######## design 1 ########
Fig. 1: design 1, cell density map
Drawn at 3 px/um. The die is cut into 12 by 12 equal tiles; white is low, dark blue is high, 0 to 100% covered.
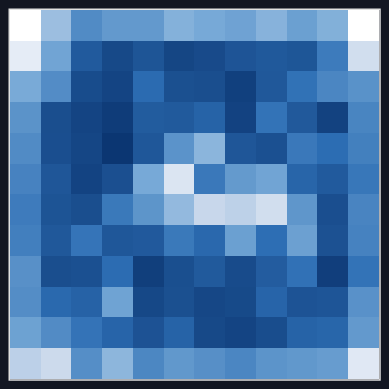
Fig. 2: design 1, clock network drawn from the DEF
Drawn at 3 px/um.
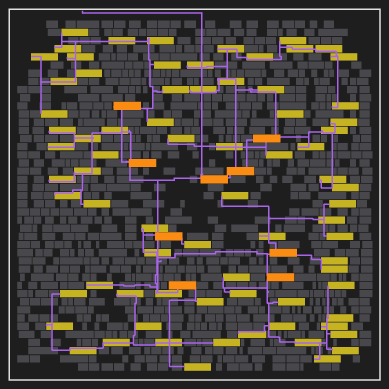
### config.mk
export PLATFORM = sky130hd
export DESIGN_NAME = idex_issue_stage
export DESIGN_NICKNAME = d
export VERILOG_FILES = /design/src/rtl/idex_issue_stage.sv
export SDC_FILE = /design/constraint.sdc
export NUM_CORES = 1
export LEC_CHECK = 0
export CAP_MARGIN = 20
export CORE_MARGIN = 2
export CORE_UTILIZATION = 36
export CTS_BUF_LIST = sky130_fd_sc_hd__clkbuf_4 sky130_fd_sc_hd__clkbuf_8 sky130_fd_sc_hd__clkbuf_16
export CTS_CLUSTER_DIAMETER = 100
export CTS_CLUSTER_SIZE = 28
export DETAILED_ROUTE_END_ITERATION = 7
export GPL_TIMING_DRIVEN = 0
export PLACE_DENSITY = 0.87
export SETUP_SLACK_MARGIN = 0.2
export SKIP_CTS_REPAIR_TIMING = 1
export SYNTH_ARGS = -nofsm -noshare
export SYNTH_HDL_FRONTEND = slang
export SYNTH_SLANG_ARGS = --single-unit
### constraint.sdc
create_clock -name clk -period 1.41 [get_ports clk]
set_input_delay 0.423 -clock clk [delete_from_list [all_inputs] [get_ports clk]]
set_output_delay 0.423 -clock clk [all_outputs]
set_load 0.05 [all_outputs]
### src/rtl/idex_issue_stage.sv
// ID/EX issue register: decodes a RISC-V ALU/load/store/branch instruction, resolves operand forwarding, registers the result.
// Latency: one clock from capture (in_valid && in_ready) to registered outputs.
// Backpressure: single-entry skid-free register; in_ready drops while full and not drained, or during flush; outputs frozen on stall.
module idex_issue_stage #(
    parameter int XLEN = 32
) (
    input  logic            clk,
    input  logic            rst_n,

    input  logic            in_valid,
    output logic            in_ready,
    input  logic [6:0]      opcode,
    input  logic [2:0]      funct3,
    input  logic            funct7b5,
    input  logic [4:0]      rs1_addr,
    input  logic [4:0]      rs2_addr,
    input  logic [4:0]      rd_addr,
    input  logic [XLEN-1:0] rs1_data,
    input  logic [XLEN-1:0] rs2_data,
    input  logic [XLEN-1:0] imm,

    input  logic            fwd_mem_en,
    input  logic [4:0]      fwd_mem_rd,
    input  logic [XLEN-1:0] fwd_mem_data,
    input  logic            fwd_wb_en,
    input  logic [4:0]      fwd_wb_rd,
    input  logic [XLEN-1:0] fwd_wb_data,

    input  logic            flush,
    input  logic            out_ready,
    output logic            out_valid,
    output logic [XLEN-1:0] src_a,
    output logic [XLEN-1:0] src_b,
    output logic [2:0]      alu_ctrl,
    output logic [4:0]      rd_out,
    output logic            reg_write,
    output logic            illegal
);

    // Major opcodes handled by this stage
    localparam logic [6:0] OP_R      = 7'b0110011;
    localparam logic [6:0] OP_I      = 7'b0010011;
    localparam logic [6:0] OP_LOAD   = 7'b0000011;
    localparam logic [6:0] OP_STORE  = 7'b0100011;
    localparam logic [6:0] OP_BRANCH = 7'b1100011;

    // ALU operation encodings driven on alu_ctrl
    localparam logic [2:0] ALU_ADD = 3'b000;
    localparam logic [2:0] ALU_SUB = 3'b001;
    localparam logic [2:0] ALU_AND = 3'b010;
    localparam logic [2:0] ALU_OR  = 3'b011;
    localparam logic [2:0] ALU_SLT = 3'b101;

    // Everything the execute stage sees, kept together so capture/hold/reset act on one word
    typedef struct packed {
        logic [XLEN-1:0] src_a;
        logic [XLEN-1:0] src_b;
        logic [2:0]      alu_ctrl;
        logic [4:0]      rd;
        logic            reg_write;
        logic            illegal;
    } issue_t;

    issue_t          dec;
    issue_t          held;
    logic            held_vld;
    logic            capture;
    logic [XLEN-1:0] fwd_a;
    logic [XLEN-1:0] fwd_b;
    logic [2:0]      f3_alu;
    logic            f3_ok;

    // Accept when the slot is empty or being drained this cycle; flush blocks acceptance
    assign in_ready = (!held_vld || out_ready) && !flush;
    assign capture  = in_valid && in_ready;

    // Operand A bypass: MEM result is younger than WB, so it wins; x0 is hard-wired and never bypassed
    always_comb begin
        fwd_a = rs1_data;
        if (rs1_addr != 5'd0) begin
            if (fwd_mem_en && (fwd_mem_rd == rs1_addr)) begin
                fwd_a = fwd_mem_data;
            end else if (fwd_wb_en && (fwd_wb_rd == rs1_addr)) begin
                fwd_a = fwd_wb_data;
            end
        end
    end

    // Operand B bypass, same priority as operand A
    always_comb begin
        fwd_b = rs2_data;
        if (rs2_addr != 5'd0) begin
            if (fwd_mem_en && (fwd_mem_rd == rs2_addr)) begin
                fwd_b = fwd_mem_data;
            end else if (fwd_wb_en && (fwd_wb_rd == rs2_addr)) begin
                fwd_b = fwd_wb_data;
            end
        end
    end

    // funct3 to ALU op for the register/immediate arithmetic groups; bit 30 only selects SUB for R-type
    always_comb begin
        f3_ok  = 1'b1;
        f3_alu = ALU_ADD;
        case (funct3)
            3'b000:  f3_alu = (opcode == OP_R && funct7b5) ? ALU_SUB : ALU_ADD;
            3'b111:  f3_alu = ALU_AND;
            3'b110:  f3_alu = ALU_OR;
            3'b010:  f3_alu = ALU_SLT;
            default: f3_ok  = 1'b0;
        endcase
    end

    // Main decode: operand B source, ALU op, write enable and illegal flag
    always_comb begin
        dec           = '0;
        dec.src_a     = fwd_a;
        dec.src_b     = fwd_b;
        dec.rd        = rd_addr;
        dec.alu_ctrl  = ALU_ADD;
        dec.reg_write = 1'b0;
        dec.illegal   = 1'b0;
        case (opcode)
            OP_R: begin
                dec.alu_ctrl  = f3_alu;
                dec.reg_write = 1'b1;
                dec.illegal   = !f3_ok;
            end
            OP_I: begin
                dec.src_b     = imm;
                dec.alu_ctrl  = f3_alu;
                dec.reg_write = 1'b1;
                dec.illegal   = !f3_ok;
            end
            OP_LOAD: begin
                dec.src_b     = imm;
                dec.reg_write = 1'b1;
            end
            OP_STORE: begin
                dec.src_b     = imm;
            end
            OP_BRANCH: begin
                dec.alu_ctrl  = ALU_SUB;
            end
            default: begin
                dec.illegal   = 1'b1;
            end
        endcase
        // Illegal instructions still flow down the pipe but must be architecturally inert
        if (dec.illegal) begin
            dec.alu_ctrl  = ALU_ADD;
            dec.reg_write = 1'b0;
        end
        // Writes to x0 are discarded here so later stages need not special-case it
        if (rd_addr == 5'd0) begin
            dec.reg_write = 1'b0;
        end
    end

    // Issue register: flush beats everything, then capture, then drain; otherwise hold (stall)
    always_ff @(posedge clk or negedge rst_n) begin
        if (!rst_n) begin
            held_vld <= 1'b0;
            held     <= '0;
        end else if (flush) begin
            held_vld <= 1'b0;
        end else if (capture) begin
            held_vld <= 1'b1;
            held     <= dec;
        end else if (out_ready) begin
            held_vld <= 1'b0;
        end
    end

    assign out_valid = held_vld;
    assign src_a     = held.src_a;
    assign src_b     = held.src_b;
    assign alu_ctrl  = held.alu_ctrl;
    assign rd_out    = held.rd;
    assign reg_write = held.reg_write;
    assign illegal   = held.illegal;

endmodule

==> results.ini <==
[outcome]
outcome=complete, but fails checks
violations=hold timing, setup timing

[synthesis]
yosys_cells=545
fp_nets=748
yosysMostFrequentCell=dfrtp_1
syn_inst=545
ys_ff=75
ys_sh_xor_pct=3.43
yosysWarnings=0
flop_cell=dfrtp_1
ys_top_cells_by_count=dfrtp_1, a21oi_1, nor3_1, and3_1, mux2i_1

[clock_tree]
clockBufferDepth=2
clock_sinks=75
cts_tree=done
cts_max_level=3

[power_and_ir_drop]
internal-power_w=0.00592
netSwitchingFraction_pct=40.1
combinationalPowerShare_pct=48.3
powerDensity_nw_per_um2=920
seq_power_share_pct=28.5
irDropWorstVdd_mv=0.628

[global_route]
grt_start_max_net_pins=53
antenna_found_initial=0

[detailed_routing]
final_antenna_net_count=0
drc=0
wl_met1_um=10700
drtIter0Drc=699
top_layer=met4

[finish]
nClkBuffers=12
comb_cells=412
comb_share_pct=36.0
layout.nets=1117
drive_gt1_share_pct=43.0

[critical_path]
crit_path_start_kind=primary input
cp_max_fo=10
worstPathRequired_ps=1620
critPathCaptureType=flop
arrival_ps=2020

[sta]
setup_viol=66
hold_viol=18
fmaxAchievable_ghz=0.553
fin_ws_ps=-397
hold_ws_ps=-24.3
finalMaxSlewViolations=0

[place]
placed_area_um2=8360

[floorplanning]
die_area_um2=15100

Notes on Fig. 1 above:
nearly empty tiles: 1.4%
fullest tile: 98%
tiles over 75% full: 49%
share of the core filled with cells: 77.5%
FP Util: 36.8%
Core ar.: 13,900 um^2

Notes on Fig. 2 above:
[flip-flops] yellow | count: 75
[clock wires] purple | length: 1,240 um
[cells driving clock nets] orange | count: 9
routed clock nets: 10
Clock Skew: 9.45 ps
Clock Power Share: 23.2%
clock-net power: 0.00229 W
Latency at later pin: 340 ps

-- kinds of logic after synthesis --
kind of cell    count (synthesis)
compound gates                207
simple gates                  153
flops                          75
buf+inv                        58
mux                            32
xor+xnor                       20
-- final timing paths --
| path | from | end | slack [ps] | cells past startpoint |
|---|---|---|---|---|
| setup reg to reg | out_valid | src_a[27] | -360 | 8 |
| hold reg to reg | reg_write | reg_write | 530 | 2 |
| setup / recovery | fwd_mem_rd[3] | src_a[29] | -400 | 7 |
| max in group asynchronous | rst_n | src_b[14] | 560 | 2 |
| min in group clk | rd_addr[3] | rd_out[3] | 330 | 3 |
| hold / removal | rst_n | src_b[18] | -20 | 1 |
-- through the flow --
step / TNS, ps / power (W) / hold WS, ps / setup slack [ps] / instances
final: -19180 / 0.00989 / -24.3 / -397 / 1099
after global routing: -22150 / 0.0102 / -10.1 / -432 / 1099
after CTS: -96770 / 0.00897 / -12.6 / -1060 / 1020
after detailed placement: -95220 / 0.00671 / 352 / -1410 / 1004
after global placement: -313280 / 0.00666 / 462 / -3240 / 1003
after floorplan: -22070 / 0.00493 / 127 / -375 / 545
-- critical path, delay by kind of cell --
kind            cells  cell delay (ps)
buf+inv             2              470
simple gates        3              860
compound gates      1               60
xor+xnor            1              190

######## design 2 ########
Fig. 3: design 2, clock network drawn from the DEF
Drawn at 2 px/um.
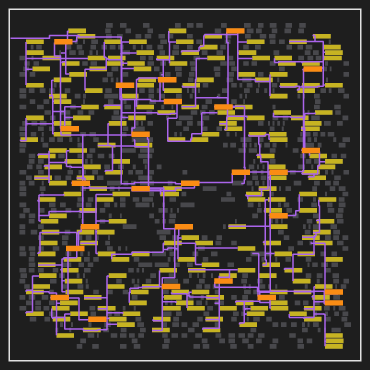
Fig. 4: design 2, cell density map
Drawn at 2 px/um. The die is cut into 17 by 17 equal tiles; white is low, dark blue is high, 0 to 100% covered.
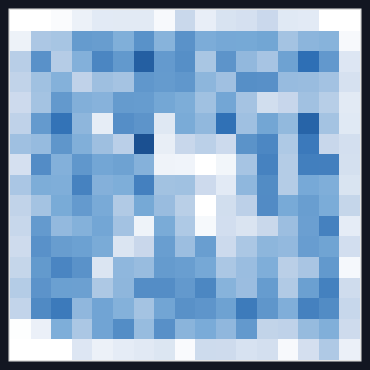
$ cat src/rtl/share_encoder_2sh_if.sv
// Handshake bundle between the unshared producer, the PRNG and the share-domain
// consumer of the 2-share encoder.
interface share_encoder_2sh_if #(
  parameter int N = 64
);
  logic         in_valid;
  logic         in_ready;
  logic [N-1:0] in_data;
  logic         rnd_valid;
  logic         rnd_ready;
  logic [N-1:0] rnd;
  logic         out_valid;
  logic         out_ready;
  logic [N-1:0] out1;
  logic [N-1:0] out2;

  // Environment side: supplies the word and the randomness, sinks the shares.
  modport master (
    output in_valid, in_data, rnd_valid, rnd, out_ready,
    input  in_ready, rnd_ready, out_valid, out1, out2
  );

  // Encoder side.
  modport slave (
    input  in_valid, in_data, rnd_valid, rnd, out_ready,
    output in_ready, rnd_ready, out_valid, out1, out2
  );
endinterface

$ cat src/rtl/share_encoder_2sh.sv
// Masking front-end: splits an unshared word into share1 = rnd and
// share2 = data ^ rnd using one fresh random word per input. The plaintext is
// held only between input accept and rnd consume; shares are cleared after
// hand-off so nothing stale is visible while out_valid is low.
module share_encoder_2sh #(
  parameter int N  = 64,
  parameter int CW = 16
) (
  input  logic                clk,
  input  logic                rst_n,
  share_encoder_2sh_if.slave  bus,
  output logic [CW-1:0]       mask_cnt
);

  typedef enum logic [1:0] {
    IDLE     = 2'd0,
    WAIT_RND = 2'd1,
    OUT      = 2'd2
  } state_t;

  state_t        state;
  state_t        state_nxt;
  logic [N-1:0]  data_q;
  logic [N-1:0]  out1_q;
  logic [N-1:0]  out2_q;
  logic [CW-1:0] mask_cnt_q;
  logic          in_fire;
  logic          rnd_fire;
  logic          out_fire;

  // State register; reset drops any in-flight word by returning to IDLE.
  always_ff @(posedge clk or negedge rst_n) begin
    if (!rst_n) begin
      state <= IDLE;
    end else begin
      state <= state_nxt;
    end
  end

  // Next-state logic: accept word, wait for randomness, hold shares until taken.
  always_comb begin
    state_nxt = state;
    case (state)
      IDLE:     if (bus.in_valid)  state_nxt = WAIT_RND;
      WAIT_RND: if (bus.rnd_valid) state_nxt = OUT;
      OUT:      if (bus.out_ready) state_nxt = IDLE;
      default:  state_nxt = IDLE;
    endcase
  end

  // Handshake outputs depend on state only, never on same-cycle inputs.
  always_comb begin
    bus.in_ready  = 1'b0;
    bus.rnd_ready = 1'b0;
    bus.out_valid = 1'b0;
    case (state)
      IDLE:     bus.in_ready  = 1'b1;
      WAIT_RND: bus.rnd_ready = 1'b1;
      OUT:      bus.out_valid = 1'b1;
      default:  bus.in_ready  = 1'b0;
    endcase
  end

  assign in_fire  = bus.in_valid  & bus.in_ready;
  assign rnd_fire = bus.rnd_valid & bus.rnd_ready;
  assign out_fire = bus.out_valid & bus.out_ready;

  // Datapath: latch word, split with rnd (clearing the plaintext), clear shares after hand-off.
  always_ff @(posedge clk or negedge rst_n) begin
    if (!rst_n) begin
      data_q     <= '0;
      out1_q     <= '0;
      out2_q     <= '0;
      mask_cnt_q <= '0;
    end else begin
      if (in_fire) begin
        data_q <= bus.in_data;
      end
      if (rnd_fire) begin
        out1_q     <= bus.rnd;
        out2_q     <= data_q ^ bus.rnd;
        data_q     <= '0;
        mask_cnt_q <= mask_cnt_q + CW'(1);
      end
      if (out_fire) begin
        out1_q <= '0;
        out2_q <= '0;
      end
    end
  end

  assign bus.out1 = out1_q;
  assign bus.out2 = out2_q;
  assign mask_cnt = mask_cnt_q;

endmodule

$ cat src/flat_wrapper.sv
// flat-port wrapper written by rule: the top's interface ports become plain ports
module share_encoder_2sh_flat 
#(
  parameter int N  = 64,
  parameter int CW = 16
)
  (clk, rst_n, mask_cnt, bus_in_valid, bus_in_data, bus_rnd_valid, bus_rnd, bus_out_ready, bus_in_ready, bus_rnd_ready, bus_out_valid, bus_out1, bus_out2);
  share_encoder_2sh_if #(.N(N)) bus_i ();
  input  logic clk;
  input  logic rst_n;
  output logic [CW-1:0] mask_cnt;
  input wire logic [$bits(bus_i.in_valid)-1:0] bus_in_valid;
  input wire logic [$bits(bus_i.in_data)-1:0] bus_in_data;
  input wire logic [$bits(bus_i.rnd_valid)-1:0] bus_rnd_valid;
  input wire logic [$bits(bus_i.rnd)-1:0] bus_rnd;
  input wire logic [$bits(bus_i.out_ready)-1:0] bus_out_ready;
  output wire logic [$bits(bus_i.in_ready)-1:0] bus_in_ready;
  output wire logic [$bits(bus_i.rnd_ready)-1:0] bus_rnd_ready;
  output wire logic [$bits(bus_i.out_valid)-1:0] bus_out_valid;
  output wire logic [$bits(bus_i.out1)-1:0] bus_out1;
  output wire logic [$bits(bus_i.out2)-1:0] bus_out2;
  assign bus_i.in_valid = bus_in_valid;
  assign bus_i.in_data = bus_in_data;
  assign bus_i.rnd_valid = bus_rnd_valid;
  assign bus_i.rnd = bus_rnd;
  assign bus_i.out_ready = bus_out_ready;
  assign bus_in_ready = bus_i.in_ready;
  assign bus_rnd_ready = bus_i.rnd_ready;
  assign bus_out_valid = bus_i.out_valid;
  assign bus_out1 = bus_i.out1;
  assign bus_out2 = bus_i.out2;
  share_encoder_2sh #(.N(N), .CW(CW)) u_core (.clk(clk), .rst_n(rst_n), .bus(bus_i), .mask_cnt(mask_cnt));
endmodule
$ cat config.mk
export PLATFORM = sky130hd
export DESIGN_NAME = share_encoder_2sh_flat
export DESIGN_NICKNAME = d
export VERILOG_FILES = /design/src/rtl/share_encoder_2sh_if.sv /design/src/rtl/share_encoder_2sh.sv /design/src/flat_wrapper.sv
export SDC_FILE = /design/constraint.sdc
export NUM_CORES = 1
export LEC_CHECK = 0
export CELL_PAD_IN_SITES_DETAIL_PLACEMENT = 1
export CELL_PAD_IN_SITES_GLOBAL_PLACEMENT = 2
export CORE_MARGIN = 4
export CORE_UTILIZATION = 29
export DETAILED_ROUTE_END_ITERATION = 10
export PLACE_DENSITY_LB_ADDON = 0.1
export SYNTH_ARGS = -nofsm -noshare
export SYNTH_HDL_FRONTEND = slang
export SYNTH_SLANG_ARGS = --single-unit
$ cat constraint.sdc
create_clock -name clk -period 1.9 [get_ports clk]
set_input_delay 0.475 -clock clk [delete_from_list [all_inputs] [get_ports clk]]
set_output_delay 0.475 -clock clk [all_outputs]
set_load 0.03 [all_outputs]
==> results.ini <==
[outcome]
outcome=complete, no violations

[sta]
rsz0062_at_grt=yes
fin_ws_ps=40.0
setup_viol=0
relSlewSlack_pct=60.7
period_used_pct=97.9
fin_crit_ps=1860

[detailed_routing]
wl_met1_um=11300
drc=0
detail_route.vias_per_cell=4.66
final_antenna_net_count=0
drt_first_pass_iters=6
drtIter0Drc=294
top_layer=met5

[finish]
layout.nets=1070
area_delta_synth_final_pct=53.6
drive_gt1_share_pct=11.3
area.combinational_um2=2640

[synthesis]
ys_area_um2=8090
flop_cell=dfrtp_1
synth_area_um2=8090
synth.logic.top_family=AND-OR/OR-AND gates
ys_sh_xor_pct=8.65
yosys.area_share.aoi_pct=17.9
post_synth.cell_area_avg_um2=12.8
syn_inst=631

[critical_path]
worstSetupEndpoint=mask_cnt[9]
cpPeakStageDelay_ps=460
cpMaxStageDelayCell=dlygate4sd2_1
crit_chain=dlygate4sd2_1
cp_max_fo=4
crit_family=buffers and inverters
cp.depth=1

[min_path]
hold_depth=1

[place]
gp_congestion=0.805
placedCellCount=1278

[clock_tree]
cts_max_level=1
cts-resized-gates=149
cts_tree=done

[floorplanning]
die_h_um=175
ioPinCount=280

[power_and_ir_drop]
power-top-group=combinational cells
combinationalPowerShare_pct=41.7
irDropWorstVdd_mv=0.753
powerDensity_nw_per_um2=1740
leakage_nw=5.91
power_w=0.0216

[global_route]
grt_util_met2_pct=28.7
met3_usage_pct=5.67
grt_start_max_net_pins=58
busiest_layer=met2

[job]
tool_warnings=27

About Fig. 3:
[flip-flops] yellow | count: 210
[cells driving clock nets] orange | count: 26
[clock wires] purple | length: 3,010 um
routed clock nets: 27
Latency at later pin: 530 ps
Clock Power Share: 23.0%
Clock Skew: 20.0 ps
clock-net power: 0.00496 W

About Fig. 4:
nearly empty tiles: 3.5%
mean over tiles: 39%
fullest tile: 87%
emptiest ninth of the die: centre
tiles over 75% full: 1.0%
Core ar.: 27,200 um^2
FP Util: 29.8%
share of the core filled with cells: 45.7%

-- cells in the mapped netlist, drive strengths merged (3+ instances only) --
library cell / n / area (um^2)
dfrtp: 210 / 5260
a22o: 128 / 1120
xnor2: 75 / 664
nand2: 72 / 270
o21ai: 65 / 325
buf: 29 / 145
clkbuf: 14 / 52.6
nor2: 8 / 32.5
inv: 5 / 18.8
nand3: 4 / 20.0
xor2: 4 / 35.0
nand4: 3 / 18.8
-- final cells by class --
type / count / share of cell area [%]
Sequential cell: 210 / 42.3
Tap cell: 372 / 3.75
Inverter: 5 / 0.151
Timing Repair Buffer: 320 / 25.4
Clock buffer: 35 / 6.07
Clock inverter: 12 / 0.997
Multi-Input combinational cell: 373 / 21.3
-- sequential cells by signal, indices dropped and copies added, names as in the netlist --
register / count
u_core.mask_cnt: 16
u_core.bus.out1: 64
u_core.bus.out2: 64
u_core.data_q: 64
u_core.state: 2
-- kinds of logic (layout without fill, tap and decap cells) --
kind of cell	count (synthesis)	count (layout)
AND/OR/NAND/NOR	98	98
AND-OR/OR-AND	194	194
XOR/XNOR	79	79
flip-flops	210	210
buffers and inverters	48	372
adder cells (fa/ha/maj)	1	1
multiplexers	1	1

######## design 3 ########
### config.mk
export PLATFORM = sky130hd
export DESIGN_NAME = convertidor_8_32
export DESIGN_NICKNAME = d
export VERILOG_FILES = /design/src/rtl/convertidor_8_32_pkg.sv /design/src/rtl/convertidor_8_32_cnt_bytes.sv /design/src/rtl/convertidor_8_32.sv
export SDC_FILE = /design/constraint.sdc
export NUM_CORES = 1
export LEC_CHECK = 0
export ABC_CLOCK_PERIOD_IN_PS = 2600
export CAP_MARGIN = 20
export CORE_ASPECT_RATIO = 0.5
export CORE_UTILIZATION = 47
export CTS_CLUSTER_DIAMETER = 80
export DETAILED_ROUTE_END_ITERATION = 7
export PLACE_DENSITY_LB_ADDON = 0.12
export SLEW_MARGIN = 0
export SYNTH_ARGS = -nofsm -noshare
export SYNTH_HDL_FRONTEND = slang
export SYNTH_SLANG_ARGS = --single-unit
export TNS_END_PERCENT = 1
### constraint.sdc
create_clock -name clk -period 2.6 [get_ports clk]
set_input_delay 0.52 -clock clk [delete_from_list [all_inputs] [get_ports clk]]
set_output_delay 0.52 -clock clk [all_outputs]
set_load 0.1 [all_outputs]
### src/rtl/convertidor_8_32_pkg.sv
// Shared definitions for the 8<->32 lane converters (packer and serializer).
// Width codes, lane/word widths and per-mode helpers.
package convertidor_8_32_pkg;

  localparam int IN_W  = 8;
  localparam int OUT_W = 32;

  typedef enum logic [1:0] {
    W32  = 2'b00,
    W16  = 2'b01,
    W8   = 2'b10,
    WRSV = 2'b11
  } width_e;

  // Bytes that make up one word in the given mode; reserved behaves as 8b.
  function automatic logic [2:0] bytes_per_mode(width_e m);
    case (m)
      W32:     bytes_per_mode = 3'd4;
      W16:     bytes_per_mode = 3'd2;
      default: bytes_per_mode = 3'd1;
    endcase
  endfunction

  // Keeps only the bytes belonging to the current word so stale bytes left
  // in the shift register never leak into the upper lanes.
  function automatic logic [OUT_W-1:0] width_mask(width_e m);
    case (m)
      W32:     width_mask = 32'hFFFF_FFFF;
      W16:     width_mask = 32'h0000_FFFF;
      default: width_mask = 32'h0000_00FF;
    endcase
  endfunction

endpackage

### src/rtl/convertidor_8_32_cnt_bytes.sv
// Byte counter for the receive packer. Counts accepted bytes within a word
// and flags the byte that completes it, given the mode in effect.
module convertidor_cnt_bytes
  import convertidor_8_32_pkg::*;
(
  input  logic       clk,
  input  logic       reset_L,
  input  logic       clr,
  input  logic       acc,
  input  logic [1:0] mode,
  output logic [1:0] cnt,
  output logic       last
);

  logic [2:0] n;

  assign n    = bytes_per_mode(width_e'(mode));
  assign last = acc && ({1'b0, cnt} == (n - 3'd1));

  // Advance on each accepted byte, wrap to zero on the terminal byte.
  always_ff @(posedge clk or negedge reset_L) begin
    if (!reset_L)  cnt <= 2'd0;
    else if (clr)  cnt <= 2'd0;
    else if (acc)  cnt <= last ? 2'd0 : cnt + 2'd1;
  end

endmodule

### src/rtl/convertidor_8_32.sv
// Receive-side byte packer: rebuilds 32/16/8-bit words from an MSB-first
// byte lane. Mode is taken from PCLK on the first byte of each word.
// Optional sticky error output enabled by defining CONVERTIDOR_ERR_EN.
module convertidor_8_32
  import convertidor_8_32_pkg::*;
#(
  parameter int IN_W  = convertidor_8_32_pkg::IN_W,
  parameter int OUT_W = convertidor_8_32_pkg::OUT_W
) (
  input  logic             clk,
  input  logic             reset_L,
  input  logic             ENB,
  input  logic [1:0]       PCLK,
  input  logic             valid_in,
  input  logic [IN_W-1:0]  in_8,
  output logic [OUT_W-1:0] out_32,
`ifdef CONVERTIDOR_ERR_EN
  output logic             err,
`endif
  output logic             valid_out
);

  logic             acc;
  logic             last;
  logic [1:0]       cnt;
  width_e           mode_q;
  width_e           eff_mode;
  logic [OUT_W-1:0] shreg;
  logic [OUT_W-1:0] word_next;

  assign acc       = ENB && valid_in;
  // On the first byte the live PCLK decides the word size; after that the
  // latched copy rules so mid-word PCLK changes are ignored.
  assign eff_mode  = (cnt == 2'd0) ? width_e'(PCLK) : mode_q;
  assign word_next = {shreg[OUT_W-IN_W-1:0], in_8};

  convertidor_cnt_bytes u_cnt (
    .clk     (clk),
    .reset_L (reset_L),
    .clr     (!ENB),
    .acc     (acc),
    .mode    (eff_mode),
    .cnt     (cnt),
    .last    (last)
  );

  // Latch the word width on the first accepted byte of each word.
  always_ff @(posedge clk or negedge reset_L) begin
    if (!reset_L)                  mode_q <= W8;
    else if (acc && cnt == 2'd0)   mode_q <= eff_mode;
  end

  // Shift accepted bytes in from the bottom; disable drops any partial word.
  always_ff @(posedge clk or negedge reset_L) begin
    if (!reset_L)  shreg <= '0;
    else if (!ENB) shreg <= '0;
    else if (acc)  shreg <= word_next;
  end

  // Publish the completed word and pulse valid_out the following cycle.
  always_ff @(posedge clk or negedge reset_L) begin
    if (!reset_L) begin
      out_32    <= '0;
      valid_out <= 1'b0;
    end else begin
      valid_out <= last;
      if (last) out_32 <= word_next & width_mask(eff_mode);
    end
  end

`ifdef CONVERTIDOR_ERR_EN
  // Sticky flag for reserved widths or width changes inside a word.
  always_ff @(posedge clk or negedge reset_L) begin
    if (!reset_L)  err <= 1'b0;
    else if (!ENB) err <= 1'b0;
    else if (acc && (width_e'(PCLK) == WRSV ||
                     (cnt != 2'd0 && width_e'(PCLK) != mode_q)))
      err <= 1'b1;
  end
`endif

endmodule

==> results.ini <==
[outcome]
outcome=complete, no violations

[synthesis]
yosys-top-cells-area=dfrtp_1, mux2i_1, nor2b_1
syn_inst=221
yosysTopAreaCell=dfrtp_1
yosysSeqAreaShare_pct=55.7
synth.logic.top_family=multiplexers

[global_route]
grt_util_met2_pct=29.8
overflow=0
track_usage_pct=21.5

[finish]
num_antenna_cells=0
area_delta_synth_final_pct=27.1
seq_share_pct=43.8

[detailed_routing]
final_antenna_net_count=0
detail_route.vias_per_cell=5.48

[place]
port_buffers=46
dp_hpwl_um=3640

[sta]
hold_viol=0

[critical_path]
crit_path_frequent_cell=mux2i_4
crit_path_start_kind=flop
critPathKind=reg2reg
cpMaxStageDelayCell=dfrtp_1
worstSetupEndpoint=out_32[6]

[min_path]
hold_path.class=in2async

[floorplanning]
chipWidth_um=110

[power_and_ir_drop]
irDropWorstVdd_mv=0.716

[clock_tree]
cts_hold_buf=0

[job]
tool_warnings=26

## layout by cell type, fill, tap and decap left out, types with 3 or more instances in the layout
master	n
a22o_1	8
mux2i_1	25
buf_4	44
clkbuf_16	9
dfrtp_1	60
o21ai_0	3
nor3b_1	16
a31oi_1	16
mux2_1	7
o2bb2ai_1	16
nor2b_1	24
clkdlybuf4s50_1	11
## worst min-delay path by stage
stage | startpoint | endpoint | slack, ps
after floorplan | reset_L | mode_q[0] | 220
after global placement | out_32[5] | out_32[5] | 480
after detailed placement | out_32[5] | out_32[5] | 480
after CTS | reset_L | out_32[20] | 380
after global routing | reset_L | out_32[23] | 430
final | reset_L | out_32[27] | 350
## per-layer routing
layer | wire length, um | up-vias | share of wire (%)
li1 | - | 915 | -
met1 | 2970 | 945 | 52
met2 | 2460 | 35 | 43
met3 | 208 | 8 | 3.6
met4 | 74 | 0 | 1.3
met5 | 0 | - | 0
## power by group
| group | internal [W] | switching (W) |
|---|---|---|
| Clock | 0.000680 | 0.000374 |
| Combinational | 0.000272 | 0.000858 |
| Sequential | 0.00107 | 0.0000779 |
## sequential cells by signal, summed over array words and instances (netlist names)
signal / flops
mode_q: 2
out_32: 32
shreg: 24
u_cnt.cnt: 2
valid_out: 1
Fig. 5: design 3, signal wires on met1
Drawn at 3 px/um. Supply wires on this layer in grey.
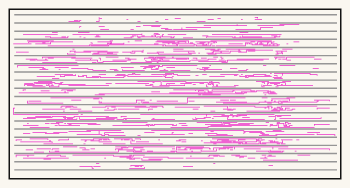
wire length on this layer: 2,970 um
nets with wire on the layer: 247
routed vias: 1,903
total wire length: 5710 um
Global Route met1 Usage: 30.8%

Fig. 6: design 3, signal wires on met3
Drawn at 6 px/um. Cells faint in the background.
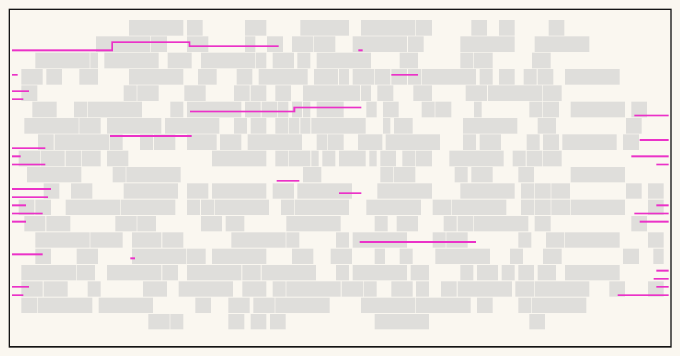
main direction: horizontal
nets with wire on the layer: 28
longest straight run: 19.1 um
routing usage on met3: 7.38%


######## design 4 ########
Fig. 7: design 4, clock nets
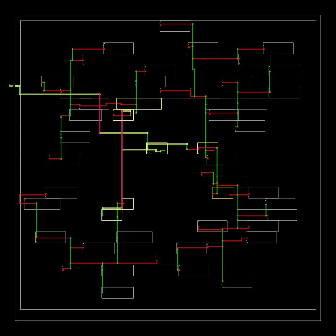
Fig. 8: design 4, cell density map
Drawn at 4 px/um. The die is cut into 7 by 7 equal tiles; white is low, dark blue is high, 0 to 100% covered.
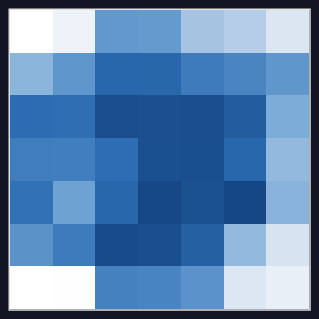
Fig. 9: design 4, signal wires on met3
Drawn at 6 px/um. Cells faint in the background.
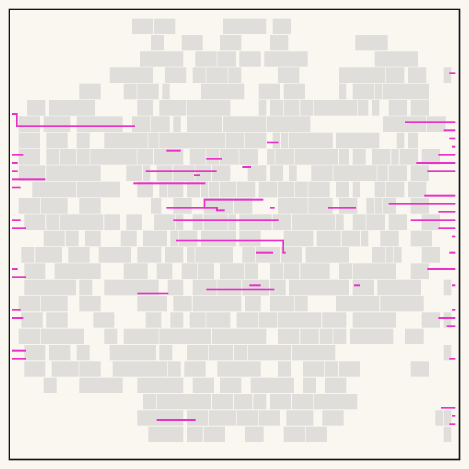
`config.mk`:
```
export PLATFORM = sky130hd
export DESIGN_NAME = ef_smsdac_msd
export DESIGN_NICKNAME = d
export VERILOG_FILES = /design/src/rtl/ef_smsdac_pkg.sv /design/src/rtl/ef_smsdac_msd_seg.sv /design/src/rtl/ef_smsdac_msd.sv
export SDC_FILE = /design/constraint.sdc
export NUM_CORES = 1
export LEC_CHECK = 0
export ABC_CLOCK_PERIOD_IN_PS = 1900
export CAP_MARGIN = 20
export CORE_UTILIZATION = 45
export DETAILED_ROUTE_END_ITERATION = 10
export MAX_ROUTING_LAYER = met4
export PLACE_DENSITY = 0.87
export SETUP_SLACK_MARGIN = 0.4
export SYNTH_ARGS = -nofsm -noshare
export SYNTH_HDL_FRONTEND = slang
export SYNTH_HIERARCHICAL = 1
export SYNTH_SLANG_ARGS = --single-unit
```
`constraint.sdc`:
```
create_clock -name clk -period 1.9 [get_ports clk]
set_input_delay 0.285 -clock clk [delete_from_list [all_inputs] [get_ports clk]]
set_output_delay 0.285 -clock clk [all_outputs]
set_load 0.03 [all_outputs]
```
`src/rtl/ef_smsdac_pkg.sv`:
```
// Shared definitions for the segmented SMS-DAC encoder/decoder blocks.
// Segment levels are unsigned 0..2. Segment differences are signed -1..+1.
// Shaping accumulators are 3-bit signed.
package ef_smsdac_pkg;

   localparam int NSEG       = 7;
   localparam int TOP_WEIGHT = 128;
   localparam int DOUT_W     = 9;

   typedef logic        [1:0] lvl_t;
   typedef logic signed [1:0] diff_t;
   typedef logic signed [2:0] sacc_t;

   // Number of active unit elements in a 3-level segment code.
   function automatic lvl_t seg_level(input logic [1:0] y);
      return lvl_t'({1'b0, y[0]} + {1'b0, y[1]});
   endfunction

   // Switching direction of a segment code: +1 for 2'b10, -1 for 2'b01.
   function automatic diff_t seg_diff(input logic [1:0] y);
      return diff_t'($signed({1'b0, y[1]}) - $signed({1'b0, y[0]}));
   endfunction

endpackage

```
`src/rtl/ef_smsdac_msd_seg.sv`:
```
// One segment of the mismatch-shaping decoder.
// Holds the stage-1 level register and, when EF_SMSDAC_MSD_SHAPE_CHK_EN
// is defined, the running direction sum S_k and the sticky viol bit.
module ef_smsdac_msd_seg
   import ef_smsdac_pkg::*;
(
   input  logic       clk,
   input  logic       rst_b,
   input  logic       vld,
   input  logic       clr_err,
   input  logic [1:0] y,
   output logic [1:0] lvl,
   output logic       viol
);

   // Stage-1 level capture; holds through bubbles.
   always_ff @(posedge clk) begin
      if (!rst_b)   lvl <= '0;
      else if (vld) lvl <= seg_level(y);
   end

`ifdef EF_SMSDAC_MSD_SHAPE_CHK_EN
   sacc_t s;
   sacc_t s_sum;
   logic  s_ovf;

   // Candidate sum; a first-order shaped sequence never leaves -1..+1.
   always_comb begin
      s_sum = s + sacc_t'(seg_diff(y));
      s_ovf = (s_sum > 3'sd1) || (s_sum < -3'sd1);
   end

   // Accumulator clamps on overflow; clr_err clears only the flag, not S_k.
   always_ff @(posedge clk) begin
      if (!rst_b) begin
         s    <= '0;
         viol <= 1'b0;
      end else begin
         if (vld) begin
            if (s_sum > 3'sd1)       s <= 3'sd1;
            else if (s_sum < -3'sd1) s <= -3'sd1;
            else                     s <= s_sum;
         end
         if (clr_err)            viol <= 1'b0;
         else if (vld && s_ovf)  viol <= 1'b1;
      end
   end
`else
   logic unused_shape;
   assign unused_shape = clr_err;
   assign viol         = 1'b0;
`endif

endmodule

```
`src/rtl/ef_smsdac_msd.sv`:
```
// Mismatch-shaping decoder/monitor for the segmented SMS-DAC.
// Reconstructs the DAC value from y6..y0/y_c and compares it against x_ref.
// The two-stage pipeline gives a latency of 2 cycles.
// The shaping monitor is present only when EF_SMSDAC_MSD_SHAPE_CHK_EN is defined.
module ef_smsdac_msd
   import ef_smsdac_pkg::*;
#(
   parameter int ERR_CNT_W = 8
) (
   input  logic                 clk,
   input  logic                 rst_b,
   input  logic                 in_valid,
   input  logic [1:0]           y6,
   input  logic [1:0]           y5,
   input  logic [1:0]           y4,
   input  logic [1:0]           y3,
   input  logic [1:0]           y2,
   input  logic [1:0]           y1,
   input  logic [1:0]           y0,
   input  logic                 y_c,
   input  logic [8:0]           x_ref,
   input  logic                 clr_err,
   output logic [8:0]           dout,
   output logic                 dout_valid,
   output logic                 mismatch,
   output logic                 err_sticky,
   output logic [ERR_CNT_W-1:0] err_cnt,
   output logic [6:0]           viol
);

   logic [NSEG-1:0][1:0] y_all;
   logic [NSEG-1:0][1:0] lvl_q;
   logic [NSEG-1:0]      viol_seg;
   logic [2:1]           vld_pipe;
   logic                 yc_q;
   logic [DOUT_W-1:0]    xref_q;
   logic [DOUT_W-1:0]    sum;

   assign y_all      = {y6, y5, y4, y3, y2, y1, y0};
   assign viol       = viol_seg;
   assign dout_valid = vld_pipe[2];

   for (genvar k = 0; k < NSEG; k++) begin : g_seg
      ef_smsdac_msd_seg u_seg (
         .clk     (clk),
         .rst_b   (rst_b),
         .vld     (in_valid),
         .clr_err (clr_err),
         .y       (y_all[k]),
         .lvl     (lvl_q[k]),
         .viol    (viol_seg[k])
      );
   end

   // Valid shift; bubbles propagate as zeros, reset drops in-flight samples.
   always_ff @(posedge clk) begin
      if (!rst_b) vld_pipe <= '0;
      else        vld_pipe <= {vld_pipe[1], in_valid};
   end

   // Stage-1 capture of carry and reference, only on accepted samples.
   always_ff @(posedge clk) begin
      if (!rst_b) begin
         yc_q   <= 1'b0;
         xref_q <= '0;
      end else if (in_valid) begin
         yc_q   <= y_c;
         xref_q <= x_ref;
      end
   end

   // Weighted sum of stage-1 levels; max 382 so DOUT_W never overflows.
   always_comb begin
      sum = yc_q ? DOUT_W'(TOP_WEIGHT) : '0;
      for (int k = 0; k < NSEG; k++)
         sum = sum + (DOUT_W'(lvl_q[k]) << k);
   end

   // Stage 2: dout holds across bubbles, mismatch is zero when not valid.
   always_ff @(posedge clk) begin
      if (!rst_b) begin
         dout     <= '0;
         mismatch <= 1'b0;
      end else begin
         mismatch <= vld_pipe[1] && (sum != xref_q);
         if (vld_pipe[1]) dout <= sum;
      end
   end

   // Error bookkeeping one cycle behind mismatch; clr_err has priority.
   always_ff @(posedge clk) begin
      if (!rst_b || clr_err) begin
         err_cnt    <= '0;
         err_sticky <= 1'b0;
      end else if (mismatch && dout_valid) begin
         err_sticky <= 1'b1;
         if (err_cnt != '1) err_cnt <= err_cnt + 1'b1;
      end
   end

endmodule

```
==> results.ini <==
[synthesis]
yosys-top-cells-area=dfxtp_1, mux2i_1, ha_1
syn_inst=247
synth_area_um2=2380

[detailed_routing]
drc=0
drt_first_pass_iters=4
drtIter0Drc=60
wl_met1_um=2320

[clock_tree]
cts_tree=done

[finish]
n_fill_cell=400
area_delta_synth_final_pct=42.0
layout.nets=354

[floorplanning]
die_h_um=74.8

[sta]
period_used_pct=113
setup_viol=2
rsz0062_at_grt=yes
fin_crit_ps=2150
fin_ws_ps=-255

[place]
dp_hpwl_um=3800

[critical_path]
reg2reg_depth=7
worstPathRequired_ps=2060
critPathBufInv=0

[min_path]
hold_path.class=reg2reg
hold_end=dout[3]

[outcome]
violations=setup timing
outcome=complete, but fails checks

About Fig. 7:
Latency at later pin: 290 ps
clock-net power: 0.000748 W
CTS Buf Count: 5

About Fig. 8:
densest ninth of the die: centre
emptiest ninth of the die: south-east
nearly empty tiles: 6.1%
tiles over 75% full: 37%
mean over tiles: 59%
fullest tile: 91%

About Fig. 9:
longest straight run: 19.5 um
wire length on this layer: 231 um
nets with wire on the layer: 48
main direction: horizontal
share of all routed wire: 4.2%
total wire length: 5440 um
routing usage on met3: 3.75%
routed vias: 2,007

## registers in the layout (all words and copies together), names as in the netlist
signal	count
g_seg.u_seg/lvl	14
err_cnt	8
vld_pipe	2
xref_q	9
dout	9
err_sticky	1
mismatch	1
yc_q	1
## final cells by class
type                    count  area (um^2)  share of cell area (%)
multi-input cells         182         1560                    46.0
flip-flops and latches     45          920                    27.2
repair buffers             73          689                    20.4
inverters                   3         11.3                   0.332
clock inverters             2         37.5                    1.11
clock buffers               6         82.6                    2.44
well taps                  70         87.6                    2.59
## placed cells by master (no fill, tap or decap), drive strengths merged, types with 2 or more instances in the layout
master	n
dfxtp	45
mux2i	30
nor2b	29
clkdlybuf4s50	26
buf	26
dlygate4sd2	20
ha	15
nor2	13
xor2	11
nand2	10
conb	7
a21oi	7
clkbuf	6
nand3	6
xnor2	5
nand2b	3
nand4	3
a31oi	3
o2111ai	3
a21o	3
nor3	3
inv	3
a41oi	2
a21boi	2
o211a	2
o211ai	2
o21ai	2
a2111oi	2
## report_power, final
| group | switching [W] | internal (W) |
|---|---|---|
| logic | 0.000220 | 0.000254 |
| registers | 0.0000443 | 0.000985 |
| clock network | 0.000320 | 0.000428 |
| total | 0.000585 | 0.00167 |

######## design 5 ########
**config.mk**
```make
export PLATFORM = sky130hd
export DESIGN_NAME = bram_stream_reader
export DESIGN_NICKNAME = d
export VERILOG_FILES = /design/src/rtl/bram_stream_reader.sv
export SDC_FILE = /design/constraint.sdc
export NUM_CORES = 1
export LEC_CHECK = 0
export CORE_MARGIN = 2
export CORE_UTILIZATION = 40
export CTS_BUF_LIST = sky130_fd_sc_hd__clkbuf_4 sky130_fd_sc_hd__clkbuf_8
export DETAILED_ROUTE_END_ITERATION = 12
export PLACE_DENSITY = 0.73
export SLEW_MARGIN = 15
export SYNTH_ARGS = -nofsm -noshare
export SYNTH_HDL_FRONTEND = slang
export SYNTH_SLANG_ARGS = --single-unit
```
**constraint.sdc**
```tcl
create_clock -name clk -period 3.35 [get_ports clk]
set_clock_uncertainty 0.05 [all_clocks]
set_input_delay 0.67 -clock clk [delete_from_list [all_inputs] [get_ports clk]]
set_output_delay 0.67 -clock clk [all_outputs]
set_load 0.05 [all_outputs]
```
**src/rtl/bram_stream_reader.sv**
```systemverilog
// Read-side DMA: fetches len words from base over a 1-cycle-latency BRAM port into a valid/ready stream.
// Optional BRAM_READER_CSUM_EN adds a running modulo-2**DATA checksum output (csum).
module bram_stream_reader #(
  parameter int DATA = 8,
  parameter int ADDR = 10
) (
  input  logic            clk,
  input  logic            reset,
  input  logic            start,
  input  logic [ADDR-1:0] base,
  input  logic [ADDR:0]   len,
  output logic            busy,
  output logic            done,
  output logic [ADDR-1:0] mem_addr,
  input  logic [DATA-1:0] mem_read,
  output logic [DATA-1:0] out_data,
  output logic            out_valid,
  input  logic            out_ready,
  output logic            out_last
`ifdef BRAM_READER_CSUM_EN
  ,
  output logic [DATA-1:0] csum
`endif
);

  localparam logic [1:0] S_IDLE  = 2'd0;
  localparam logic [1:0] S_RUN   = 2'd1;
  localparam logic [1:0] S_DRAIN = 2'd2;

  localparam logic [ADDR:0] CNT_ONE = {{ADDR{1'b0}}, 1'b1};

  logic [1:0]      state;
  logic [ADDR:0]   to_issue;
  logic            inflight;
  logic            inflight_last;
  logic [DATA-1:0] buf_data;
  logic            buf_valid;
  logic            buf_last;

  logic            pop;
  logic            accept;
  logic            issue;
  logic [1:0]      occ_after_pop;

  // Occupancy is counted after this cycle's pop so a full-rate stream keeps one fetch per clock.
  always_comb begin
    pop           = out_valid & out_ready;
    accept        = (state == S_IDLE) & start;
    occ_after_pop = 2'(out_valid) + 2'(buf_valid) - 2'(pop);
    issue         = (state == S_RUN) && (to_issue != '0) &&
                    ((occ_after_pop + 2'(inflight)) < 2'd2);
  end

  always_ff @(posedge clk) begin
    if (reset) begin
      state         <= S_IDLE;
      busy          <= 1'b0;
      done          <= 1'b0;
      mem_addr      <= '0;
      to_issue      <= '0;
      inflight      <= 1'b0;
      inflight_last <= 1'b0;
    end else begin
      done     <= 1'b0;
      inflight <= issue;
      if (issue) begin
        inflight_last <= (to_issue == CNT_ONE);
        mem_addr      <= mem_addr + 1'b1;
        to_issue      <= to_issue - CNT_ONE;
      end
      case (state)
        S_IDLE: begin
          if (accept) begin
            mem_addr <= base;
            to_issue <= len;
            if (len == '0) begin
              done <= 1'b1;
            end else begin
              state <= S_RUN;
              busy  <= 1'b1;
            end
          end
        end
        S_RUN: begin
          if (issue && (to_issue == CNT_ONE)) state <= S_DRAIN;
        end
        S_DRAIN: begin
          if (pop && out_last) begin
            state <= S_IDLE;
            busy  <= 1'b0;
            done  <= 1'b1;
          end
        end
        default: state <= S_IDLE;
      endcase
    end
  end

  // Two-entry skid: out_* is the registered head, buf_* the second slot.
  always_ff @(posedge clk) begin
    if (reset) begin
      out_valid <= 1'b0;
      out_last  <= 1'b0;
      out_data  <= '0;
      buf_valid <= 1'b0;
      buf_last  <= 1'b0;
      buf_data  <= '0;
    end else if (pop) begin
      if (buf_valid) begin
        out_data  <= buf_data;
        out_last  <= buf_last;
        out_valid <= 1'b1;
        buf_valid <= inflight;
        if (inflight) begin
          buf_data <= mem_read;
          buf_last <= inflight_last;
        end
      end else begin
        out_valid <= inflight;
        out_last  <= inflight ? inflight_last : 1'b0;
        if (inflight) out_data <= mem_read;
      end
    end else if (inflight) begin
      if (!out_valid) begin
        out_valid <= 1'b1;
        out_data  <= mem_read;
        out_last  <= inflight_last;
      end else begin
        buf_valid <= 1'b1;
        buf_data  <= mem_read;
        buf_last  <= inflight_last;
      end
    end
  end

`ifdef BRAM_READER_CSUM_EN
  always_ff @(posedge clk) begin
    if (reset || accept) begin
      csum <= '0;
    end else if (pop) begin
      csum <= csum + out_data;
    end
  end
`endif

endmodule

```
Fig. 10: design 5, clock network drawn from the DEF
Drawn at 4 px/um.
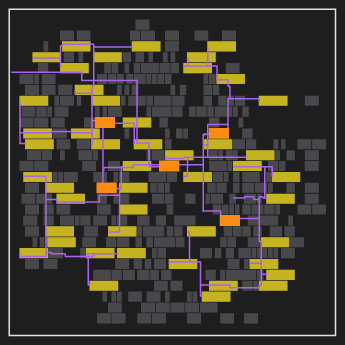
[flip-flops] yellow | count: 47
[cells driving clock nets] orange | count: 5
[clock wires] purple | length: 535 um
flops lie: widely spread
routed clock nets: 6
clock-net power: 0.000339 W
Clock Power Share: 25.3%
Latency at later pin: 290 ps

Fig. 11: design 5, cell density map
Drawn at 4 px/um. The die is cut into 8 by 8 equal tiles; white is low, dark blue is high, 0 to 100% covered.
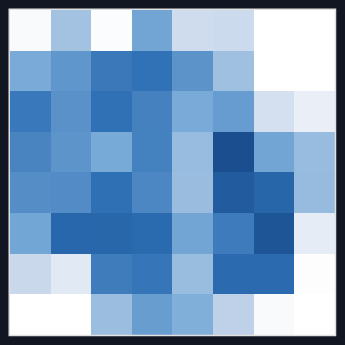
mean over tiles: 46%
nearly empty tiles: 14%
fullest tile: 88%
emptiest ninth of the die: north-east
tiles over 75% full: 14%
Core ar.: 5850 um^2
FP Util: 40.7%
share of the core filled with cells: 52.8%

==> results.ini <==
[finish]
comb_cells=200
seq_share_pct=30.5
num_antenna_cells=0
clock_area_share_pct=2.88
area.combinational_um2=1340
area_delta_synth_final_pct=29.7
flops=47
stdcell_count=399
largest_class=multi-input combinational cells

[synthesis]
ys_sh_xor_pct=5.88
syn_inst=269
post_synth.cell_area_avg_um2=8.86
synth.logic.top_family=simple AND/OR/NAND/NOR gates
fp_nets=308
synth-edff-count=0
async_flop_share_pct=0
yosysWarnings=0
yosysTopAreaCell=dfxtp_1
yosys.area.top_type_share_pct=39.5
yosys_cells=269

[floorplanning]
fp-row-count=28
chipWidth_um=81.2
die_area_um2=6590

[power_and_ir_drop]
power_w=0.00134
powerDensity_nw_per_um2=434
leakage_nw=1.12

[job]
tool_warnings=28

[detailed_routing]
routed_wl_um=5210
wl_per_cell_um=13.1

[critical_path]
cpMaxStageDelayCell=clkdlybuf4s50_1
critPathKind=in2reg
crit_chain=clkdlybuf4s50_1 -> nand2_1 -> ha_1 -> ha_1 -> a21oi_1 -> mux2i_2 -> nand3b_1 -> or3_1 -> a311oi_2
crit_path_frequent_cell=ha_1
worstSetupEndpoint=mem_addr[9]

[sta]
rsz0062_at_grt=no
fmaxAchievable_ghz=0.333
setup_viol=0

[global_route]
overflow=0

[clock_tree]
cts_setup_buffers=0
clockBufferDepth=2

[min_path]
hold_depth=2

[place]
gp_congestion=0.829

[outcome]
outcome=complete, no violations

## layout by cell type, fill, tap and decap left out, types with 4 or more instances in the layout
master and n:
a211oi_1 22, nand4_1 5, buf_4 7, a21oi_1 11, inv_1 7, nand2_1 13
ha_1 6, mux2i_1 18, xor2_1 11, nor4_1 4, clkdlybuf4s50_1 54, dfxtp_1 47
and3_1 4, xnor2_1 5, nand3_1 12, nor3_1 6, nor2_1 46, clkbuf_8 5
## metal layers
layer	part of all wire (%)	routed length, um	track usage [%]	up-vias
met5	0	0	0	-
met4	0.65	34	4.07	0
met3	5.1	266	4.33	5
met2	47	2470	28.6	40
met1	47	2440	20.9	948
li1	-	-	-	1074
## sequential cells by signal, summed over array words and instances (netlist names)
name	cells
busy	1
mem_addr	10
buf_valid	1
out_data	8
inflight	1
out_last	1
out_valid	1
buf_data	8
buf_last	1
to_issue	11
done	1
inflight_last	1
state	2
## report_power, final
group	switching, W	internal (W)	leakage (nW)	total [W]
Sequential	0.0000447	0.000597	0.385	0.000642
Combinational	0.000207	0.000153	0.694	0.000360
Clock	0.000185	0.000154	0.0446	0.000339
Total	0.000436	0.000904	1.12	0.00134

######## design 6 ########
==> config.mk <==
export PLATFORM = sky130hd
export DESIGN_NAME = fetch
export DESIGN_NICKNAME = d
export VERILOG_FILES = /design/src/rtl/fetch.sv
export SDC_FILE = /design/constraint.sdc
export NUM_CORES = 1
export LEC_CHECK = 0
export ABC_AREA = 1
export CAP_MARGIN = 0
export CORE_MARGIN = 3
export CORE_UTILIZATION = 41
export CTS_BUF_LIST = sky130_fd_sc_hd__clkbuf_8
export DETAILED_ROUTE_END_ITERATION = 8
export PLACE_DENSITY = 0.6
export SLEW_MARGIN = 20
export SYNTH_ARGS = -nofsm -noshare
export SYNTH_HDL_FRONTEND = slang
export SYNTH_SLANG_ARGS = --single-unit
==> constraint.sdc <==
create_clock -name clk -period 4.14 [get_ports clk]
set_input_delay 0.828 -clock clk [delete_from_list [all_inputs] [get_ports clk]]
set_output_delay 0.828 -clock clk [all_outputs]
set_load 0.01 [all_outputs]
==> src/rtl/fetch.sv <==
// Instruction fetch: issues word reads to a 2-cycle memory, buffers returns in a FIFO.
// Ports: clk, rst_n, redirect/redirectPc in; memAddr out, memData in; instValid/instData/instPc out, instReady in. Trace macro: FETCH_TRACE_EN.
module fetch #(
  parameter int          DEPTH    = 4,
  parameter logic [15:0] RESET_PC = 16'h0000
) (
  input  logic        clk,
  input  logic        rst_n,
  input  logic        redirect,
  input  logic [15:0] redirectPc,
  output logic [15:0] memAddr,
  input  logic [15:0] memData,
  output logic        instValid,
  output logic [15:0] instData,
  output logic [15:0] instPc,
  input  logic        instReady
);

  localparam int AW = $clog2(DEPTH);
  localparam int CW = AW + 1;
  localparam int KW = CW + 1;

  logic [15:0]   r_pc;
  logic          r_v1;
  logic [15:0]   r_pc1;
  logic          r_v2;
  logic [15:0]   r_pc2;
  logic [15:0]   r_dat [DEPTH];
  logic [15:0]   r_fpc [DEPTH];
  logic [AW-1:0] r_rd;
  logic [AW-1:0] r_wr;
  logic [CW-1:0] r_count;

  logic [KW-1:0] w_credit;
  logic          w_issue;
  logic          w_enq;
  logic          w_deq;

  assign memAddr = redirect ? redirectPc : r_pc;

  // Credit counts buffered plus in-flight words; same-cycle
  // dequeue is ignored so the FIFO can never overflow.
  assign w_credit = KW'(r_count) + KW'(r_v1) + KW'(r_v2);
  assign w_issue  = redirect | (w_credit < KW'(DEPTH));
  assign w_enq    = r_v2 & ~redirect;
  assign w_deq    = instValid & instReady;

  assign instValid = (r_count != '0);
  assign instData  = r_dat[r_rd];
  assign instPc    = r_fpc[r_rd];

  always_ff @(posedge clk or negedge rst_n) begin
    if (!rst_n) begin
      r_pc  <= RESET_PC;
      r_v1  <= 1'b0;
      r_pc1 <= 16'h0000;
      r_v2  <= 1'b0;
      r_pc2 <= 16'h0000;
    end else begin
      if (w_issue) begin
        r_v1  <= 1'b1;
        r_pc1 <= memAddr;
        r_pc  <= memAddr + 16'd1;
      end else begin
        r_v1  <= 1'b0;
      end
      // Redirect kills the request issued last cycle.
      r_v2  <= r_v1 & ~redirect;
      r_pc2 <= r_pc1;
    end
  end

  always_ff @(posedge clk or negedge rst_n) begin
    if (!rst_n) begin
      r_rd    <= '0;
      r_wr    <= '0;
      r_count <= '0;
    end else if (redirect) begin
      r_rd    <= '0;
      r_wr    <= '0;
      r_count <= '0;
    end else begin
      if (w_enq) r_wr <= r_wr + AW'(1);
      if (w_deq) r_rd <= r_rd + AW'(1);
      case ({w_enq, w_deq})
        2'b10:   r_count <= r_count + CW'(1);
        2'b01:   r_count <= r_count - CW'(1);
        default: r_count <= r_count;
      endcase
    end
  end

  always_ff @(posedge clk) begin
    if (w_enq) begin
      r_dat[r_wr] <= memData;
      r_fpc[r_wr] <= r_pc2;
    end
  end

`ifdef FETCH_TRACE_EN
  always_ff @(posedge clk) begin
    if (rst_n) begin
      if (w_enq)
        $display("#fetch[%h] -> %h", r_pc2, memData);
      if (redirect)
        $display("#fetch redirect %h", redirectPc);
    end
  end
`else
`endif

endmodule

==> results.ini <==
[outcome]
outcome=complete, no violations

[detailed_routing]
routed_wl_um=15400
wl_per_cell_um=15.4
drc=0
drt_first_pass_iters=4

[synthesis]
synth_area_um2=7580
post_synth.cell_area_avg_um2=11.4
flop_cell=edfxtp_1
async_flop_share_pct=30.8
yosys.area_share.aoi_pct=10.5
yosysSeqAreaShare_pct=69.5
yosys_cells=667
ys_ff=185
yosysMostFrequentCell=edfxtp_1

[critical_path]
cpPeakStageDelay_ps=670
worstSetupEndpoint=instPc[7]
cpMaxStageDelayCell=inv_1

[finish]
inverters=57
final_cell_mix=edfxtp_1, nand2_1, nor2_1
ff_latch_area_um2=5270
layout_top_cell=edfxtp_1
nClkBuffers=17
comb_cells=394
seq_share_pct=58.0

[place]
dpl_worst_slack_ps=842
gp_congestion=0.887

[power_and_ir_drop]
powerDensity_nw_per_um2=511
leakage_nw=3.48

[sta]
worstMarginPinSlew_ps=928

[global_route]
antenna_found_initial=0

[floorplanning]
chipWidth_um=142
ioPinCount=85

[clock_tree]
cts_root_buf=clkbuf_8
clockBufferDepth=2
cts-resized-gates=0

[worst register-to-register path: stages (launching register included)]
cell	delay, ps
dfrtp_1	380
inv_1	50
nor2_1	290
inv_1	260
nor2_4	120
buf_4	440
[through the flow]
| step | util [%] | hold slack (ps) | cell area, um^2 | cells | power, W |
|---|---|---|---|---|---|
| global placement | 47.9 | 361 | 8670 | 962 | 0.00343 |
| floorplan | - | 354 | 7580 | 667 | 0.00294 |
| finish | 50.3 | 339 | 9090 | 994 | 0.00465 |
| CTS | 50.3 | 329 | 9090 | 994 | 0.00470 |
| detailed placement | 47.9 | 362 | 8670 | 962 | 0.00345 |
| global route | 50.3 | 349 | 9090 | 994 | 0.00492 |
[metal layers]
metal  global-route usage (%)  part of all wire, %  up-vias
met5                        0                    0        -
met4                     4.75                  1.4        0
met3                     3.93                  4.7       15
met2                     25.1                   48      123
met1                     21.5                   46     2391
li1                         -                    -     2455
[power by group through the flow]
stage                     logic, W  clock network, W  registers [W]
final                      0.00106           0.00125        0.00234
after global routing       0.00118           0.00137        0.00237
after global placement     0.00106                 0        0.00237
after detailed placement   0.00107                 0        0.00238
after floorplan           0.000610                 0        0.00233
after CTS                  0.00107           0.00128        0.00234
Fig. 12: design 6, clock nets
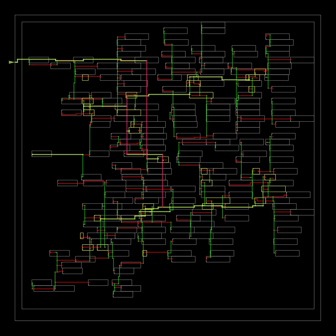
Latency at later pin: 440 ps
registers: 185
clock-net power: 0.00125 W
CTS Buf Count: 17
Clock Skew: 11.6 ps

Fig. 13: design 6, cell density map
Drawn at 3 px/um. The die is cut into 14 by 14 equal tiles; white is low, dark blue is high, 0 to 100% covered.
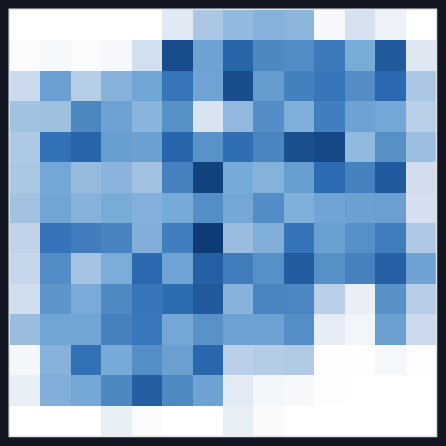
densest ninth of the die: centre
mean over tiles: 44%
tiles over 75% full: 11%
FP Util: 41.9%
Core ar.: 18,100 um^2
share of the core filled with cells: 50.3%


######## design 7 ########
Fig. 14: design 7, signal wires on met1
Drawn at 2 px/um. Supply wires on this layer in grey.
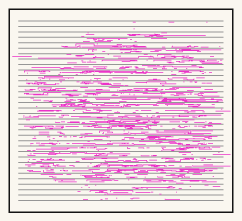
Fig. 15: design 7, cell density map
Drawn at 3 px/um. The die is cut into 11 by 10 equal tiles; white is low, dark blue is high, 0 to 100% covered.
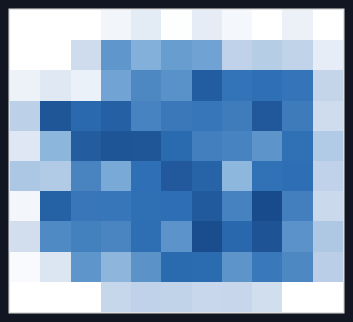
`src/rtl/demux_class_fifo_if.sv`:
```
// Bundle between the link input and the per-class queues.
// Ports: in_valid/in_ready/datain_class/class_in/dest carry one word towards a class;
//        out_data/out_valid/out_ready are the N_CLASS queue heads; drop_cnt counts discards.
interface demux_class_fifo_if #(
  parameter int DATA_W  = 8,
  parameter int N_CLASS = 2,
  parameter int CLASS_W = 1,
  parameter int CNT_W   = 8
);
  logic                              in_valid;
  logic                              in_ready;
  logic [DATA_W-1:0]                 datain_class;
  logic [CLASS_W-1:0]                class_in;
  logic                              dest;
  logic [N_CLASS*(DATA_W+1)-1:0]     out_data;
  logic [N_CLASS-1:0]                out_valid;
  logic [N_CLASS-1:0]                out_ready;
  logic [CNT_W-1:0]                  drop_cnt;

  // Producer of words and consumer of the queue heads.
  modport master (
    output in_valid, datain_class, class_in, dest, out_ready,
    input  in_ready, out_data, out_valid, drop_cnt
  );

  // The demultiplexer itself.
  modport slave (
    input  in_valid, datain_class, class_in, dest, out_ready,
    output in_ready, out_data, out_valid, drop_cnt
  );
endinterface

```
`src/rtl/demux_class_fifo.sv`:
```
// 1-to-N class demux: steers each word into a per-class FIFO so one stalled consumer never blocks another.
// Latency: a word accepted at edge k is at its channel head after edge k; no comb path input->output.
// Backpressure: in_ready = !full[class_in] (DROP_ON_FULL=0) or always 1 with drop+count (DROP_ON_FULL=1).
// Ports: clk, reset_L (async, active-low), bus (slave side of demux_class_fifo_if).
module demux_class_fifo #(
  parameter int DATA_W       = 8,
  parameter int N_CLASS      = 2,
  parameter int CLASS_W      = 1,
  parameter int DEPTH        = 4,
  parameter int DROP_ON_FULL = 0,
  parameter int CNT_W        = 8
) (
  input  logic              clk,
  input  logic              reset_L,
  demux_class_fifo_if.slave bus
);
  localparam int W    = DATA_W + 1;
  localparam int AW   = $clog2(DEPTH);
  localparam int NSEL = 1 << CLASS_W;
  localparam logic [AW:0] OCC_FULL = (AW+1)'(DEPTH);

  logic [W-1:0]     mem_q    [N_CLASS][DEPTH];
  logic [W-1:0]     mem_d    [N_CLASS][DEPTH];
  logic [AW-1:0]    wr_ptr_q [N_CLASS];
  logic [AW-1:0]    wr_ptr_d [N_CLASS];
  logic [AW-1:0]    rd_ptr_q [N_CLASS];
  logic [AW-1:0]    rd_ptr_d [N_CLASS];
  logic [AW:0]      occ_q    [N_CLASS];
  logic [AW:0]      occ_d    [N_CLASS];
  logic [CNT_W-1:0] drop_cnt_q;
  logic [CNT_W-1:0] drop_cnt_d;

  logic [NSEL-1:0]    class_ok_mask;
  logic               class_ok;
  logic [N_CLASS-1:0] hit;
  logic [N_CLASS-1:0] full;
  logic [N_CLASS-1:0] push;
  logic [N_CLASS-1:0] pop;
  logic               tgt_full;
  logic               acc;
  logic               drop;

  // Handshake and steering. A constant mask of legal class codes avoids a
  // range compare that is trivially true when 2**CLASS_W == N_CLASS.
  always_comb begin
    class_ok_mask = '0;
    for (int s = 0; s < NSEL; s++) begin
      class_ok_mask[s] = (s < N_CLASS);
    end
    class_ok = class_ok_mask[bus.class_in];

    full = '0;
    hit  = '0;
    pop  = '0;
    for (int c = 0; c < N_CLASS; c++) begin
      full[c] = (occ_q[c] == OCC_FULL);
      hit[c]  = class_ok && (bus.class_in == CLASS_W'(c));
      pop[c]  = (occ_q[c] != '0) && bus.out_ready[c];
    end
    tgt_full = |(hit & full);

    // A full target refuses even if it pops this cycle: ready looks only at
    // occupancy, never at out_ready. Illegal classes are always taken.
    bus.in_ready = (DROP_ON_FULL != 0) || !tgt_full;
    acc          = bus.in_valid && bus.in_ready;
    push         = acc ? (hit & ~full) : '0;
    drop         = acc && (!class_ok || tgt_full);
  end

  // Next-state for storage, pointers, occupancy and the saturating drop counter.
  always_comb begin
    mem_d      = mem_q;
    wr_ptr_d   = wr_ptr_q;
    rd_ptr_d   = rd_ptr_q;
    occ_d      = occ_q;
    drop_cnt_d = drop_cnt_q;
    for (int c = 0; c < N_CLASS; c++) begin
      if (push[c]) begin
        mem_d[c][wr_ptr_q[c]] = {bus.dest, bus.datain_class};
        wr_ptr_d[c]           = wr_ptr_q[c] + AW'(1);
      end
      if (pop[c]) begin
        rd_ptr_d[c] = rd_ptr_q[c] + AW'(1);
      end
      case ({push[c], pop[c]})
        2'b10:   occ_d[c] = occ_q[c] + (AW+1)'(1);
        2'b01:   occ_d[c] = occ_q[c] - (AW+1)'(1);
        default: occ_d[c] = occ_q[c];
      endcase
    end
    if (drop && (drop_cnt_q != '1)) begin
      drop_cnt_d = drop_cnt_q + CNT_W'(1);
    end
  end

  always_ff @(posedge clk or negedge reset_L) begin
    if (!reset_L) begin
      for (int c = 0; c < N_CLASS; c++) begin
        for (int d = 0; d < DEPTH; d++) begin
          mem_q[c][d] <= '0;
        end
        wr_ptr_q[c] <= '0;
        rd_ptr_q[c] <= '0;
        occ_q[c]    <= '0;
      end
      drop_cnt_q <= '0;
    end else begin
      mem_q      <= mem_d;
      wr_ptr_q   <= wr_ptr_d;
      rd_ptr_q   <= rd_ptr_d;
      occ_q      <= occ_d;
      drop_cnt_q <= drop_cnt_d;
    end
  end

  // Heads are driven straight from the registered FIFO state; an empty
  // channel shows zero rather than stale storage.
  always_comb begin
    bus.out_data  = '0;
    bus.out_valid = '0;
    for (int c = 0; c < N_CLASS; c++) begin
      bus.out_valid[c] = (occ_q[c] != '0);
      if (occ_q[c] != '0) begin
        bus.out_data[c*W +: W] = mem_q[c][rd_ptr_q[c]];
      end
    end
    bus.drop_cnt = drop_cnt_q;
  end
endmodule

```
`src/flat_wrapper.sv`:
```
// flat-port wrapper written by rule: the top's interface ports become plain ports
module demux_class_fifo_flat 
#(
  parameter int DATA_W       = 8,
  parameter int N_CLASS      = 2,
  parameter int CLASS_W      = 1,
  parameter int DEPTH        = 4,
  parameter int DROP_ON_FULL = 0,
  parameter int CNT_W        = 8
)
  (clk, reset_L, bus_in_valid, bus_datain_class, bus_class_in, bus_dest, bus_out_ready, bus_in_ready, bus_out_data, bus_out_valid, bus_drop_cnt);
  demux_class_fifo_if #(.DATA_W(DATA_W), .N_CLASS(N_CLASS), .CLASS_W(CLASS_W), .CNT_W(CNT_W)) bus_i ();
  input  logic clk;
  input  logic reset_L;
  input wire logic [$bits(bus_i.in_valid)-1:0] bus_in_valid;
  input wire logic [$bits(bus_i.datain_class)-1:0] bus_datain_class;
  input wire logic [$bits(bus_i.class_in)-1:0] bus_class_in;
  input wire logic [$bits(bus_i.dest)-1:0] bus_dest;
  input wire logic [$bits(bus_i.out_ready)-1:0] bus_out_ready;
  output wire logic [$bits(bus_i.in_ready)-1:0] bus_in_ready;
  output wire logic [$bits(bus_i.out_data)-1:0] bus_out_data;
  output wire logic [$bits(bus_i.out_valid)-1:0] bus_out_valid;
  output wire logic [$bits(bus_i.drop_cnt)-1:0] bus_drop_cnt;
  assign bus_i.in_valid = bus_in_valid;
  assign bus_i.datain_class = bus_datain_class;
  assign bus_i.class_in = bus_class_in;
  assign bus_i.dest = bus_dest;
  assign bus_i.out_ready = bus_out_ready;
  assign bus_in_ready = bus_i.in_ready;
  assign bus_out_data = bus_i.out_data;
  assign bus_out_valid = bus_i.out_valid;
  assign bus_drop_cnt = bus_i.drop_cnt;
  demux_class_fifo #(.DATA_W(DATA_W), .N_CLASS(N_CLASS), .CLASS_W(CLASS_W), .DEPTH(DEPTH), .DROP_ON_FULL(DROP_ON_FULL), .CNT_W(CNT_W)) u_core (.clk(clk), .reset_L(reset_L), .bus(bus_i));
endmodule
```
`config.mk`:
```
export PLATFORM = sky130hd
export DESIGN_NAME = demux_class_fifo_flat
export DESIGN_NICKNAME = d
export VERILOG_FILES = /design/src/rtl/demux_class_fifo_if.sv /design/src/rtl/demux_class_fifo.sv /design/src/flat_wrapper.sv
export SDC_FILE = /design/constraint.sdc
export NUM_CORES = 1
export LEC_CHECK = 0
export CORE_ASPECT_RATIO = 0.9
export CORE_MARGIN = 4
export CORE_UTILIZATION = 45
export DETAILED_ROUTE_END_ITERATION = 12
export HOLD_SLACK_MARGIN = 0.1
export PLACE_DENSITY = 0.73
export SLEW_MARGIN = 15
export SYNTH_ARGS = -nofsm -noshare
export SYNTH_HDL_FRONTEND = slang
export SYNTH_SLANG_ARGS = --single-unit
```
`constraint.sdc`:
```
create_clock -name clk -period 2.5 [get_ports clk]
set_clock_uncertainty 0.1 [all_clocks]
set_input_delay 0.625 -clock clk [delete_from_list [all_inputs] [get_ports clk]]
set_output_delay 0.625 -clock clk [all_outputs]
set_load 0.02 [all_outputs]
```
==> results.ini <==
[finish]
layout.nets=388
clock_area_share_pct=3.30
area.combinational_um2=1850
seq_share_pct=44.3
post-route-cell-area_um2=5310
drive_gt1_share_pct=49.7
inverters=12

[synthesis]
ys_area_um2=4300
syn_inst=288
yosys.area_share.aoi_pct=0.116
synth.logic.top_family=multiplexers

[place]
dp_hpwl_um=5620

[clock_tree]
cts_hold_buf=0
cts_root_buf=clkbuf_8

[power_and_ir_drop]
p_switching_w=0.00238

[outcome]
outcome=complete, no violations

[critical_path]
rrSetupSlack_ps=390
regToRegEndpoint=u_core.occ_q[5]

[floorplanning]
fp.coreArea_um2=9210

[detailed_routing]
dr_wl_met2_um=3690

Notes on Fig. 14 above:
wire length on this layer: 3,770 um
nets with wire on the layer: 337
share of all routed wire: 48%
main direction: horizontal

Notes on Fig. 15 above:
tiles over 75% full: 18%
fullest tile: 89%
emptiest ninth of the die: north-west
nearly empty tiles: 12%
mean over tiles: 46%

-- what timing repair did --
item                                    CTS  global route
gates resized                            78            36
endpoints found under the setup margin   21            16
pin swaps                                 0            10
setup buffers                             3             2
endpoints found under the hold margin     0             0
-- flip-flops by register name, summed over array words and instances (netlist names) --
signal	flops
u_core.mem_q	72
u_core.occ_q	6
u_core.bus.drop_cnt	8
u_core.rd_ptr_q	4
u_core.wr_ptr_q	4
-- per-stage QoR --
stage	worst slack (ps)	instances
final	5.02	488
after global routing	-88.8	488
after CTS	-48.1	487
after detailed placement	-149	468
after global placement	-143	468
after floorplan	307	288
-- critical path, cell delays in order (launching register included) --
cell and delay (ps):
dfrtp_1 410, buf_6 150, buf_6 90, mux4_2 490, and2_4 150, buf_6 120
-- cell families (layout without fill, tap and decap cells) --
kind of cell,Yosys count,after routing
adders and majority gates,12,12
xor gates and xnor gates,12,12
DFF,94,94
AOI/OAI and AO/OA,1,1
and+or+nand+nor,44,44
muxes,94,94
buffers and inverters,31,109

######## design 8 ########
`config.mk`:
```
export PLATFORM = sky130hd
export DESIGN_NAME = rat_ckpt
export DESIGN_NICKNAME = d
export VERILOG_FILES = /design/src/rtl/rat_ckpt.sv
export SDC_FILE = /design/constraint.sdc
export NUM_CORES = 2
export LEC_CHECK = 0
export CORE_MARGIN = 5
export CORE_UTILIZATION = 55
export CTS_CLUSTER_DIAMETER = 60
export DETAILED_ROUTE_END_ITERATION = 6
export PLACE_DENSITY = 0.79
export SYNTH_ARGS = -nofsm -noshare
export SYNTH_HDL_FRONTEND = slang
export SYNTH_SLANG_ARGS = --single-unit
```
`constraint.sdc`:
```
create_clock -name clk -period 4.1 [get_ports clk]
set_input_delay 0.615 -clock clk [delete_from_list [all_inputs] [get_ports clk]]
set_output_delay 0.615 -clock clk [all_outputs]
set_load 0.05 [all_outputs]
```
`src/rtl/rat_ckpt.sv`:
```
`default_nettype none
// ============================================================================
// Module   : rat_ckpt
// Brief    : Register alias table (speculative bit + ROB tag per arch reg)
//            with circular branch checkpoints. A mispredict restores the map
//            from its checkpoint in one cycle. Optional feature macro:
//            RAT_CKPT_RETIRE_BYPASS_EN (same-cycle retire clears lookup spec).
// Revision : 1.0 - initial release
// ============================================================================
module rat_ckpt #(
   parameter int N_ARCH_REGS  = 32,
   parameter int ROB_ID_WIDTH = 4,
   parameter int N_SRC_PORTS  = 2,
   parameter int N_CKPTS      = 4,
   localparam int C_AW        = $clog2(N_ARCH_REGS),
   localparam int C_CW        = $clog2(N_CKPTS)
) (
   input  logic                              clk,
   input  logic                              rst_aL,
   input  logic [N_SRC_PORTS*C_AW-1:0]       src_arf_id,
   output logic [N_SRC_PORTS-1:0]            src_spec,
   output logic [N_SRC_PORTS*ROB_ID_WIDTH-1:0] src_rob_id,
   input  logic                              rename_valid,
   input  logic [C_AW-1:0]                   rename_arf_id,
   input  logic [ROB_ID_WIDTH-1:0]           rename_rob_id,
   input  logic                              retire_valid,
   input  logic [C_AW-1:0]                   retire_arf_id,
   input  logic [ROB_ID_WIDTH-1:0]           retire_rob_id,
   input  logic                              ckpt_req_valid,
   output logic                              ckpt_req_ready,
   output logic [C_CW-1:0]                   ckpt_alloc_id,
   input  logic                              ckpt_release_valid,
   input  logic [C_CW-1:0]                   ckpt_release_id,
   input  logic                              recover_valid,
   input  logic [C_CW-1:0]                   recover_id,
   input  logic                              flush_all,
   output logic [C_CW:0]                     ckpt_count
);

   // Live map
   logic [N_ARCH_REGS-1:0]                    r_spec;
   logic [N_ARCH_REGS-1:0][ROB_ID_WIDTH-1:0]  r_tag;
   // Checkpoint slots
   logic [N_CKPTS-1:0]                        r_ck_valid;
   logic [N_CKPTS-1:0][N_ARCH_REGS-1:0]       r_ck_spec;
   logic [N_CKPTS-1:0][N_ARCH_REGS-1:0][ROB_ID_WIDTH-1:0] r_ck_tag;
   logic [C_CW-1:0]                           r_tail;

   // Next-state terms
   logic [N_ARCH_REGS-1:0]                    w_map_spec;
   logic [N_ARCH_REGS-1:0][ROB_ID_WIDTH-1:0]  w_map_tag;
   logic [N_ARCH_REGS-1:0]                    w_rec_spec;
   logic [N_ARCH_REGS-1:0][ROB_ID_WIDTH-1:0]  w_rec_tag;
   logic [N_ARCH_REGS-1:0]                    w_spec_n;
   logic [N_ARCH_REGS-1:0][ROB_ID_WIDTH-1:0]  w_tag_n;
   logic [N_CKPTS-1:0]                        w_ck_valid_n;
   logic [N_CKPTS-1:0][N_ARCH_REGS-1:0]       w_ck_spec_n;
   logic [N_CKPTS-1:0][N_ARCH_REGS-1:0][ROB_ID_WIDTH-1:0] w_ck_tag_n;
   logic [C_CW-1:0]                           w_tail_n;
   logic [C_CW-1:0]                           w_rec_span;
   logic [C_CW-1:0]                           w_dist;
   logic                                      w_alloc;
   logic [C_CW:0]                             w_count;

   // Lookup ports read registered state only (plus optional retire bypass)
   for (genvar p = 0; p < N_SRC_PORTS; p++) begin : g_src
      logic [C_AW-1:0] w_addr;
      logic            w_bypass;
      assign w_addr = src_arf_id[p*C_AW +: C_AW];
`ifdef RAT_CKPT_RETIRE_BYPASS_EN
      assign w_bypass = retire_valid && (retire_arf_id == w_addr) &&
                        (retire_rob_id == r_tag[w_addr]);
`else
      assign w_bypass = 1'b0;
`endif
      assign src_spec[p] = (w_addr != '0) && r_spec[w_addr] && !w_bypass;
      assign src_rob_id[p*ROB_ID_WIDTH +: ROB_ID_WIDTH] =
         (w_addr == '0) ? '0 : r_tag[w_addr];
   end

   // A slot is only handed out once the tail has reached a released slot
   assign ckpt_req_ready = ~r_ck_valid[r_tail] & ~recover_valid & ~flush_all;
   assign ckpt_alloc_id  = r_tail;
   assign w_alloc        = ckpt_req_valid & ckpt_req_ready;
   assign ckpt_count     = w_count;

   // Candidate maps: normal path (retire then rename, so rename wins) and
   // recovery path (checkpoint contents with this cycle's retire on top)
   always_comb begin
      w_map_spec = r_spec;
      w_map_tag  = r_tag;
      if (retire_valid && r_spec[retire_arf_id] &&
          (r_tag[retire_arf_id] == retire_rob_id))
         w_map_spec[retire_arf_id] = 1'b0;
      if (rename_valid && (rename_arf_id != '0)) begin
         w_map_spec[rename_arf_id] = 1'b1;
         w_map_tag[rename_arf_id]  = rename_rob_id;
      end
      w_rec_spec = r_ck_spec[recover_id];
      w_rec_tag  = r_ck_tag[recover_id];
      if (retire_valid && w_rec_spec[retire_arf_id] &&
          (w_rec_tag[retire_arf_id] == retire_rob_id))
         w_rec_spec[retire_arf_id] = 1'b0;
   end

   // Select the live map: flush > recover > normal; tags stay stale on flush
   always_comb begin
      w_spec_n = w_map_spec;
      w_tag_n  = w_map_tag;
      if (flush_all) begin
         w_spec_n = '0;
         w_tag_n  = r_tag;
      end else if (recover_valid) begin
         w_spec_n = w_rec_spec;
         w_tag_n  = w_rec_tag;
      end
   end

   // Checkpoint slot bookkeeping: retire scrubbing, alloc, release, squash
   always_comb begin
      w_ck_valid_n = r_ck_valid;
      w_ck_spec_n  = r_ck_spec;
      w_ck_tag_n   = r_ck_tag;
      w_tail_n     = r_tail;
      w_rec_span   = r_tail - recover_id;
      w_dist       = '0;
      for (int k = 0; k < N_CKPTS; k++) begin
         if (retire_valid && r_ck_valid[k] && r_ck_spec[k][retire_arf_id] &&
             (r_ck_tag[k][retire_arf_id] == retire_rob_id))
            w_ck_spec_n[k][retire_arf_id] = 1'b0;
      end
      if (flush_all) begin
         w_ck_valid_n = '0;
         w_tail_n     = '0;
      end else if (recover_valid) begin
         // Squash recover_id..tail-1; a zero span means the ring is full
         for (int k = 0; k < N_CKPTS; k++) begin
            w_dist = C_CW'(k) - recover_id;
            if ((w_rec_span == '0) || (w_dist < w_rec_span))
               w_ck_valid_n[k] = 1'b0;
         end
         w_tail_n = recover_id + 1'b1;
      end else begin
         if (ckpt_release_valid)
            w_ck_valid_n[ckpt_release_id] = 1'b0;
         if (w_alloc) begin
            w_ck_valid_n[r_tail] = 1'b1;
            w_ck_spec_n[r_tail]  = w_map_spec;
            w_ck_tag_n[r_tail]   = w_map_tag;
            w_tail_n             = r_tail + 1'b1;
         end
      end
   end

   // Live checkpoint population count
   always_comb begin
      w_count = '0;
      for (int k = 0; k < N_CKPTS; k++)
         w_count = w_count + (C_CW+1)'(r_ck_valid[k]);
   end

   // State registers; reset discards every checkpoint immediately
   always_ff @(posedge clk or negedge rst_aL) begin
      if (!rst_aL) begin
         r_spec     <= '0;
         r_tag      <= '0;
         r_ck_valid <= '0;
         r_ck_spec  <= '0;
         r_ck_tag   <= '0;
         r_tail     <= '0;
      end else begin
         r_spec     <= w_spec_n;
         r_tag      <= w_tag_n;
         r_ck_valid <= w_ck_valid_n;
         r_ck_spec  <= w_ck_spec_n;
         r_ck_tag   <= w_ck_tag_n;
         r_tail     <= w_tail_n;
      end
   end

   // A mispredict must name a live checkpoint
   a_recover_live : assert property (@(posedge clk) disable iff (!rst_aL)
      (recover_valid && !flush_all) |-> r_ck_valid[recover_id]);

endmodule
`default_nettype wire

```
Fig. 16: design 8, clock network drawn from the DEF
Drawn at 1 px/um.
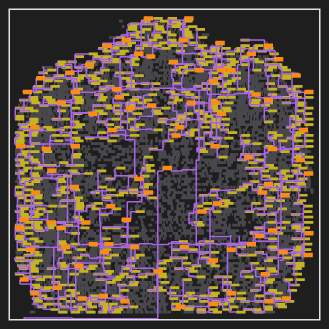
[clock wires] purple | length: 10,700 um
[flip-flops] yellow | count: 806
[cells driving clock nets] orange | count: 94
routed clock nets: 95
Latency at later pin: 710 ps
Clock Skew: 29.6 ps
clock-net power: 0.00924 W
Clock Power Share: 31.2%

==> results.ini <==
[place]
placedCellCount=5710
dp_hpwl_um=141000
port_buffers=55

[finish]
final_cell_mix=dfrtp_1, nor2_1, mux4_2
layout_top_cell=dfrtp_1
nClkBuffers=124
stdcell_count=5893
signal_buffers=539
buf_share_pct=8.75
drive_gt1_share_pct=27.5
comb_cells=3162
num_antenna_cells=7

[outcome]
outcome=complete, but fails checks
violations=DRC, hold timing

[detailed_routing]
drc=18
drtIter0Drc=7785
detail_route.vias_per_cell=7.51
wl_met3_um=31500

[floorplanning]
fp-row-count=109
num_tap_cells=1165
fp.coreArea_um2=88500

[clock_tree]
cts_hold_buf=0
cts_root_buf=clkbuf_16
clk_pin_slew_ps=60

[synthesis]
synth-edff-count=0
async_flop_share_pct=100
ys_area_um2=49200
synth_area_um2=49200
syn_inst=4438
yosys_cells=4438
post_synth.cell_area_avg_um2=11.1
mux_share_pct=29.3

[sta]
hold_viol=10
rsz0062_at_grt=no
hold_ws_ps=-46.5
period_used_pct=98.7

[power_and_ir_drop]
pg_seq_w=0.0122
internal-power_w=0.0194
leakage_nw=24.3
irDropWorstVdd_mv=0.570
power_w=0.0296
seq_power_share_pct=41.1
netSwitchingFraction_pct=34.5
power-top-group=sequential cells

[global_route]
overflow=0
grt_pass1_wl_um=293000
antenna_found_initial=9
busiest_layer=met2

[critical_path]
critPathKind=in2reg
cp-startpoint=retire_arf_id[2]
critPathBufInv=3
crit_family=simple AND/OR/NAND/NOR gates
reg2reg_from=r_ck_tag[130]
regToRegEndpoint=r_spec[6]
worstSetupEndpoint=r_spec[6]
cp_max_fo=15
cp.depth=11

## stage by stage
stage	hold WS, ps	area, um^2	utilization (%)	worst slack [ps]
floorplan	319	49200	-	466
global placement	480	53900	60.9	-261
detailed placement	492	53900	60.9	-249
CTS	1.58	57300	64.7	321
global route	3.02	57300	64.7	90.6
finish	-46.5	57300	64.8	52.0
## synthesized netlist by cell type (15+ instances only)
cell / number / area, um^2
a211oi_1: 84 / 631
a21o_1: 84 / 631
a21oi_1: 395 / 1980
a22oi_1: 20 / 150
buf_1: 51 / 191
buf_2: 70 / 350
clkbuf_1: 286 / 1070
dfrtp_1: 806 / 20200
inv_1: 33 / 124
mux2_2: 56 / 631
mux2i_1: 255 / 2550
mux4_2: 494 / 11100
nand2_1: 333 / 1250
nand3_1: 150 / 751
nand4_1: 25 / 156
nor2_1: 507 / 1900
nor3_1: 17 / 85.1
o211ai_1: 124 / 931
o211ai_2: 30 / 375
o21ai_0: 275 / 1380
o21ai_1: 31 / 155
o221ai_1: 31 / 272
o22ai_1: 71 / 444
or2_2: 15 / 93.8
## registers in the layout, summed over array words and instances, names as in the netlist
signal	flops
r_ck_tag	512
r_ck_spec	128
r_tag	128
r_spec	32
r_ck_valid	4
ckpt_alloc_id	2

######## design 9 ########
===== src/rtl/mem_arbiter.sv =====
// mem_arbiter: shares the single pipelined main memory between I-cache fill,
// D-cache fill and D-cache write-through. One requester is granted at a time;
// a fill issues WORDS pipelined word reads, a write issues one word write.
// Read data flows straight from memory to both caches; only control is routed here.
// Optional build macro ARB_RR_EN: fills alternate between D and I when both are
// pending (write-through keeps top priority). Default build is fixed priority
// dc_wr_req > dc_miss > ic_miss.
module mem_arbiter #(
   parameter int unsigned ADDR_W = 16,
   parameter int unsigned DATA_W = 16,
   parameter int unsigned WORDS  = 8
) (
   input  logic                       clk,
   input  logic                       rst,

   input  logic                       ic_miss,
   input  logic [ADDR_W-1:0]          ic_addr,
   output logic                       ic_busy,
   output logic                       ic_data_valid,
   output logic [$clog2(WORDS)-1:0]   ic_offset,
   output logic                       ic_fill_done,

   input  logic                       dc_miss,
   input  logic [ADDR_W-1:0]          dc_addr,
   output logic                       dc_busy,
   output logic                       dc_data_valid,
   output logic [$clog2(WORDS)-1:0]   dc_offset,
   output logic                       dc_fill_done,

   input  logic                       dc_wr_req,
   input  logic [ADDR_W-1:0]          dc_wr_addr,
   input  logic [DATA_W-1:0]          dc_wr_data,
   output logic                       dc_wr_ack,

   output logic                       mem_en,
   output logic                       mem_wr,
   output logic [ADDR_W-1:0]          mem_addr,
   output logic [DATA_W-1:0]          mem_wdata,
   input  logic                       mem_data_valid
);

   localparam int unsigned OFF_W  = $clog2(WORDS);
   localparam int unsigned LSB_W  = OFF_W + 1;          // word offset plus byte bit
   localparam int unsigned BASE_W = ADDR_W - LSB_W;
   localparam logic [OFF_W-1:0] LAST_IDX = OFF_W'(WORDS - 1);

   typedef enum logic [1:0] {
      S_IDLE   = 2'd0,
      S_IFILL  = 2'd1,
      S_DFILL  = 2'd2,
      S_DWRITE = 2'd3
   } state_e;

   state_e              state_q, state_d;
   logic [OFF_W-1:0]    req_cnt_q, req_cnt_d;
   logic [OFF_W-1:0]    rcv_cnt_q, rcv_cnt_d;
   logic [BASE_W-1:0]   base_q, base_d;
   logic                mem_en_q, mem_en_d;
   logic                mem_wr_q, mem_wr_d;
   logic [ADDR_W-1:0]   mem_addr_q, mem_addr_d;
   logic [DATA_W-1:0]   mem_wdata_q, mem_wdata_d;
   logic                wr_ack_q, wr_ack_d;
`ifdef ARB_RR_EN
   logic                last_fill_q, last_fill_d;   // 1: D-cache fill served last
`endif

   logic                grant_dc, grant_ic;
   logic [ADDR_W-1:0]   fill_addr;
   logic [OFF_W-1:0]    req_nxt;
   logic                fill_act, rx_valid, rx_last;

   // Byte/word offset bits of the miss addresses are dropped: fills are block aligned
   logic                unused_addr_lsbs;
   assign unused_addr_lsbs = ^{ic_addr[LSB_W-1:0], dc_addr[LSB_W-1:0]};

   assign fill_act = (state_q == S_IFILL) || (state_q == S_DFILL);
   assign rx_valid = fill_act & mem_data_valid;
   assign rx_last  = rx_valid & (rcv_cnt_q == LAST_IDX);

   // Fill arbitration between the two caches (write-through is handled ahead of this)
   always_comb begin
      grant_dc = 1'b0;
      grant_ic = 1'b0;
`ifdef ARB_RR_EN
      grant_dc = dc_miss & (~ic_miss | ~last_fill_q);
`else
      grant_dc = dc_miss;
`endif
      grant_ic  = ic_miss & ~grant_dc;
      fill_addr = grant_dc ? dc_addr : ic_addr;
   end

   // Next state, counters and registered memory command
   always_comb begin
      state_d     = state_q;
      req_cnt_d   = req_cnt_q;
      rcv_cnt_d   = rcv_cnt_q;
      base_d      = base_q;
      mem_en_d    = 1'b0;
      mem_wr_d    = 1'b0;
      mem_addr_d  = '0;
      mem_wdata_d = '0;
      wr_ack_d    = 1'b0;
`ifdef ARB_RR_EN
      last_fill_d = last_fill_q;
`endif
      req_nxt     = req_cnt_q + OFF_W'(1);

      case (state_q)
         S_IDLE: begin
            if (dc_wr_req) begin
               state_d     = S_DWRITE;
               mem_en_d    = 1'b1;
               mem_wr_d    = 1'b1;
               mem_addr_d  = dc_wr_addr;
               mem_wdata_d = dc_wr_data;
               wr_ack_d    = 1'b1;
            end else if (grant_dc | grant_ic) begin
               state_d    = grant_dc ? S_DFILL : S_IFILL;
               base_d     = fill_addr[ADDR_W-1:LSB_W];
               req_cnt_d  = '0;
               rcv_cnt_d  = '0;
               mem_en_d   = 1'b1;
               mem_addr_d = {fill_addr[ADDR_W-1:LSB_W], LSB_W'(0)};
`ifdef ARB_RR_EN
               last_fill_d = grant_dc;
`endif
            end
         end

         S_IFILL, S_DFILL: begin
            // Keep issuing until the last word has gone out, then hold at LAST_IDX
            if (mem_en_q && (req_cnt_q != LAST_IDX)) begin
               req_cnt_d  = req_nxt;
               mem_en_d   = 1'b1;
               mem_addr_d = {base_q, req_nxt, 1'b0};
            end
            if (rx_valid) begin
               rcv_cnt_d = rcv_cnt_q + OFF_W'(1);
            end
            if (rx_last) begin
               state_d = S_IDLE;
            end
         end

         S_DWRITE: begin
            state_d = S_IDLE;
         end

         default: begin
            state_d = S_IDLE;
         end
      endcase
   end

   // State and output registers with synchronous reset
   always_ff @(posedge clk) begin
      if (rst) begin
         state_q     <= S_IDLE;
         req_cnt_q   <= '0;
         rcv_cnt_q   <= '0;
         base_q      <= '0;
         mem_en_q    <= 1'b0;
         mem_wr_q    <= 1'b0;
         mem_addr_q  <= '0;
         mem_wdata_q <= '0;
         wr_ack_q    <= 1'b0;
`ifdef ARB_RR_EN
         last_fill_q <= 1'b0;
`endif
      end else begin
         state_q     <= state_d;
         req_cnt_q   <= req_cnt_d;
         rcv_cnt_q   <= rcv_cnt_d;
         base_q      <= base_d;
         mem_en_q    <= mem_en_d;
         mem_wr_q    <= mem_wr_d;
         mem_addr_q  <= mem_addr_d;
         mem_wdata_q <= mem_wdata_d;
         wr_ack_q    <= wr_ack_d;
`ifdef ARB_RR_EN
         last_fill_q <= last_fill_d;
`endif
      end
   end

   assign mem_en    = mem_en_q;
   assign mem_wr    = mem_wr_q;
   assign mem_addr  = mem_addr_q;
   assign mem_wdata = mem_wdata_q;
   assign dc_wr_ack = wr_ack_q;

   // Returning read data is steered to whichever cache owns the current fill
   assign ic_busy       = ic_miss | (state_q == S_IFILL);
   assign ic_data_valid = mem_data_valid & (state_q == S_IFILL);
   assign ic_offset     = (state_q == S_IFILL) ? rcv_cnt_q : '0;
   assign ic_fill_done  = ic_data_valid & (rcv_cnt_q == LAST_IDX);

   assign dc_busy       = dc_miss | (state_q == S_DFILL);
   assign dc_data_valid = mem_data_valid & (state_q == S_DFILL);
   assign dc_offset     = (state_q == S_DFILL) ? rcv_cnt_q : '0;
   assign dc_fill_done  = dc_data_valid & (rcv_cnt_q == LAST_IDX);

endmodule


===== config.mk =====
export PLATFORM = sky130hd
export DESIGN_NAME = mem_arbiter
export DESIGN_NICKNAME = d
export VERILOG_FILES = /design/src/rtl/mem_arbiter.sv
export SDC_FILE = /design/constraint.sdc
export NUM_CORES = 1
export LEC_CHECK = 0
export ABC_AREA = 1
export ABC_CLOCK_PERIOD_IN_PS = 4500
export CORE_ASPECT_RATIO = 1.25
export CORE_MARGIN = 2
export CORE_UTILIZATION = 44
export CTS_CLUSTER_DIAMETER = 80
export DETAILED_ROUTE_END_ITERATION = 10
export PLACE_DENSITY = 0.86
export SETUP_SLACK_MARGIN = 0.02
export SLEW_MARGIN = 20
export SYNTH_ARGS = -nofsm -noshare
export SYNTH_HDL_FRONTEND = slang
export SYNTH_SLANG_ARGS = --single-unit
export TNS_END_PERCENT = 1

===== constraint.sdc =====
create_clock -name clk -period 4.5 [get_ports clk]
set_input_delay 0.45 -clock clk [delete_from_list [all_inputs] [get_ports clk]]
set_output_delay 0.45 -clock clk [all_outputs]
set_load 0.01 [all_outputs]

Fig. 17: design 9, signal wires on met1
Drawn at 3 px/um. Supply wires on this layer in grey.
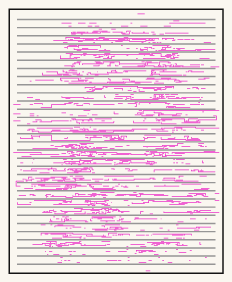
main direction: horizontal
share of all routed wire: 41%
longest straight run: 28.1 um
total wire length: 6190 um
routed vias: 2,390
Global Route met1 Usage: 23.8%

==> results.ini <==
[outcome]
outcome=complete, no violations

[power_and_ir_drop]
pg_clk_w=0.000265
netSwitchingFraction_pct=39.3
seq_power_share_pct=36.5
irDropWorstVdd_mv=0.293

[clock_tree]
clk_latency_ps=310
cts-resized-gates=0
cts_tree=done
cts_setup_buffers=0
numCtsBuffers=5

[job]
tool_warnings=37
max-cap-violations=0

[global_route]
met3_usage_pct=3.94
busiest_layer=met2
grt_start_max_net_pins=20
grt_pass1_vias=2303
grt_pass1_wl_um=10000
overflow=0

[detailed_routing]
detail_route.vias_per_cell=4.64
final_antenna_net_count=0
drt_first_pass_iters=4
top_layer=met4
drtIter0Drc=110

[sta]
finalClockSkew_ps=6.27
setup_viol=0

[critical_path]
arrival_ps=2070
critPathKind=in2out
cp_max_fo=17
crit_path_start_kind=primary input
worstPathRequired_ps=4050

[synthesis]
yosysWarnings=0
syn_inst=348
mux_share_pct=0
ys_sh_simple_pct=30.9
synth_adder_area_share_pct=4.08
synth.logic.top_family=simple AND/OR/NAND/NOR gates
post_synth.cell_area_avg_um2=7.05

[finish]
nClkBuffers=6
layout_top_cell=nand2_1
n_fill_cell=463
stdcell_count=515
largest_class=non-clock buffers
ff_latch_area_um2=1080
area.combinational_um2=1060
inverters=50
comb_share_pct=29.6
num_antenna_cells=0
flops=54

[place]
placed_area_um2=3500
gp_congestion=0.754
port_buffers=108

[floorplanning]
fp_util_pct=45.4
num_tap_cells=64
fp-row-count=30
chipWidth_um=70.8

[min_path]
hold_path.class=reg2reg

Fig. 18: design 9, signal wires on met3
Drawn at 6 px/um. Cells faint in the background.
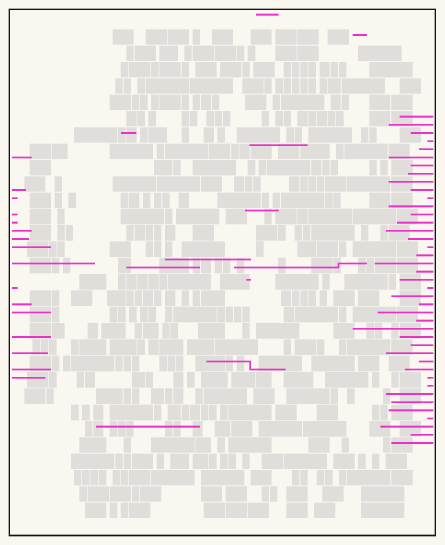
main direction: horizontal
nets with wire on the layer: 63

## synth_stat cells, drive strengths merged
library cell	number	area share [%]
a21oi	30	6.7
buf	12	4.5
clkbuf	2	0.36
dfxtp	54	44
ha	8	4.1
inv	50	7.8
nand2	137	21
nand3	7	1.4
nor2	40	7.2
nor3b	1	0.31
o211ai	1	0.31
o21ai	1	0.36
o31ai	3	0.92
or2	2	0.51
## per-stage QoR
step,setup WS [ps],power [W],utilization (%)
floorplan,3080,0.00119,-
global placement,2000,0.00140,64.8
detailed placement,1990,0.00143,64.8
CTS,1980,0.00170,66.4
global route,1880,0.00183,66.4
finish,1980,0.00169,66.4
## worst max-delay path, cell delays in order
cell and delay (ps):
clkdlybuf4s50_1 450, buf_4 230, inv_1 260, nand2_1 130, clkdlybuf4s50_1 540
## worst paths after layout
path         cells past startpoint       start  slack, ps           to
max                              5     dc_miss       1980      dc_busy
min                              2   base_q[5]        470    base_q[5]
max reg2reg                      8  state_q[0]       2670  mem_addr[4]
min reg2reg                      2   base_q[5]        470    base_q[5]
## registers in the layout, summed over array words and instances (netlist names)
register	count
state_q	2
mem_en	1
base_q	12
mem_addr	16
dc_wr_ack	1
rcv_cnt_q	3
req_cnt_q	3
mem_wdata	16

######## design 10 ########
Fig. 19: design 10, cell density map
The die is cut into 22 by 22 equal tiles; white is low, dark blue is high, 0 to 100% covered.
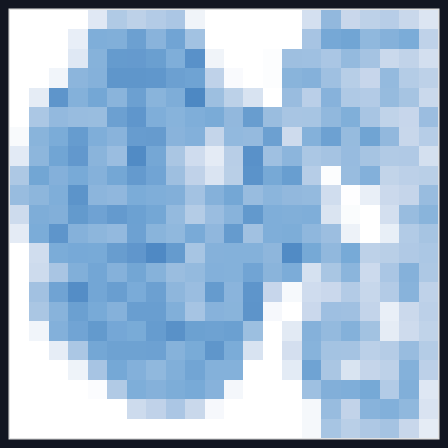
Fig. 20: design 10, signal wires on met3
Drawn at 1 px/um. Cells faint in the background.
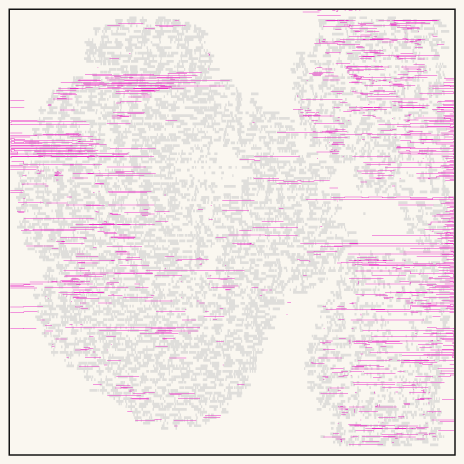
Fig. 21: design 10, clock network drawn from the DEF
Drawn at 1 px/um.
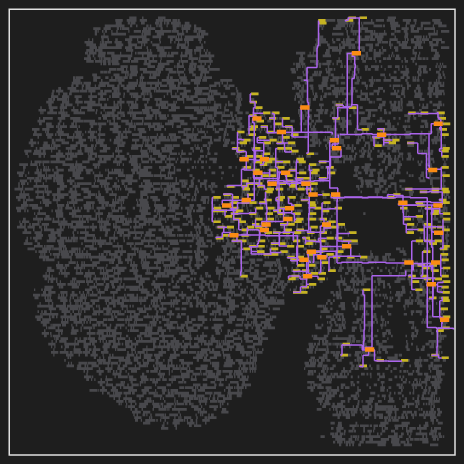
[src/rtl/int_exe_cluster.sv]
// Integer execution cluster: N_ALU single-cycle ALU lanes plus one MUL_LAT-deep multiplier lane.
// Latency: ALU result registered 1 cycle after issue; multiplier result exactly MUL_LAT cycles after issue.
// Backpressure: ALU lane ready when its output register is empty or draining; multiplier freezes whole pipe on stall.
module int_exe_cluster #(
  parameter int N_ALU   = 2,
  parameter int XLEN    = 32,
  parameter int ROB_W   = 6,
  parameter int MUL_LAT = 3
) (
  input  logic                   clk,
  input  logic                   rst,
  input  logic                   flush_i,
  input  logic [N_ALU-1:0]       alu_valid_i,
  output logic [N_ALU-1:0]       alu_ready_o,
  input  logic [4*N_ALU-1:0]     alu_op_i,
  input  logic [XLEN*N_ALU-1:0]  alu_src1_i,
  input  logic [XLEN*N_ALU-1:0]  alu_src2_i,
  input  logic [ROB_W*N_ALU-1:0] alu_rob_i,
  output logic [N_ALU-1:0]       alu_cmt_valid_o,
  input  logic [N_ALU-1:0]       alu_cmt_ready_i,
  output logic [XLEN*N_ALU-1:0]  alu_cmt_data_o,
  output logic [ROB_W*N_ALU-1:0] alu_cmt_rob_o,
  input  logic                   mul_valid_i,
  output logic                   mul_ready_o,
  input  logic [1:0]             mul_op_i,
  input  logic [XLEN-1:0]        mul_src1_i,
  input  logic [XLEN-1:0]        mul_src2_i,
  input  logic [ROB_W-1:0]       mul_rob_i,
  output logic                   mul_cmt_valid_o,
  input  logic                   mul_cmt_ready_i,
  output logic [XLEN-1:0]        mul_cmt_data_o,
  output logic [ROB_W-1:0]       mul_cmt_rob_o
);

  localparam int SHW  = $clog2(XLEN);
  localparam int LAST = MUL_LAT - 1;

  // ALU datapath; undefined opcodes (11..15) produce zero
  function automatic logic [XLEN-1:0] alu_f(input logic [3:0] op,
                                            input logic [XLEN-1:0] a,
                                            input logic [XLEN-1:0] b);
    logic [SHW-1:0] sh;
    sh = b[SHW-1:0];
    case (op)
      4'd0:    return a + b;
      4'd1:    return a - b;
      4'd2:    return a & b;
      4'd3:    return a | b;
      4'd4:    return a ^ b;
      4'd5:    return {{(XLEN-1){1'b0}}, ($signed(a) < $signed(b))};
      4'd6:    return {{(XLEN-1){1'b0}}, (a < b)};
      4'd7:    return a << sh;
      4'd8:    return a >> sh;
      4'd9:    return $unsigned($signed(a) >>> sh);
      4'd10:   return b;
      default: return '0;
    endcase
  endfunction

  // ---------------------------------------------------------------- ALU lanes
  logic [N_ALU-1:0]            avld_q, avld_d;
  logic [N_ALU-1:0][XLEN-1:0]  adat_q, adat_d;
  logic [N_ALU-1:0][ROB_W-1:0] arob_q, arob_d;
  logic [N_ALU-1:0]            alu_fire;

  // Per-lane output register: load on issue, clear on commit, flush kills it
  always_comb begin
    avld_d      = avld_q;
    adat_d      = adat_q;
    arob_d      = arob_q;
    alu_ready_o = '0;
    alu_fire    = '0;
    for (int i = 0; i < N_ALU; i++) begin
      alu_ready_o[i] = !flush_i && (!avld_q[i] || alu_cmt_ready_i[i]);
      alu_fire[i]    = alu_valid_i[i] && alu_ready_o[i];
      if (flush_i) begin
        avld_d[i] = 1'b0;
      end else if (alu_fire[i]) begin
        // a same-cycle commit is implied by ready, so reloading keeps valid high
        avld_d[i] = 1'b1;
        adat_d[i] = alu_f(alu_op_i[i*4 +: 4], alu_src1_i[i*XLEN +: XLEN],
                          alu_src2_i[i*XLEN +: XLEN]);
        arob_d[i] = alu_rob_i[i*ROB_W +: ROB_W];
      end else if (alu_cmt_ready_i[i]) begin
        avld_d[i] = 1'b0;
      end
    end
  end

  // ALU lane state registers
  always_ff @(posedge clk) begin
    if (rst) begin
      avld_q <= '0;
      adat_q <= '0;
      arob_q <= '0;
    end else begin
      avld_q <= avld_d;
      adat_q <= adat_d;
      arob_q <= arob_d;
    end
  end

  assign alu_cmt_valid_o = avld_q;
  assign alu_cmt_data_o  = adat_q;
  assign alu_cmt_rob_o   = arob_q;

  // ---------------------------------------------------------- multiplier lane
  logic [MUL_LAT-1:0]              mvld_q, mvld_d;
  logic [MUL_LAT-1:0][2*XLEN-1:0]  mprod_q, mprod_d;
  logic [MUL_LAT-1:0][1:0]         mop_q, mop_d;
  logic [MUL_LAT-1:0][ROB_W-1:0]   mrob_q, mrob_d;
  logic                            mul_stall;
  logic                            mul_fire;
  logic                            a_sgn, b_sgn;
  logic [2*XLEN-1:0]               a_ext, b_ext, prod;

  // One 2*XLEN multiply covers all four ops: extend each operand per its signedness,
  // the low 2*XLEN bits of the product are then correct in two's complement.
  assign a_sgn = (mul_op_i == 2'd1) || (mul_op_i == 2'd3);
  assign b_sgn = (mul_op_i == 2'd1);
  assign a_ext = {{XLEN{a_sgn & mul_src1_i[XLEN-1]}}, mul_src1_i};
  assign b_ext = {{XLEN{b_sgn & mul_src2_i[XLEN-1]}}, mul_src2_i};
  assign prod  = a_ext * b_ext;

  assign mul_stall   = mvld_q[LAST] && !mul_cmt_ready_i;
  assign mul_ready_o = !flush_i && !mul_stall;
  assign mul_fire    = mul_valid_i && mul_ready_o;

  // Pipeline advance: whole pipe shifts together unless the last stage is blocked
  always_comb begin
    mvld_d  = mvld_q;
    mprod_d = mprod_q;
    mop_d   = mop_q;
    mrob_d  = mrob_q;
    if (flush_i) begin
      mvld_d = '0;
    end else if (!mul_stall) begin
      mvld_d[0] = mul_fire;
      if (mul_fire) begin
        mprod_d[0] = prod;
        mop_d[0]   = mul_op_i;
        mrob_d[0]  = mul_rob_i;
      end
      for (int s = 1; s < MUL_LAT; s++) begin
        mvld_d[s]  = mvld_q[s-1];
        mprod_d[s] = mprod_q[s-1];
        mop_d[s]   = mop_q[s-1];
        mrob_d[s]  = mrob_q[s-1];
      end
    end
  end

  // Multiplier pipeline registers
  always_ff @(posedge clk) begin
    if (rst) begin
      mvld_q  <= '0;
      mprod_q <= '0;
      mop_q   <= '0;
      mrob_q  <= '0;
    end else begin
      mvld_q  <= mvld_d;
      mprod_q <= mprod_d;
      mop_q   <= mop_d;
      mrob_q  <= mrob_d;
    end
  end

  // MUL takes the low half, every high variant takes the upper half
  assign mul_cmt_valid_o = mvld_q[LAST];
  assign mul_cmt_data_o  = (mop_q[LAST] == 2'd0) ? mprod_q[LAST][XLEN-1:0]
                                                 : mprod_q[LAST][2*XLEN-1:XLEN];
  assign mul_cmt_rob_o   = mrob_q[LAST];

endmodule

[config.mk]
export PLATFORM = sky130hd
export DESIGN_NAME = int_exe_cluster
export DESIGN_NICKNAME = d
export VERILOG_FILES = /design/src/rtl/int_exe_cluster.sv
export SDC_FILE = /design/constraint.sdc
export NUM_CORES = 2
export LEC_CHECK = 0
export CORE_MARGIN = 4
export CORE_UTILIZATION = 34
export CTS_CLUSTER_SIZE = 10
export DETAILED_ROUTE_END_ITERATION = 16
export DONT_BUFFER_PORTS = 1
export PLACE_DENSITY_LB_ADDON = 0.2
export SYNTH_ARGS = -nofsm -noshare
export SYNTH_HDL_FRONTEND = slang
export SYNTH_SLANG_ARGS = --single-unit
[constraint.sdc]
create_clock -name clk -period 28.5 [get_ports clk]
set_input_delay 7.125 -clock clk [delete_from_list [all_inputs] [get_ports clk]]
set_output_delay 7.125 -clock clk [all_outputs]
set_load 0.005 [all_outputs]
==> results.ini <==
[detailed_routing]
drtIter0Drc=4017
routed_wl_um=237000

[synthesis]
async_flop_share_pct=0
synth_area_um2=64700
syn_inst=8050
post_synth.cell_area_avg_um2=8.04

[critical_path]
crit_path_frequent_cell=fa_1
crit_family=adder cells
cpMaxStageDelayCell=fa_1
arrival_ps=16200

[clock_tree]
cts_setup_buffers=0
clock_sinks=297
cts_max_level=2

[sta]
hold_viol=0

[finish]
n_fill_cell=19800
buf_share_pct=0.401
area.combinational_um2=51600
layout.nets=9366
nClkBuffers=41

[global_route]
track_usage_pct=23.7
grt_pass1_vias=56600
grt_pass1_wl_um=363000
antenna_found_initial=3

[floorplanning]
die_h_um=444

[outcome]
outcome=complete, no violations

[place]
dpl_worst_slack_ps=12030
placedCellCount=10100

Notes on Fig. 19 above:
fullest tile: 64%
mean over tiles: 33%
emptiest ninth of the die: south-west
nearly empty tiles: 17%

Notes on Fig. 20 above:
share of all routed wire: 7.2%
longest straight run: 148 um
nets with wire on the layer: 635

Notes on Fig. 21 above:
[cells driving clock nets] orange | count: 38
[flip-flops] yellow | count: 297
[clock wires] purple | length: 5,070 um
routed clock nets: 39

==> cell usage after synthesis (all sizes together) (88+ instances only) <==
master,instances
nand2,1478
inv,1375
fa,1129
a21oi,561
nor2,439
clkbuf,426
ha,406
dfxtp,297
o21ai,296
and2,262
mux2i,113
buf,98
nor3,88
==> path summary, 6_finish.rpt <==
check / from / slack [ps] / cells past startpoint / to
setup reg to reg: mvld_q[2] / 24860 / 7 / mprod_q[67]
setup / recovery: mul_src1_i[31] / 12770 / 27 / mprod_q[60]
hold / removal: mprod_q[115] / 420 / 2 / mprod_q[179]
hold reg to reg: mprod_q[115] / 420 / 2 / mprod_q[179]
==> registers in the layout, summed over array words and instances (netlist names) <==
register         flops
alu_cmt_data_o      64
alu_cmt_rob_o       12
alu_cmt_valid_o      2
mop_q                6
mprod_q            192
mrob_q              12
mul_cmt_rob_o        6
mvld_q               3
==> metal layers <==
layer | GRT usage, % | routed length, um
met1 | 31.7 | 102000
met4 | 6.19 | 6970
met5 | 0 | 0
met2 | 39.7 | 111000
met3 | 4.30 | 17100

######## design 11 ########
Fig. 22: design 11, signal wires on met1
Drawn at 2 px/um. Supply wires on this layer in grey.
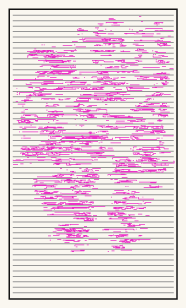
==> config.mk <==
export PLATFORM = sky130hd
export DESIGN_NAME = buzzer_ctrl
export DESIGN_NICKNAME = d
export VERILOG_FILES = /design/src/rtl/buzzer_ctrl.sv
export SDC_FILE = /design/constraint.sdc
export NUM_CORES = 1
export LEC_CHECK = 0
export ABC_CLOCK_PERIOD_IN_PS = 2900
export CAP_MARGIN = 10
export CORE_ASPECT_RATIO = 1.75
export CORE_UTILIZATION = 32
export DETAILED_ROUTE_END_ITERATION = 10
export HOLD_SLACK_MARGIN = 0.15
export PLACE_DENSITY = 0.53
export SLEW_MARGIN = 0
export SYNTH_ARGS = -nofsm -noshare
export SYNTH_HDL_FRONTEND = slang
export SYNTH_SLANG_ARGS = --single-unit
==> constraint.sdc <==
create_clock -name clk -period 2.9 [get_ports clk]
set_input_delay 0.58 -clock clk [delete_from_list [all_inputs] [get_ports clk]]
set_output_delay 0.58 -clock clk [all_outputs]
set_load 0.01 [all_outputs]
==> src/rtl/buzzer_ctrl.sv <==
// Piezo buzzer driver: turns key-click / cook-done pulses into timed, toned beep patterns.
// Optional build macro BUZZER_MUTE_EN adds an i_mute input that silences o_buzz without disturbing timing.
module buzzer_ctrl #(
  parameter int unsigned TONE_HALF  = 25_000,
  parameter int unsigned CLICK_CYC  = 5_000_000,
  parameter int unsigned BEEP_CYC   = 30_000_000,
  parameter int unsigned GAP_CYC    = 20_000_000,
  parameter int unsigned DONE_BEEPS = 3
) (
  input  logic clk,
  input  logic rst,
  input  logic i_click,
  input  logic i_done,
  input  logic i_stop,
`ifdef BUZZER_MUTE_EN
  input  logic i_mute,
`endif
  output logic o_buzz,
  output logic o_busy
);

  localparam int unsigned MAX_A = (CLICK_CYC > BEEP_CYC) ? CLICK_CYC : BEEP_CYC;
  localparam int unsigned MAX_B = (MAX_A > GAP_CYC) ? MAX_A : GAP_CYC;
  localparam int unsigned MAX_C = (MAX_B > TONE_HALF) ? MAX_B : TONE_HALF;
  localparam int unsigned CW    = $clog2(MAX_C) + 1;

  localparam logic [CW-1:0] CLICK_LAST = CW'(CLICK_CYC - 1);
  localparam logic [CW-1:0] BEEP_LAST  = CW'(BEEP_CYC - 1);
  localparam logic [CW-1:0] GAP_LAST   = CW'(GAP_CYC - 1);
  localparam logic [CW-1:0] TONE_LAST  = CW'(TONE_HALF - 1);
  localparam logic [3:0]    DONE_N     = 4'(DONE_BEEPS);

  localparam logic [1:0] IDLE = 2'd0;
  localparam logic [1:0] BEEP = 2'd1;
  localparam logic [1:0] GAP  = 2'd2;

  localparam logic MODE_CLICK = 1'b0;
  localparam logic MODE_DONE  = 1'b1;

  logic [1:0]    state, state_nx;
  logic          mode, mode_nx;
  logic [CW-1:0] dur_cnt, dur_nx;
  logic [CW-1:0] tone_cnt, tone_nx;
  logic          tone_ph, ph_nx;
  logic [3:0]    beep_cnt, beep_nx;
  logic [3:0]    beep_inc;
  logic [CW-1:0] dur_last;
  logic          start, start_mode, go_idle;
  logic          buzz_nx;

  function automatic logic [CW-1:0] sat_inc(input logic [CW-1:0] v);
    return (v == '1) ? v : v + 1'b1;
  endfunction

  assign beep_inc = (beep_cnt == 4'hF) ? beep_cnt : beep_cnt + 4'd1;
  assign dur_last = (mode == MODE_CLICK) ? CLICK_LAST : BEEP_LAST;

  always_comb begin
    state_nx   = state;
    mode_nx    = mode;
    dur_nx     = dur_cnt;
    tone_nx    = tone_cnt;
    ph_nx      = tone_ph;
    beep_nx    = beep_cnt;
    start      = 1'b0;
    start_mode = MODE_CLICK;
    go_idle    = 1'b0;

    if (i_stop) begin
      go_idle = 1'b1;
    end else begin
      case (state)
        IDLE: begin
          if (i_done) begin
            start      = 1'b1;
            start_mode = MODE_DONE;
          end else if (i_click) begin
            start      = 1'b1;
            start_mode = MODE_CLICK;
          end
        end
        BEEP: begin
          if (i_done) begin
            start      = 1'b1;
            start_mode = MODE_DONE;
          end else if (dur_cnt >= dur_last) begin
            // beep_inc includes the beep just finishing, so no trailing gap follows the last one
            if (mode == MODE_CLICK || beep_inc >= DONE_N) begin
              go_idle = 1'b1;
            end else begin
              state_nx = GAP;
              beep_nx  = beep_inc;
              dur_nx   = '0;
              tone_nx  = '0;
              ph_nx    = 1'b0;
            end
          end else begin
            dur_nx = sat_inc(dur_cnt);
            if (tone_cnt >= TONE_LAST) begin
              tone_nx = '0;
              ph_nx   = ~tone_ph;
            end else begin
              tone_nx = sat_inc(tone_cnt);
            end
          end
        end
        GAP: begin
          if (i_done) begin
            start      = 1'b1;
            start_mode = MODE_DONE;
          end else if (dur_cnt >= GAP_LAST) begin
            state_nx = BEEP;
            dur_nx   = '0;
            tone_nx  = '0;
            ph_nx    = 1'b1;
          end else begin
            dur_nx = sat_inc(dur_cnt);
          end
        end
        default: go_idle = 1'b1;
      endcase
    end

    // A new request always restarts its pattern from beep 1 with a fresh tone phase
    if (start) begin
      state_nx = BEEP;
      mode_nx  = start_mode;
      dur_nx   = '0;
      tone_nx  = '0;
      ph_nx    = 1'b1;
      beep_nx  = '0;
    end

    if (go_idle) begin
      state_nx = IDLE;
      mode_nx  = MODE_CLICK;
      dur_nx   = '0;
      tone_nx  = '0;
      ph_nx    = 1'b0;
      beep_nx  = '0;
    end

`ifdef BUZZER_MUTE_EN
    buzz_nx = (state_nx == BEEP) && ph_nx && !i_mute;
`else
    buzz_nx = (state_nx == BEEP) && ph_nx;
`endif
  end

  always_ff @(posedge clk) begin
    if (rst) begin
      state    <= IDLE;
      mode     <= MODE_CLICK;
      dur_cnt  <= '0;
      tone_cnt <= '0;
      tone_ph  <= 1'b0;
      beep_cnt <= '0;
      o_buzz   <= 1'b0;
      o_busy   <= 1'b0;
    end else begin
      state    <= state_nx;
      mode     <= mode_nx;
      dur_cnt  <= dur_nx;
      tone_cnt <= tone_nx;
      tone_ph  <= ph_nx;
      beep_cnt <= beep_nx;
      o_buzz   <= buzz_nx;
      o_busy   <= (state_nx != IDLE);
    end
  end

endmodule

==> results.ini <==
[outcome]
outcome=complete, no violations

[finish]
comb_cells=350
comb_share_pct=52.9
seq_share_pct=28.3

[floorplanning]
fp-row-count=51
die_h_um=144
fp_util_pct=33.1

[job]
tool_warnings=30
max-cap-violations=0

[clock_tree]
cts-resized-gates=1
clk_latency_ps=340
cts_tree=done

[min_path]
hold_path.startpoint=tone_cnt[14]

[synthesis]
synth_area_um2=3690
synth_adder_area_share_pct=4.75

[place]
gp_congestion=0.846

[sta]
hold_viol=0

[detailed_routing]
top_layer=met4
vias=3499

[critical_path]
crit_chain=inv_1 -> ha_1 -> a211o_1 -> and4_1 -> a41oi_4 -> nand3_2 -> o22a_4 -> or4_1 -> a21oi_1

Notes on Fig. 22 above:
longest straight run: 24.8 um
share of all routed wire: 39%

==> flip-flops by register name (all words and copies together) (netlist names) <==
name / cells
mode: 1
beep_cnt: 4
state: 2
o_busy: 1
dur_cnt: 26
tone_cnt: 26
o_buzz: 1
tone_ph: 1
==> worst max-delay path by stage <==
| stage | start | to | slack [ps] | depth (start not counted) |
|---|---|---|---|---|
| 2_1_floorplan | mode | dur_cnt[6] | 300 | 11 |
| 3_3_place_gp | mode | dur_cnt[13] | 100 | 10 |
| 4_1_cts | mode | tone_cnt[24] | 40 | 9 |
| 5_1_grt | mode | dur_cnt[13] | 2 | 10 |
| 6_report | mode | dur_cnt[9] | 140 | 9 |
| 3_5_place_dp | mode | dur_cnt[13] | 30 | 10 |
==> cells by family (layout without fill, tap and decap cells) <==
logic type / after synthesis / after routing
simple gates: 194 / 194
compound gates: 136 / 137
flops: 62 / 62
buf+inv: 32 / 62
fa+ha+maj: 14 / 14
mux: 3 / 3
xor+xnor: 2 / 2
==> power by group <==
group	internal [W]	switching [W]	total [W]
Combinational	0.0000395	0.0000591	0.0000986
Sequential	0.000855	0.00000193	0.000857
Clock	0.000772	0.000383	0.00116
Total	0.00167	0.000444	0.00211

######## design 12 ########
Fig. 23: design 12, clock network drawn from the DEF
Drawn at 4 px/um.
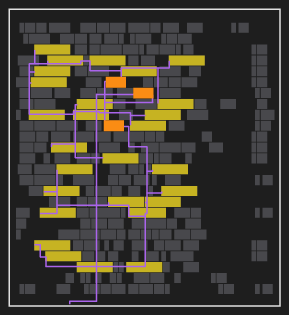
Fig. 24: design 12, signal wires on met3
Drawn at 6 px/um. Cells faint in the background.
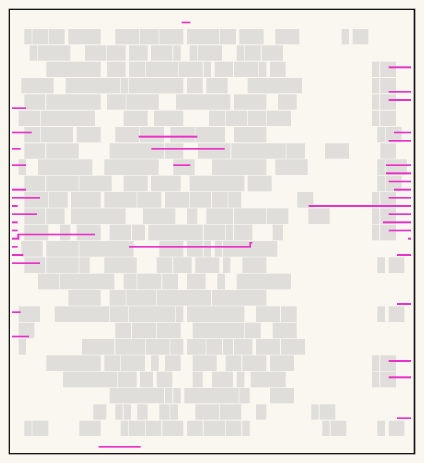
==> config.mk <==
export PLATFORM = sky130hd
export DESIGN_NAME = int_sequencer
export DESIGN_NICKNAME = d
export VERILOG_FILES = /design/src/rtl/int_sequencer.sv
export SDC_FILE = /design/constraint.sdc
export NUM_CORES = 1
export LEC_CHECK = 0
export CORE_ASPECT_RATIO = 1.1
export CORE_UTILIZATION = 34
export DETAILED_ROUTE_END_ITERATION = 12
export GPL_TIMING_DRIVEN = 0
export PLACE_DENSITY = 0.81
export SYNTH_ARGS = -nofsm -noshare
export SYNTH_HDL_FRONTEND = slang
export SYNTH_SLANG_ARGS = --single-unit
==> constraint.sdc <==
create_clock -name i_clk -period 1.5 [get_ports i_clk]
set_input_delay 0.45 -clock i_clk [delete_from_list [all_inputs] [get_ports i_clk]]
set_output_delay 0.45 -clock i_clk [all_outputs]
set_load 0.01 [all_outputs]
==> src/rtl/int_sequencer.sv <==
// -----------------------------------------------------------------------------
// int_sequencer
//
// Interrupt entry/exit controller for the 5-stage pipeline. It latches a rising
// edge on the external interrupt and waits for a safe point (no control
// transfer in flight). It then stalls fetch, drains the pipeline with NOPs,
// pushes the PC and then the CCR through the memory stage, and redirects fetch
// to the interrupt vector. Further entries are held off until RTI retires.
//
// Ports
//   i_clk          system clock, rising edge
//   i_reset        asynchronous active-high reset
//   i_int          external interrupt request (level, edge-acted)
//   i_safe_point   decode/execute hold no jump/call/return/pop-PC/pop-CCR
//   i_pc_current   PC of next unexecuted instruction
//   i_ccr          current flag register
//   i_push_ack     memory stage accepted the current push
//   i_rti_done     one-cycle pulse when RTI's pop-PC writes back
//   o_fetch_stall  freezes PC and fetch/decode register
//   o_inject_nop   forces NOP opcode into the control unit mux
//   o_push_pc_req  push saved_pc[15:0] request
//   o_push_ccr_req push saved_ccr request
//   o_push_data    data for the active push
//   o_pc_load      one-cycle PC redirect strobe
//   o_pc_load_addr redirect target
//   o_int_active   handler running
//   o_int_lost     sticky: edge arrived while a request was already pending
// -----------------------------------------------------------------------------
module int_sequencer #(
   parameter int              PC_W         = 32,
   parameter logic [PC_W-1:0] INT_VECTOR   = '0,
   parameter int              DRAIN_CYCLES = 3
) (
   input  logic            i_clk,
   input  logic            i_reset,
   input  logic            i_int,
   input  logic            i_safe_point,
   input  logic [PC_W-1:0] i_pc_current,
   input  logic [2:0]      i_ccr,
   input  logic            i_push_ack,
   input  logic            i_rti_done,
   output logic            o_fetch_stall,
   output logic            o_inject_nop,
   output logic            o_push_pc_req,
   output logic            o_push_ccr_req,
   output logic [15:0]     o_push_data,
   output logic            o_pc_load,
   output logic [PC_W-1:0] o_pc_load_addr,
   output logic            o_int_active,
   output logic            o_int_lost
);

   localparam logic [2:0] S_IDLE     = 3'd0;
   localparam logic [2:0] S_DRAIN    = 3'd1;
   localparam logic [2:0] S_PUSH_PC  = 3'd2;
   localparam logic [2:0] S_PUSH_CCR = 3'd3;
   localparam logic [2:0] S_VECTOR   = 3'd4;
   localparam logic [2:0] S_ACTIVE   = 3'd5;

   localparam int              CNT_W      = (DRAIN_CYCLES > 1) ? $clog2(DRAIN_CYCLES) : 1;
   localparam logic [CNT_W-1:0] DRAIN_LOAD = CNT_W'(DRAIN_CYCLES - 1);

   logic [2:0]       r_state;
   logic             r_int_q;
   logic             r_pending;
   logic [15:0]      r_saved_pc;
   logic [2:0]       r_saved_ccr;
   logic [CNT_W-1:0] r_cnt;
   logic             r_int_lost;
   logic             w_rise;

   // Only the low half-word of the PC is ever pushed.
   generate
      if (PC_W > 16) begin : g_pc_hi
         logic w_unused_pc_hi;
         assign w_unused_pc_hi = ^i_pc_current[PC_W-1:16];
      end
   endgenerate

   assign w_rise = i_int & ~r_int_q;

   always_ff @(posedge i_clk or posedge i_reset) begin
      if (i_reset) begin
         r_state     <= S_IDLE;
         r_int_q     <= 1'b0;
         r_pending   <= 1'b0;
         r_saved_pc  <= '0;
         r_saved_ccr <= '0;
         r_cnt       <= '0;
         r_int_lost  <= 1'b0;
      end else begin
         r_int_q <= i_int;

         // A second edge before the first is serviced cannot be queued.
         if (w_rise && r_pending)
            r_int_lost <= 1'b1;

         // Clearing on VECTOR wins: an edge landing in that cycle is counted
         // as lost above since the request was still pending.
         if (r_state == S_VECTOR)
            r_pending <= 1'b0;
         else if (w_rise)
            r_pending <= 1'b1;

         case (r_state)
            S_IDLE: begin
               if (r_pending && i_safe_point) begin
                  r_state     <= S_DRAIN;
                  r_saved_pc  <= i_pc_current[15:0];
                  r_saved_ccr <= i_ccr;
                  r_cnt       <= DRAIN_LOAD;
               end
            end
            S_DRAIN: begin
               if (r_cnt == '0)
                  r_state <= S_PUSH_PC;
               else
                  r_cnt <= r_cnt - 1'b1;
            end
            S_PUSH_PC: begin
               if (i_push_ack)
                  r_state <= S_PUSH_CCR;
            end
            S_PUSH_CCR: begin
               if (i_push_ack)
                  r_state <= S_VECTOR;
            end
            S_VECTOR: begin
               r_state <= S_ACTIVE;
            end
            S_ACTIVE: begin
               if (i_rti_done)
                  r_state <= S_IDLE;
            end
            default: begin
               r_state <= S_IDLE;
            end
         endcase
      end
   end

   // Outputs decode purely from registers, so reset clears them immediately.
   always_comb begin
      o_fetch_stall  = 1'b0;
      o_inject_nop   = 1'b0;
      o_push_pc_req  = 1'b0;
      o_push_ccr_req = 1'b0;
      o_push_data    = 16'h0000;
      o_pc_load      = 1'b0;
      o_pc_load_addr = '0;
      o_int_active   = 1'b0;
      case (r_state)
         S_DRAIN: begin
            o_fetch_stall = 1'b1;
            o_inject_nop  = 1'b1;
         end
         S_PUSH_PC: begin
            o_fetch_stall = 1'b1;
            o_inject_nop  = 1'b1;
            o_push_pc_req = 1'b1;
            o_push_data   = r_saved_pc;
         end
         S_PUSH_CCR: begin
            o_fetch_stall  = 1'b1;
            o_inject_nop   = 1'b1;
            o_push_ccr_req = 1'b1;
            o_push_data    = {13'b0, r_saved_ccr};
         end
         S_VECTOR: begin
            o_inject_nop   = 1'b1;
            o_pc_load      = 1'b1;
            o_pc_load_addr = INT_VECTOR;
         end
         S_ACTIVE: begin
            o_int_active = 1'b1;
         end
         default: begin
         end
      endcase
   end

   assign o_int_lost = r_int_lost;

endmodule

==> results.ini <==
[outcome]
outcome=complete, but fails checks
violations=setup timing

[floorplanning]
die_h_um=73.8
fp_util_pct=36.1
fp.coreArea_um2=4410

[critical_path]
crit_chain=nand2b_4 -> nor2_4 -> buf_4 -> buf_6 -> and2_4 -> buf_6
critPathBufInv=3
cp.depth=6

[finish]
comb_cells=101
num_antenna_cells=0
signal_buffers=113
largest_reg_flops=16
area.combinational_um2=836
seq_share_pct=25.2
nClkBuffers=3
final_cell_mix=buf_4, buf_6, conb_1
layout.nets=292
buf_share_pct=38.9
comb_share_pct=31.1

[synthesis]
yosys.area_share.aoi_pct=3.92
ys_sh_simple_pct=12.2
mux_share_pct=20.2
yosys_cells=139
synth_cell_type_count=26
synth.logic.top_family=multiplexers
ys_area_um2=1590
yosysSeqAreaShare_pct=42.4
synth_area_um2=1590

[sta]
setup_viol=44
finalSetupTns_ps=-12210
fin_ws_ps=-419
finalMaxSlewViolations=0
fin_crit_ps=1920

[global_route]
grt_util_met2_pct=25.4
grt_use_met1_pct=20.3

[power_and_ir_drop]
power_w=0.00491

[place]
port_buffers=47

[detailed_routing]
final_antenna_net_count=0
wl_met3_um=172
routed_wl_um=3930

[min_path]
hold_depth=1

[clock_tree]
numCtsBuffers=3
clk_latency_ps=270
cts_tree=done

Notes on Fig. 23 above:
[cells driving clock nets] orange | count: 3
[clock wires] purple | length: 350 um
[flip-flops] yellow | count: 27
routed clock nets: 4

Notes on Fig. 24 above:
nets with wire on the layer: 40
main direction: horizontal
longest straight run: 20.0 um

[cells in the mapped netlist]
master / n
nor4_4: 1
a311oi_1: 1
a21o_1: 2
mux2_2: 1
nand2_1: 3
dfrtp_1: 27
or2b_1: 1
o2bb2ai_1: 1
inv_1: 4
nor2_1: 12
mux2i_1: 4
o22ai_1: 1
nand2b_1: 2
a21oi_1: 2
and2_1: 13
ha_1: 1
conb_1: 1
buf_2: 2
buf_6: 3
mux2_4: 18
nor4b_1: 1
o21ai_0: 1
o31a_1: 1
xnor2_1: 2
nor2b_1: 1
buf_4: 33
[worst paths after layout]
| check | from | endpoint | slack (ps) |
|---|---|---|---|
| max | r_state[2] | o_push_data[10] | -420 |
| min | o_int_lost | o_int_lost | 460 |
| max reg2reg | r_state[2] | r_saved_pc[11] | -250 |
| min reg2reg | o_int_lost | o_int_lost | 460 |
| max in group asynchronous | i_reset | r_state[0] | 550 |
| min in group asynchronous | i_reset | r_saved_pc[15] | 590 |
[where the power goes]
part	switching (W)	total (W)	internal [W]
combinational	0.00122	0.00318	0.00196
sequential	0.000229	0.00131	0.00108
clock	0.000231	0.000417	0.000186
total	0.00168	0.00491	0.00322


==> gallery <==
Clock network drawn from the DEF.
image #1
Drawn at 3 px/um.
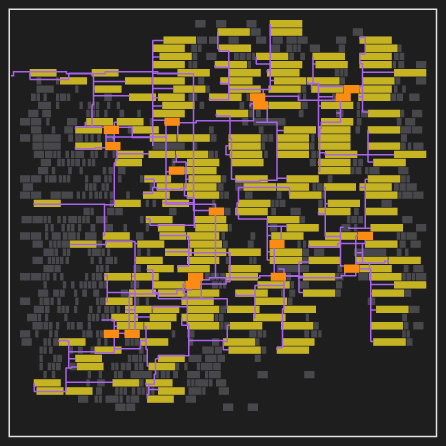
image #2
Drawn at 3 px/um.
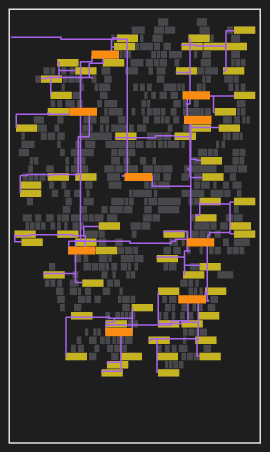
image #3
Drawn at 4 px/um.
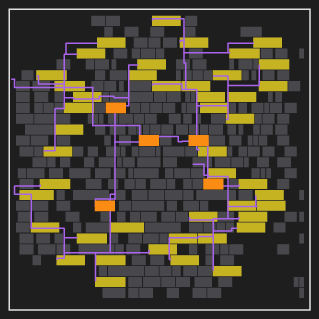
image #4
Drawn at 3 px/um.
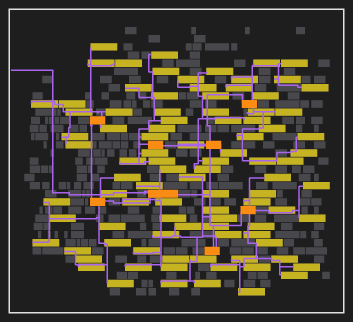
image #5
Drawn at 4 px/um.
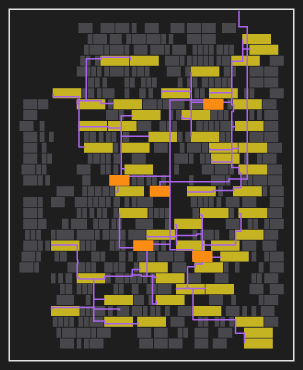
image #6
Drawn at 4 px/um.
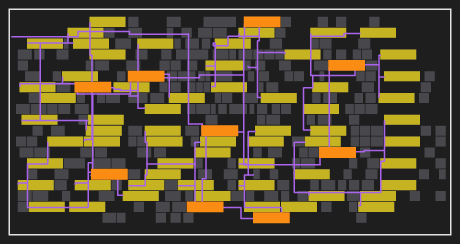
image #2 -> design 11
image #1 -> design 6
image #4 -> design 7
image #6 -> design 3
image #5 -> design 9
image #3 -> design 4


==> layout pictures side by side <==
Cell density map.
panel A
Drawn at 3 px/um. The die is cut into 8 by 14 equal tiles; white is low, dark blue is high, 0 to 100% covered.
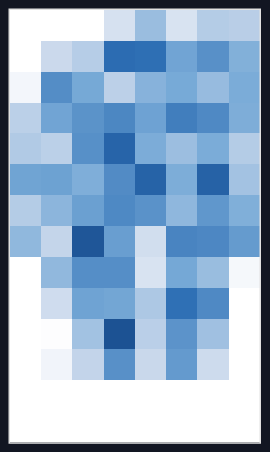
panel B
Drawn at 1 px/um. The die is cut into 31 by 31 equal tiles; white is low, dark blue is high, 0 to 100% covered.
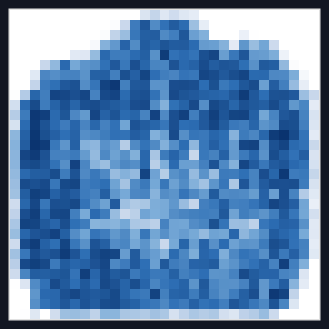
panel C
Drawn at 4 px/um. The die is cut into 7 by 9 equal tiles; white is low, dark blue is high, 0 to 100% covered.
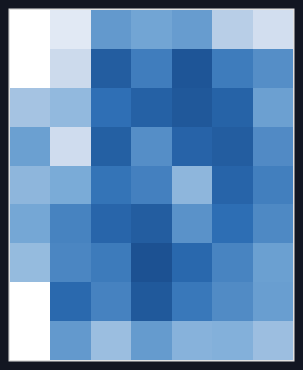
panel D
Drawn at 4 px/um. The die is cut into 7 by 7 equal tiles; white is low, dark blue is high, 0 to 100% covered.
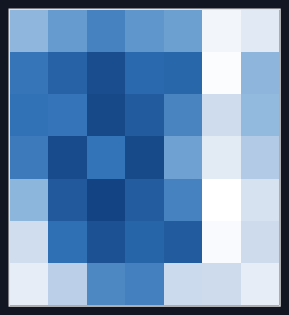
panel E
Drawn at 4 px/um. The die is cut into 11 by 6 equal tiles; white is low, dark blue is high, 0 to 100% covered.
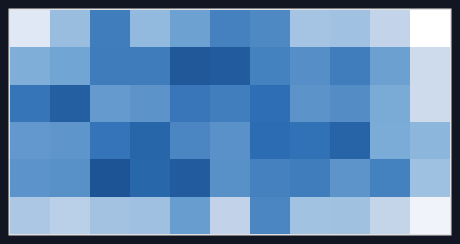
Design 9 is panel C.
Design 8 is panel B.
Design 12 is panel D.
Design 11 is panel A.
Design 3 is panel E.

Key to panel A:
mean over tiles: 35%
nearly empty tiles: 25%
densest ninth of the die: centre
tiles over 75% full: 5.4%

Power is estimated from default activity; no workload was simulated.
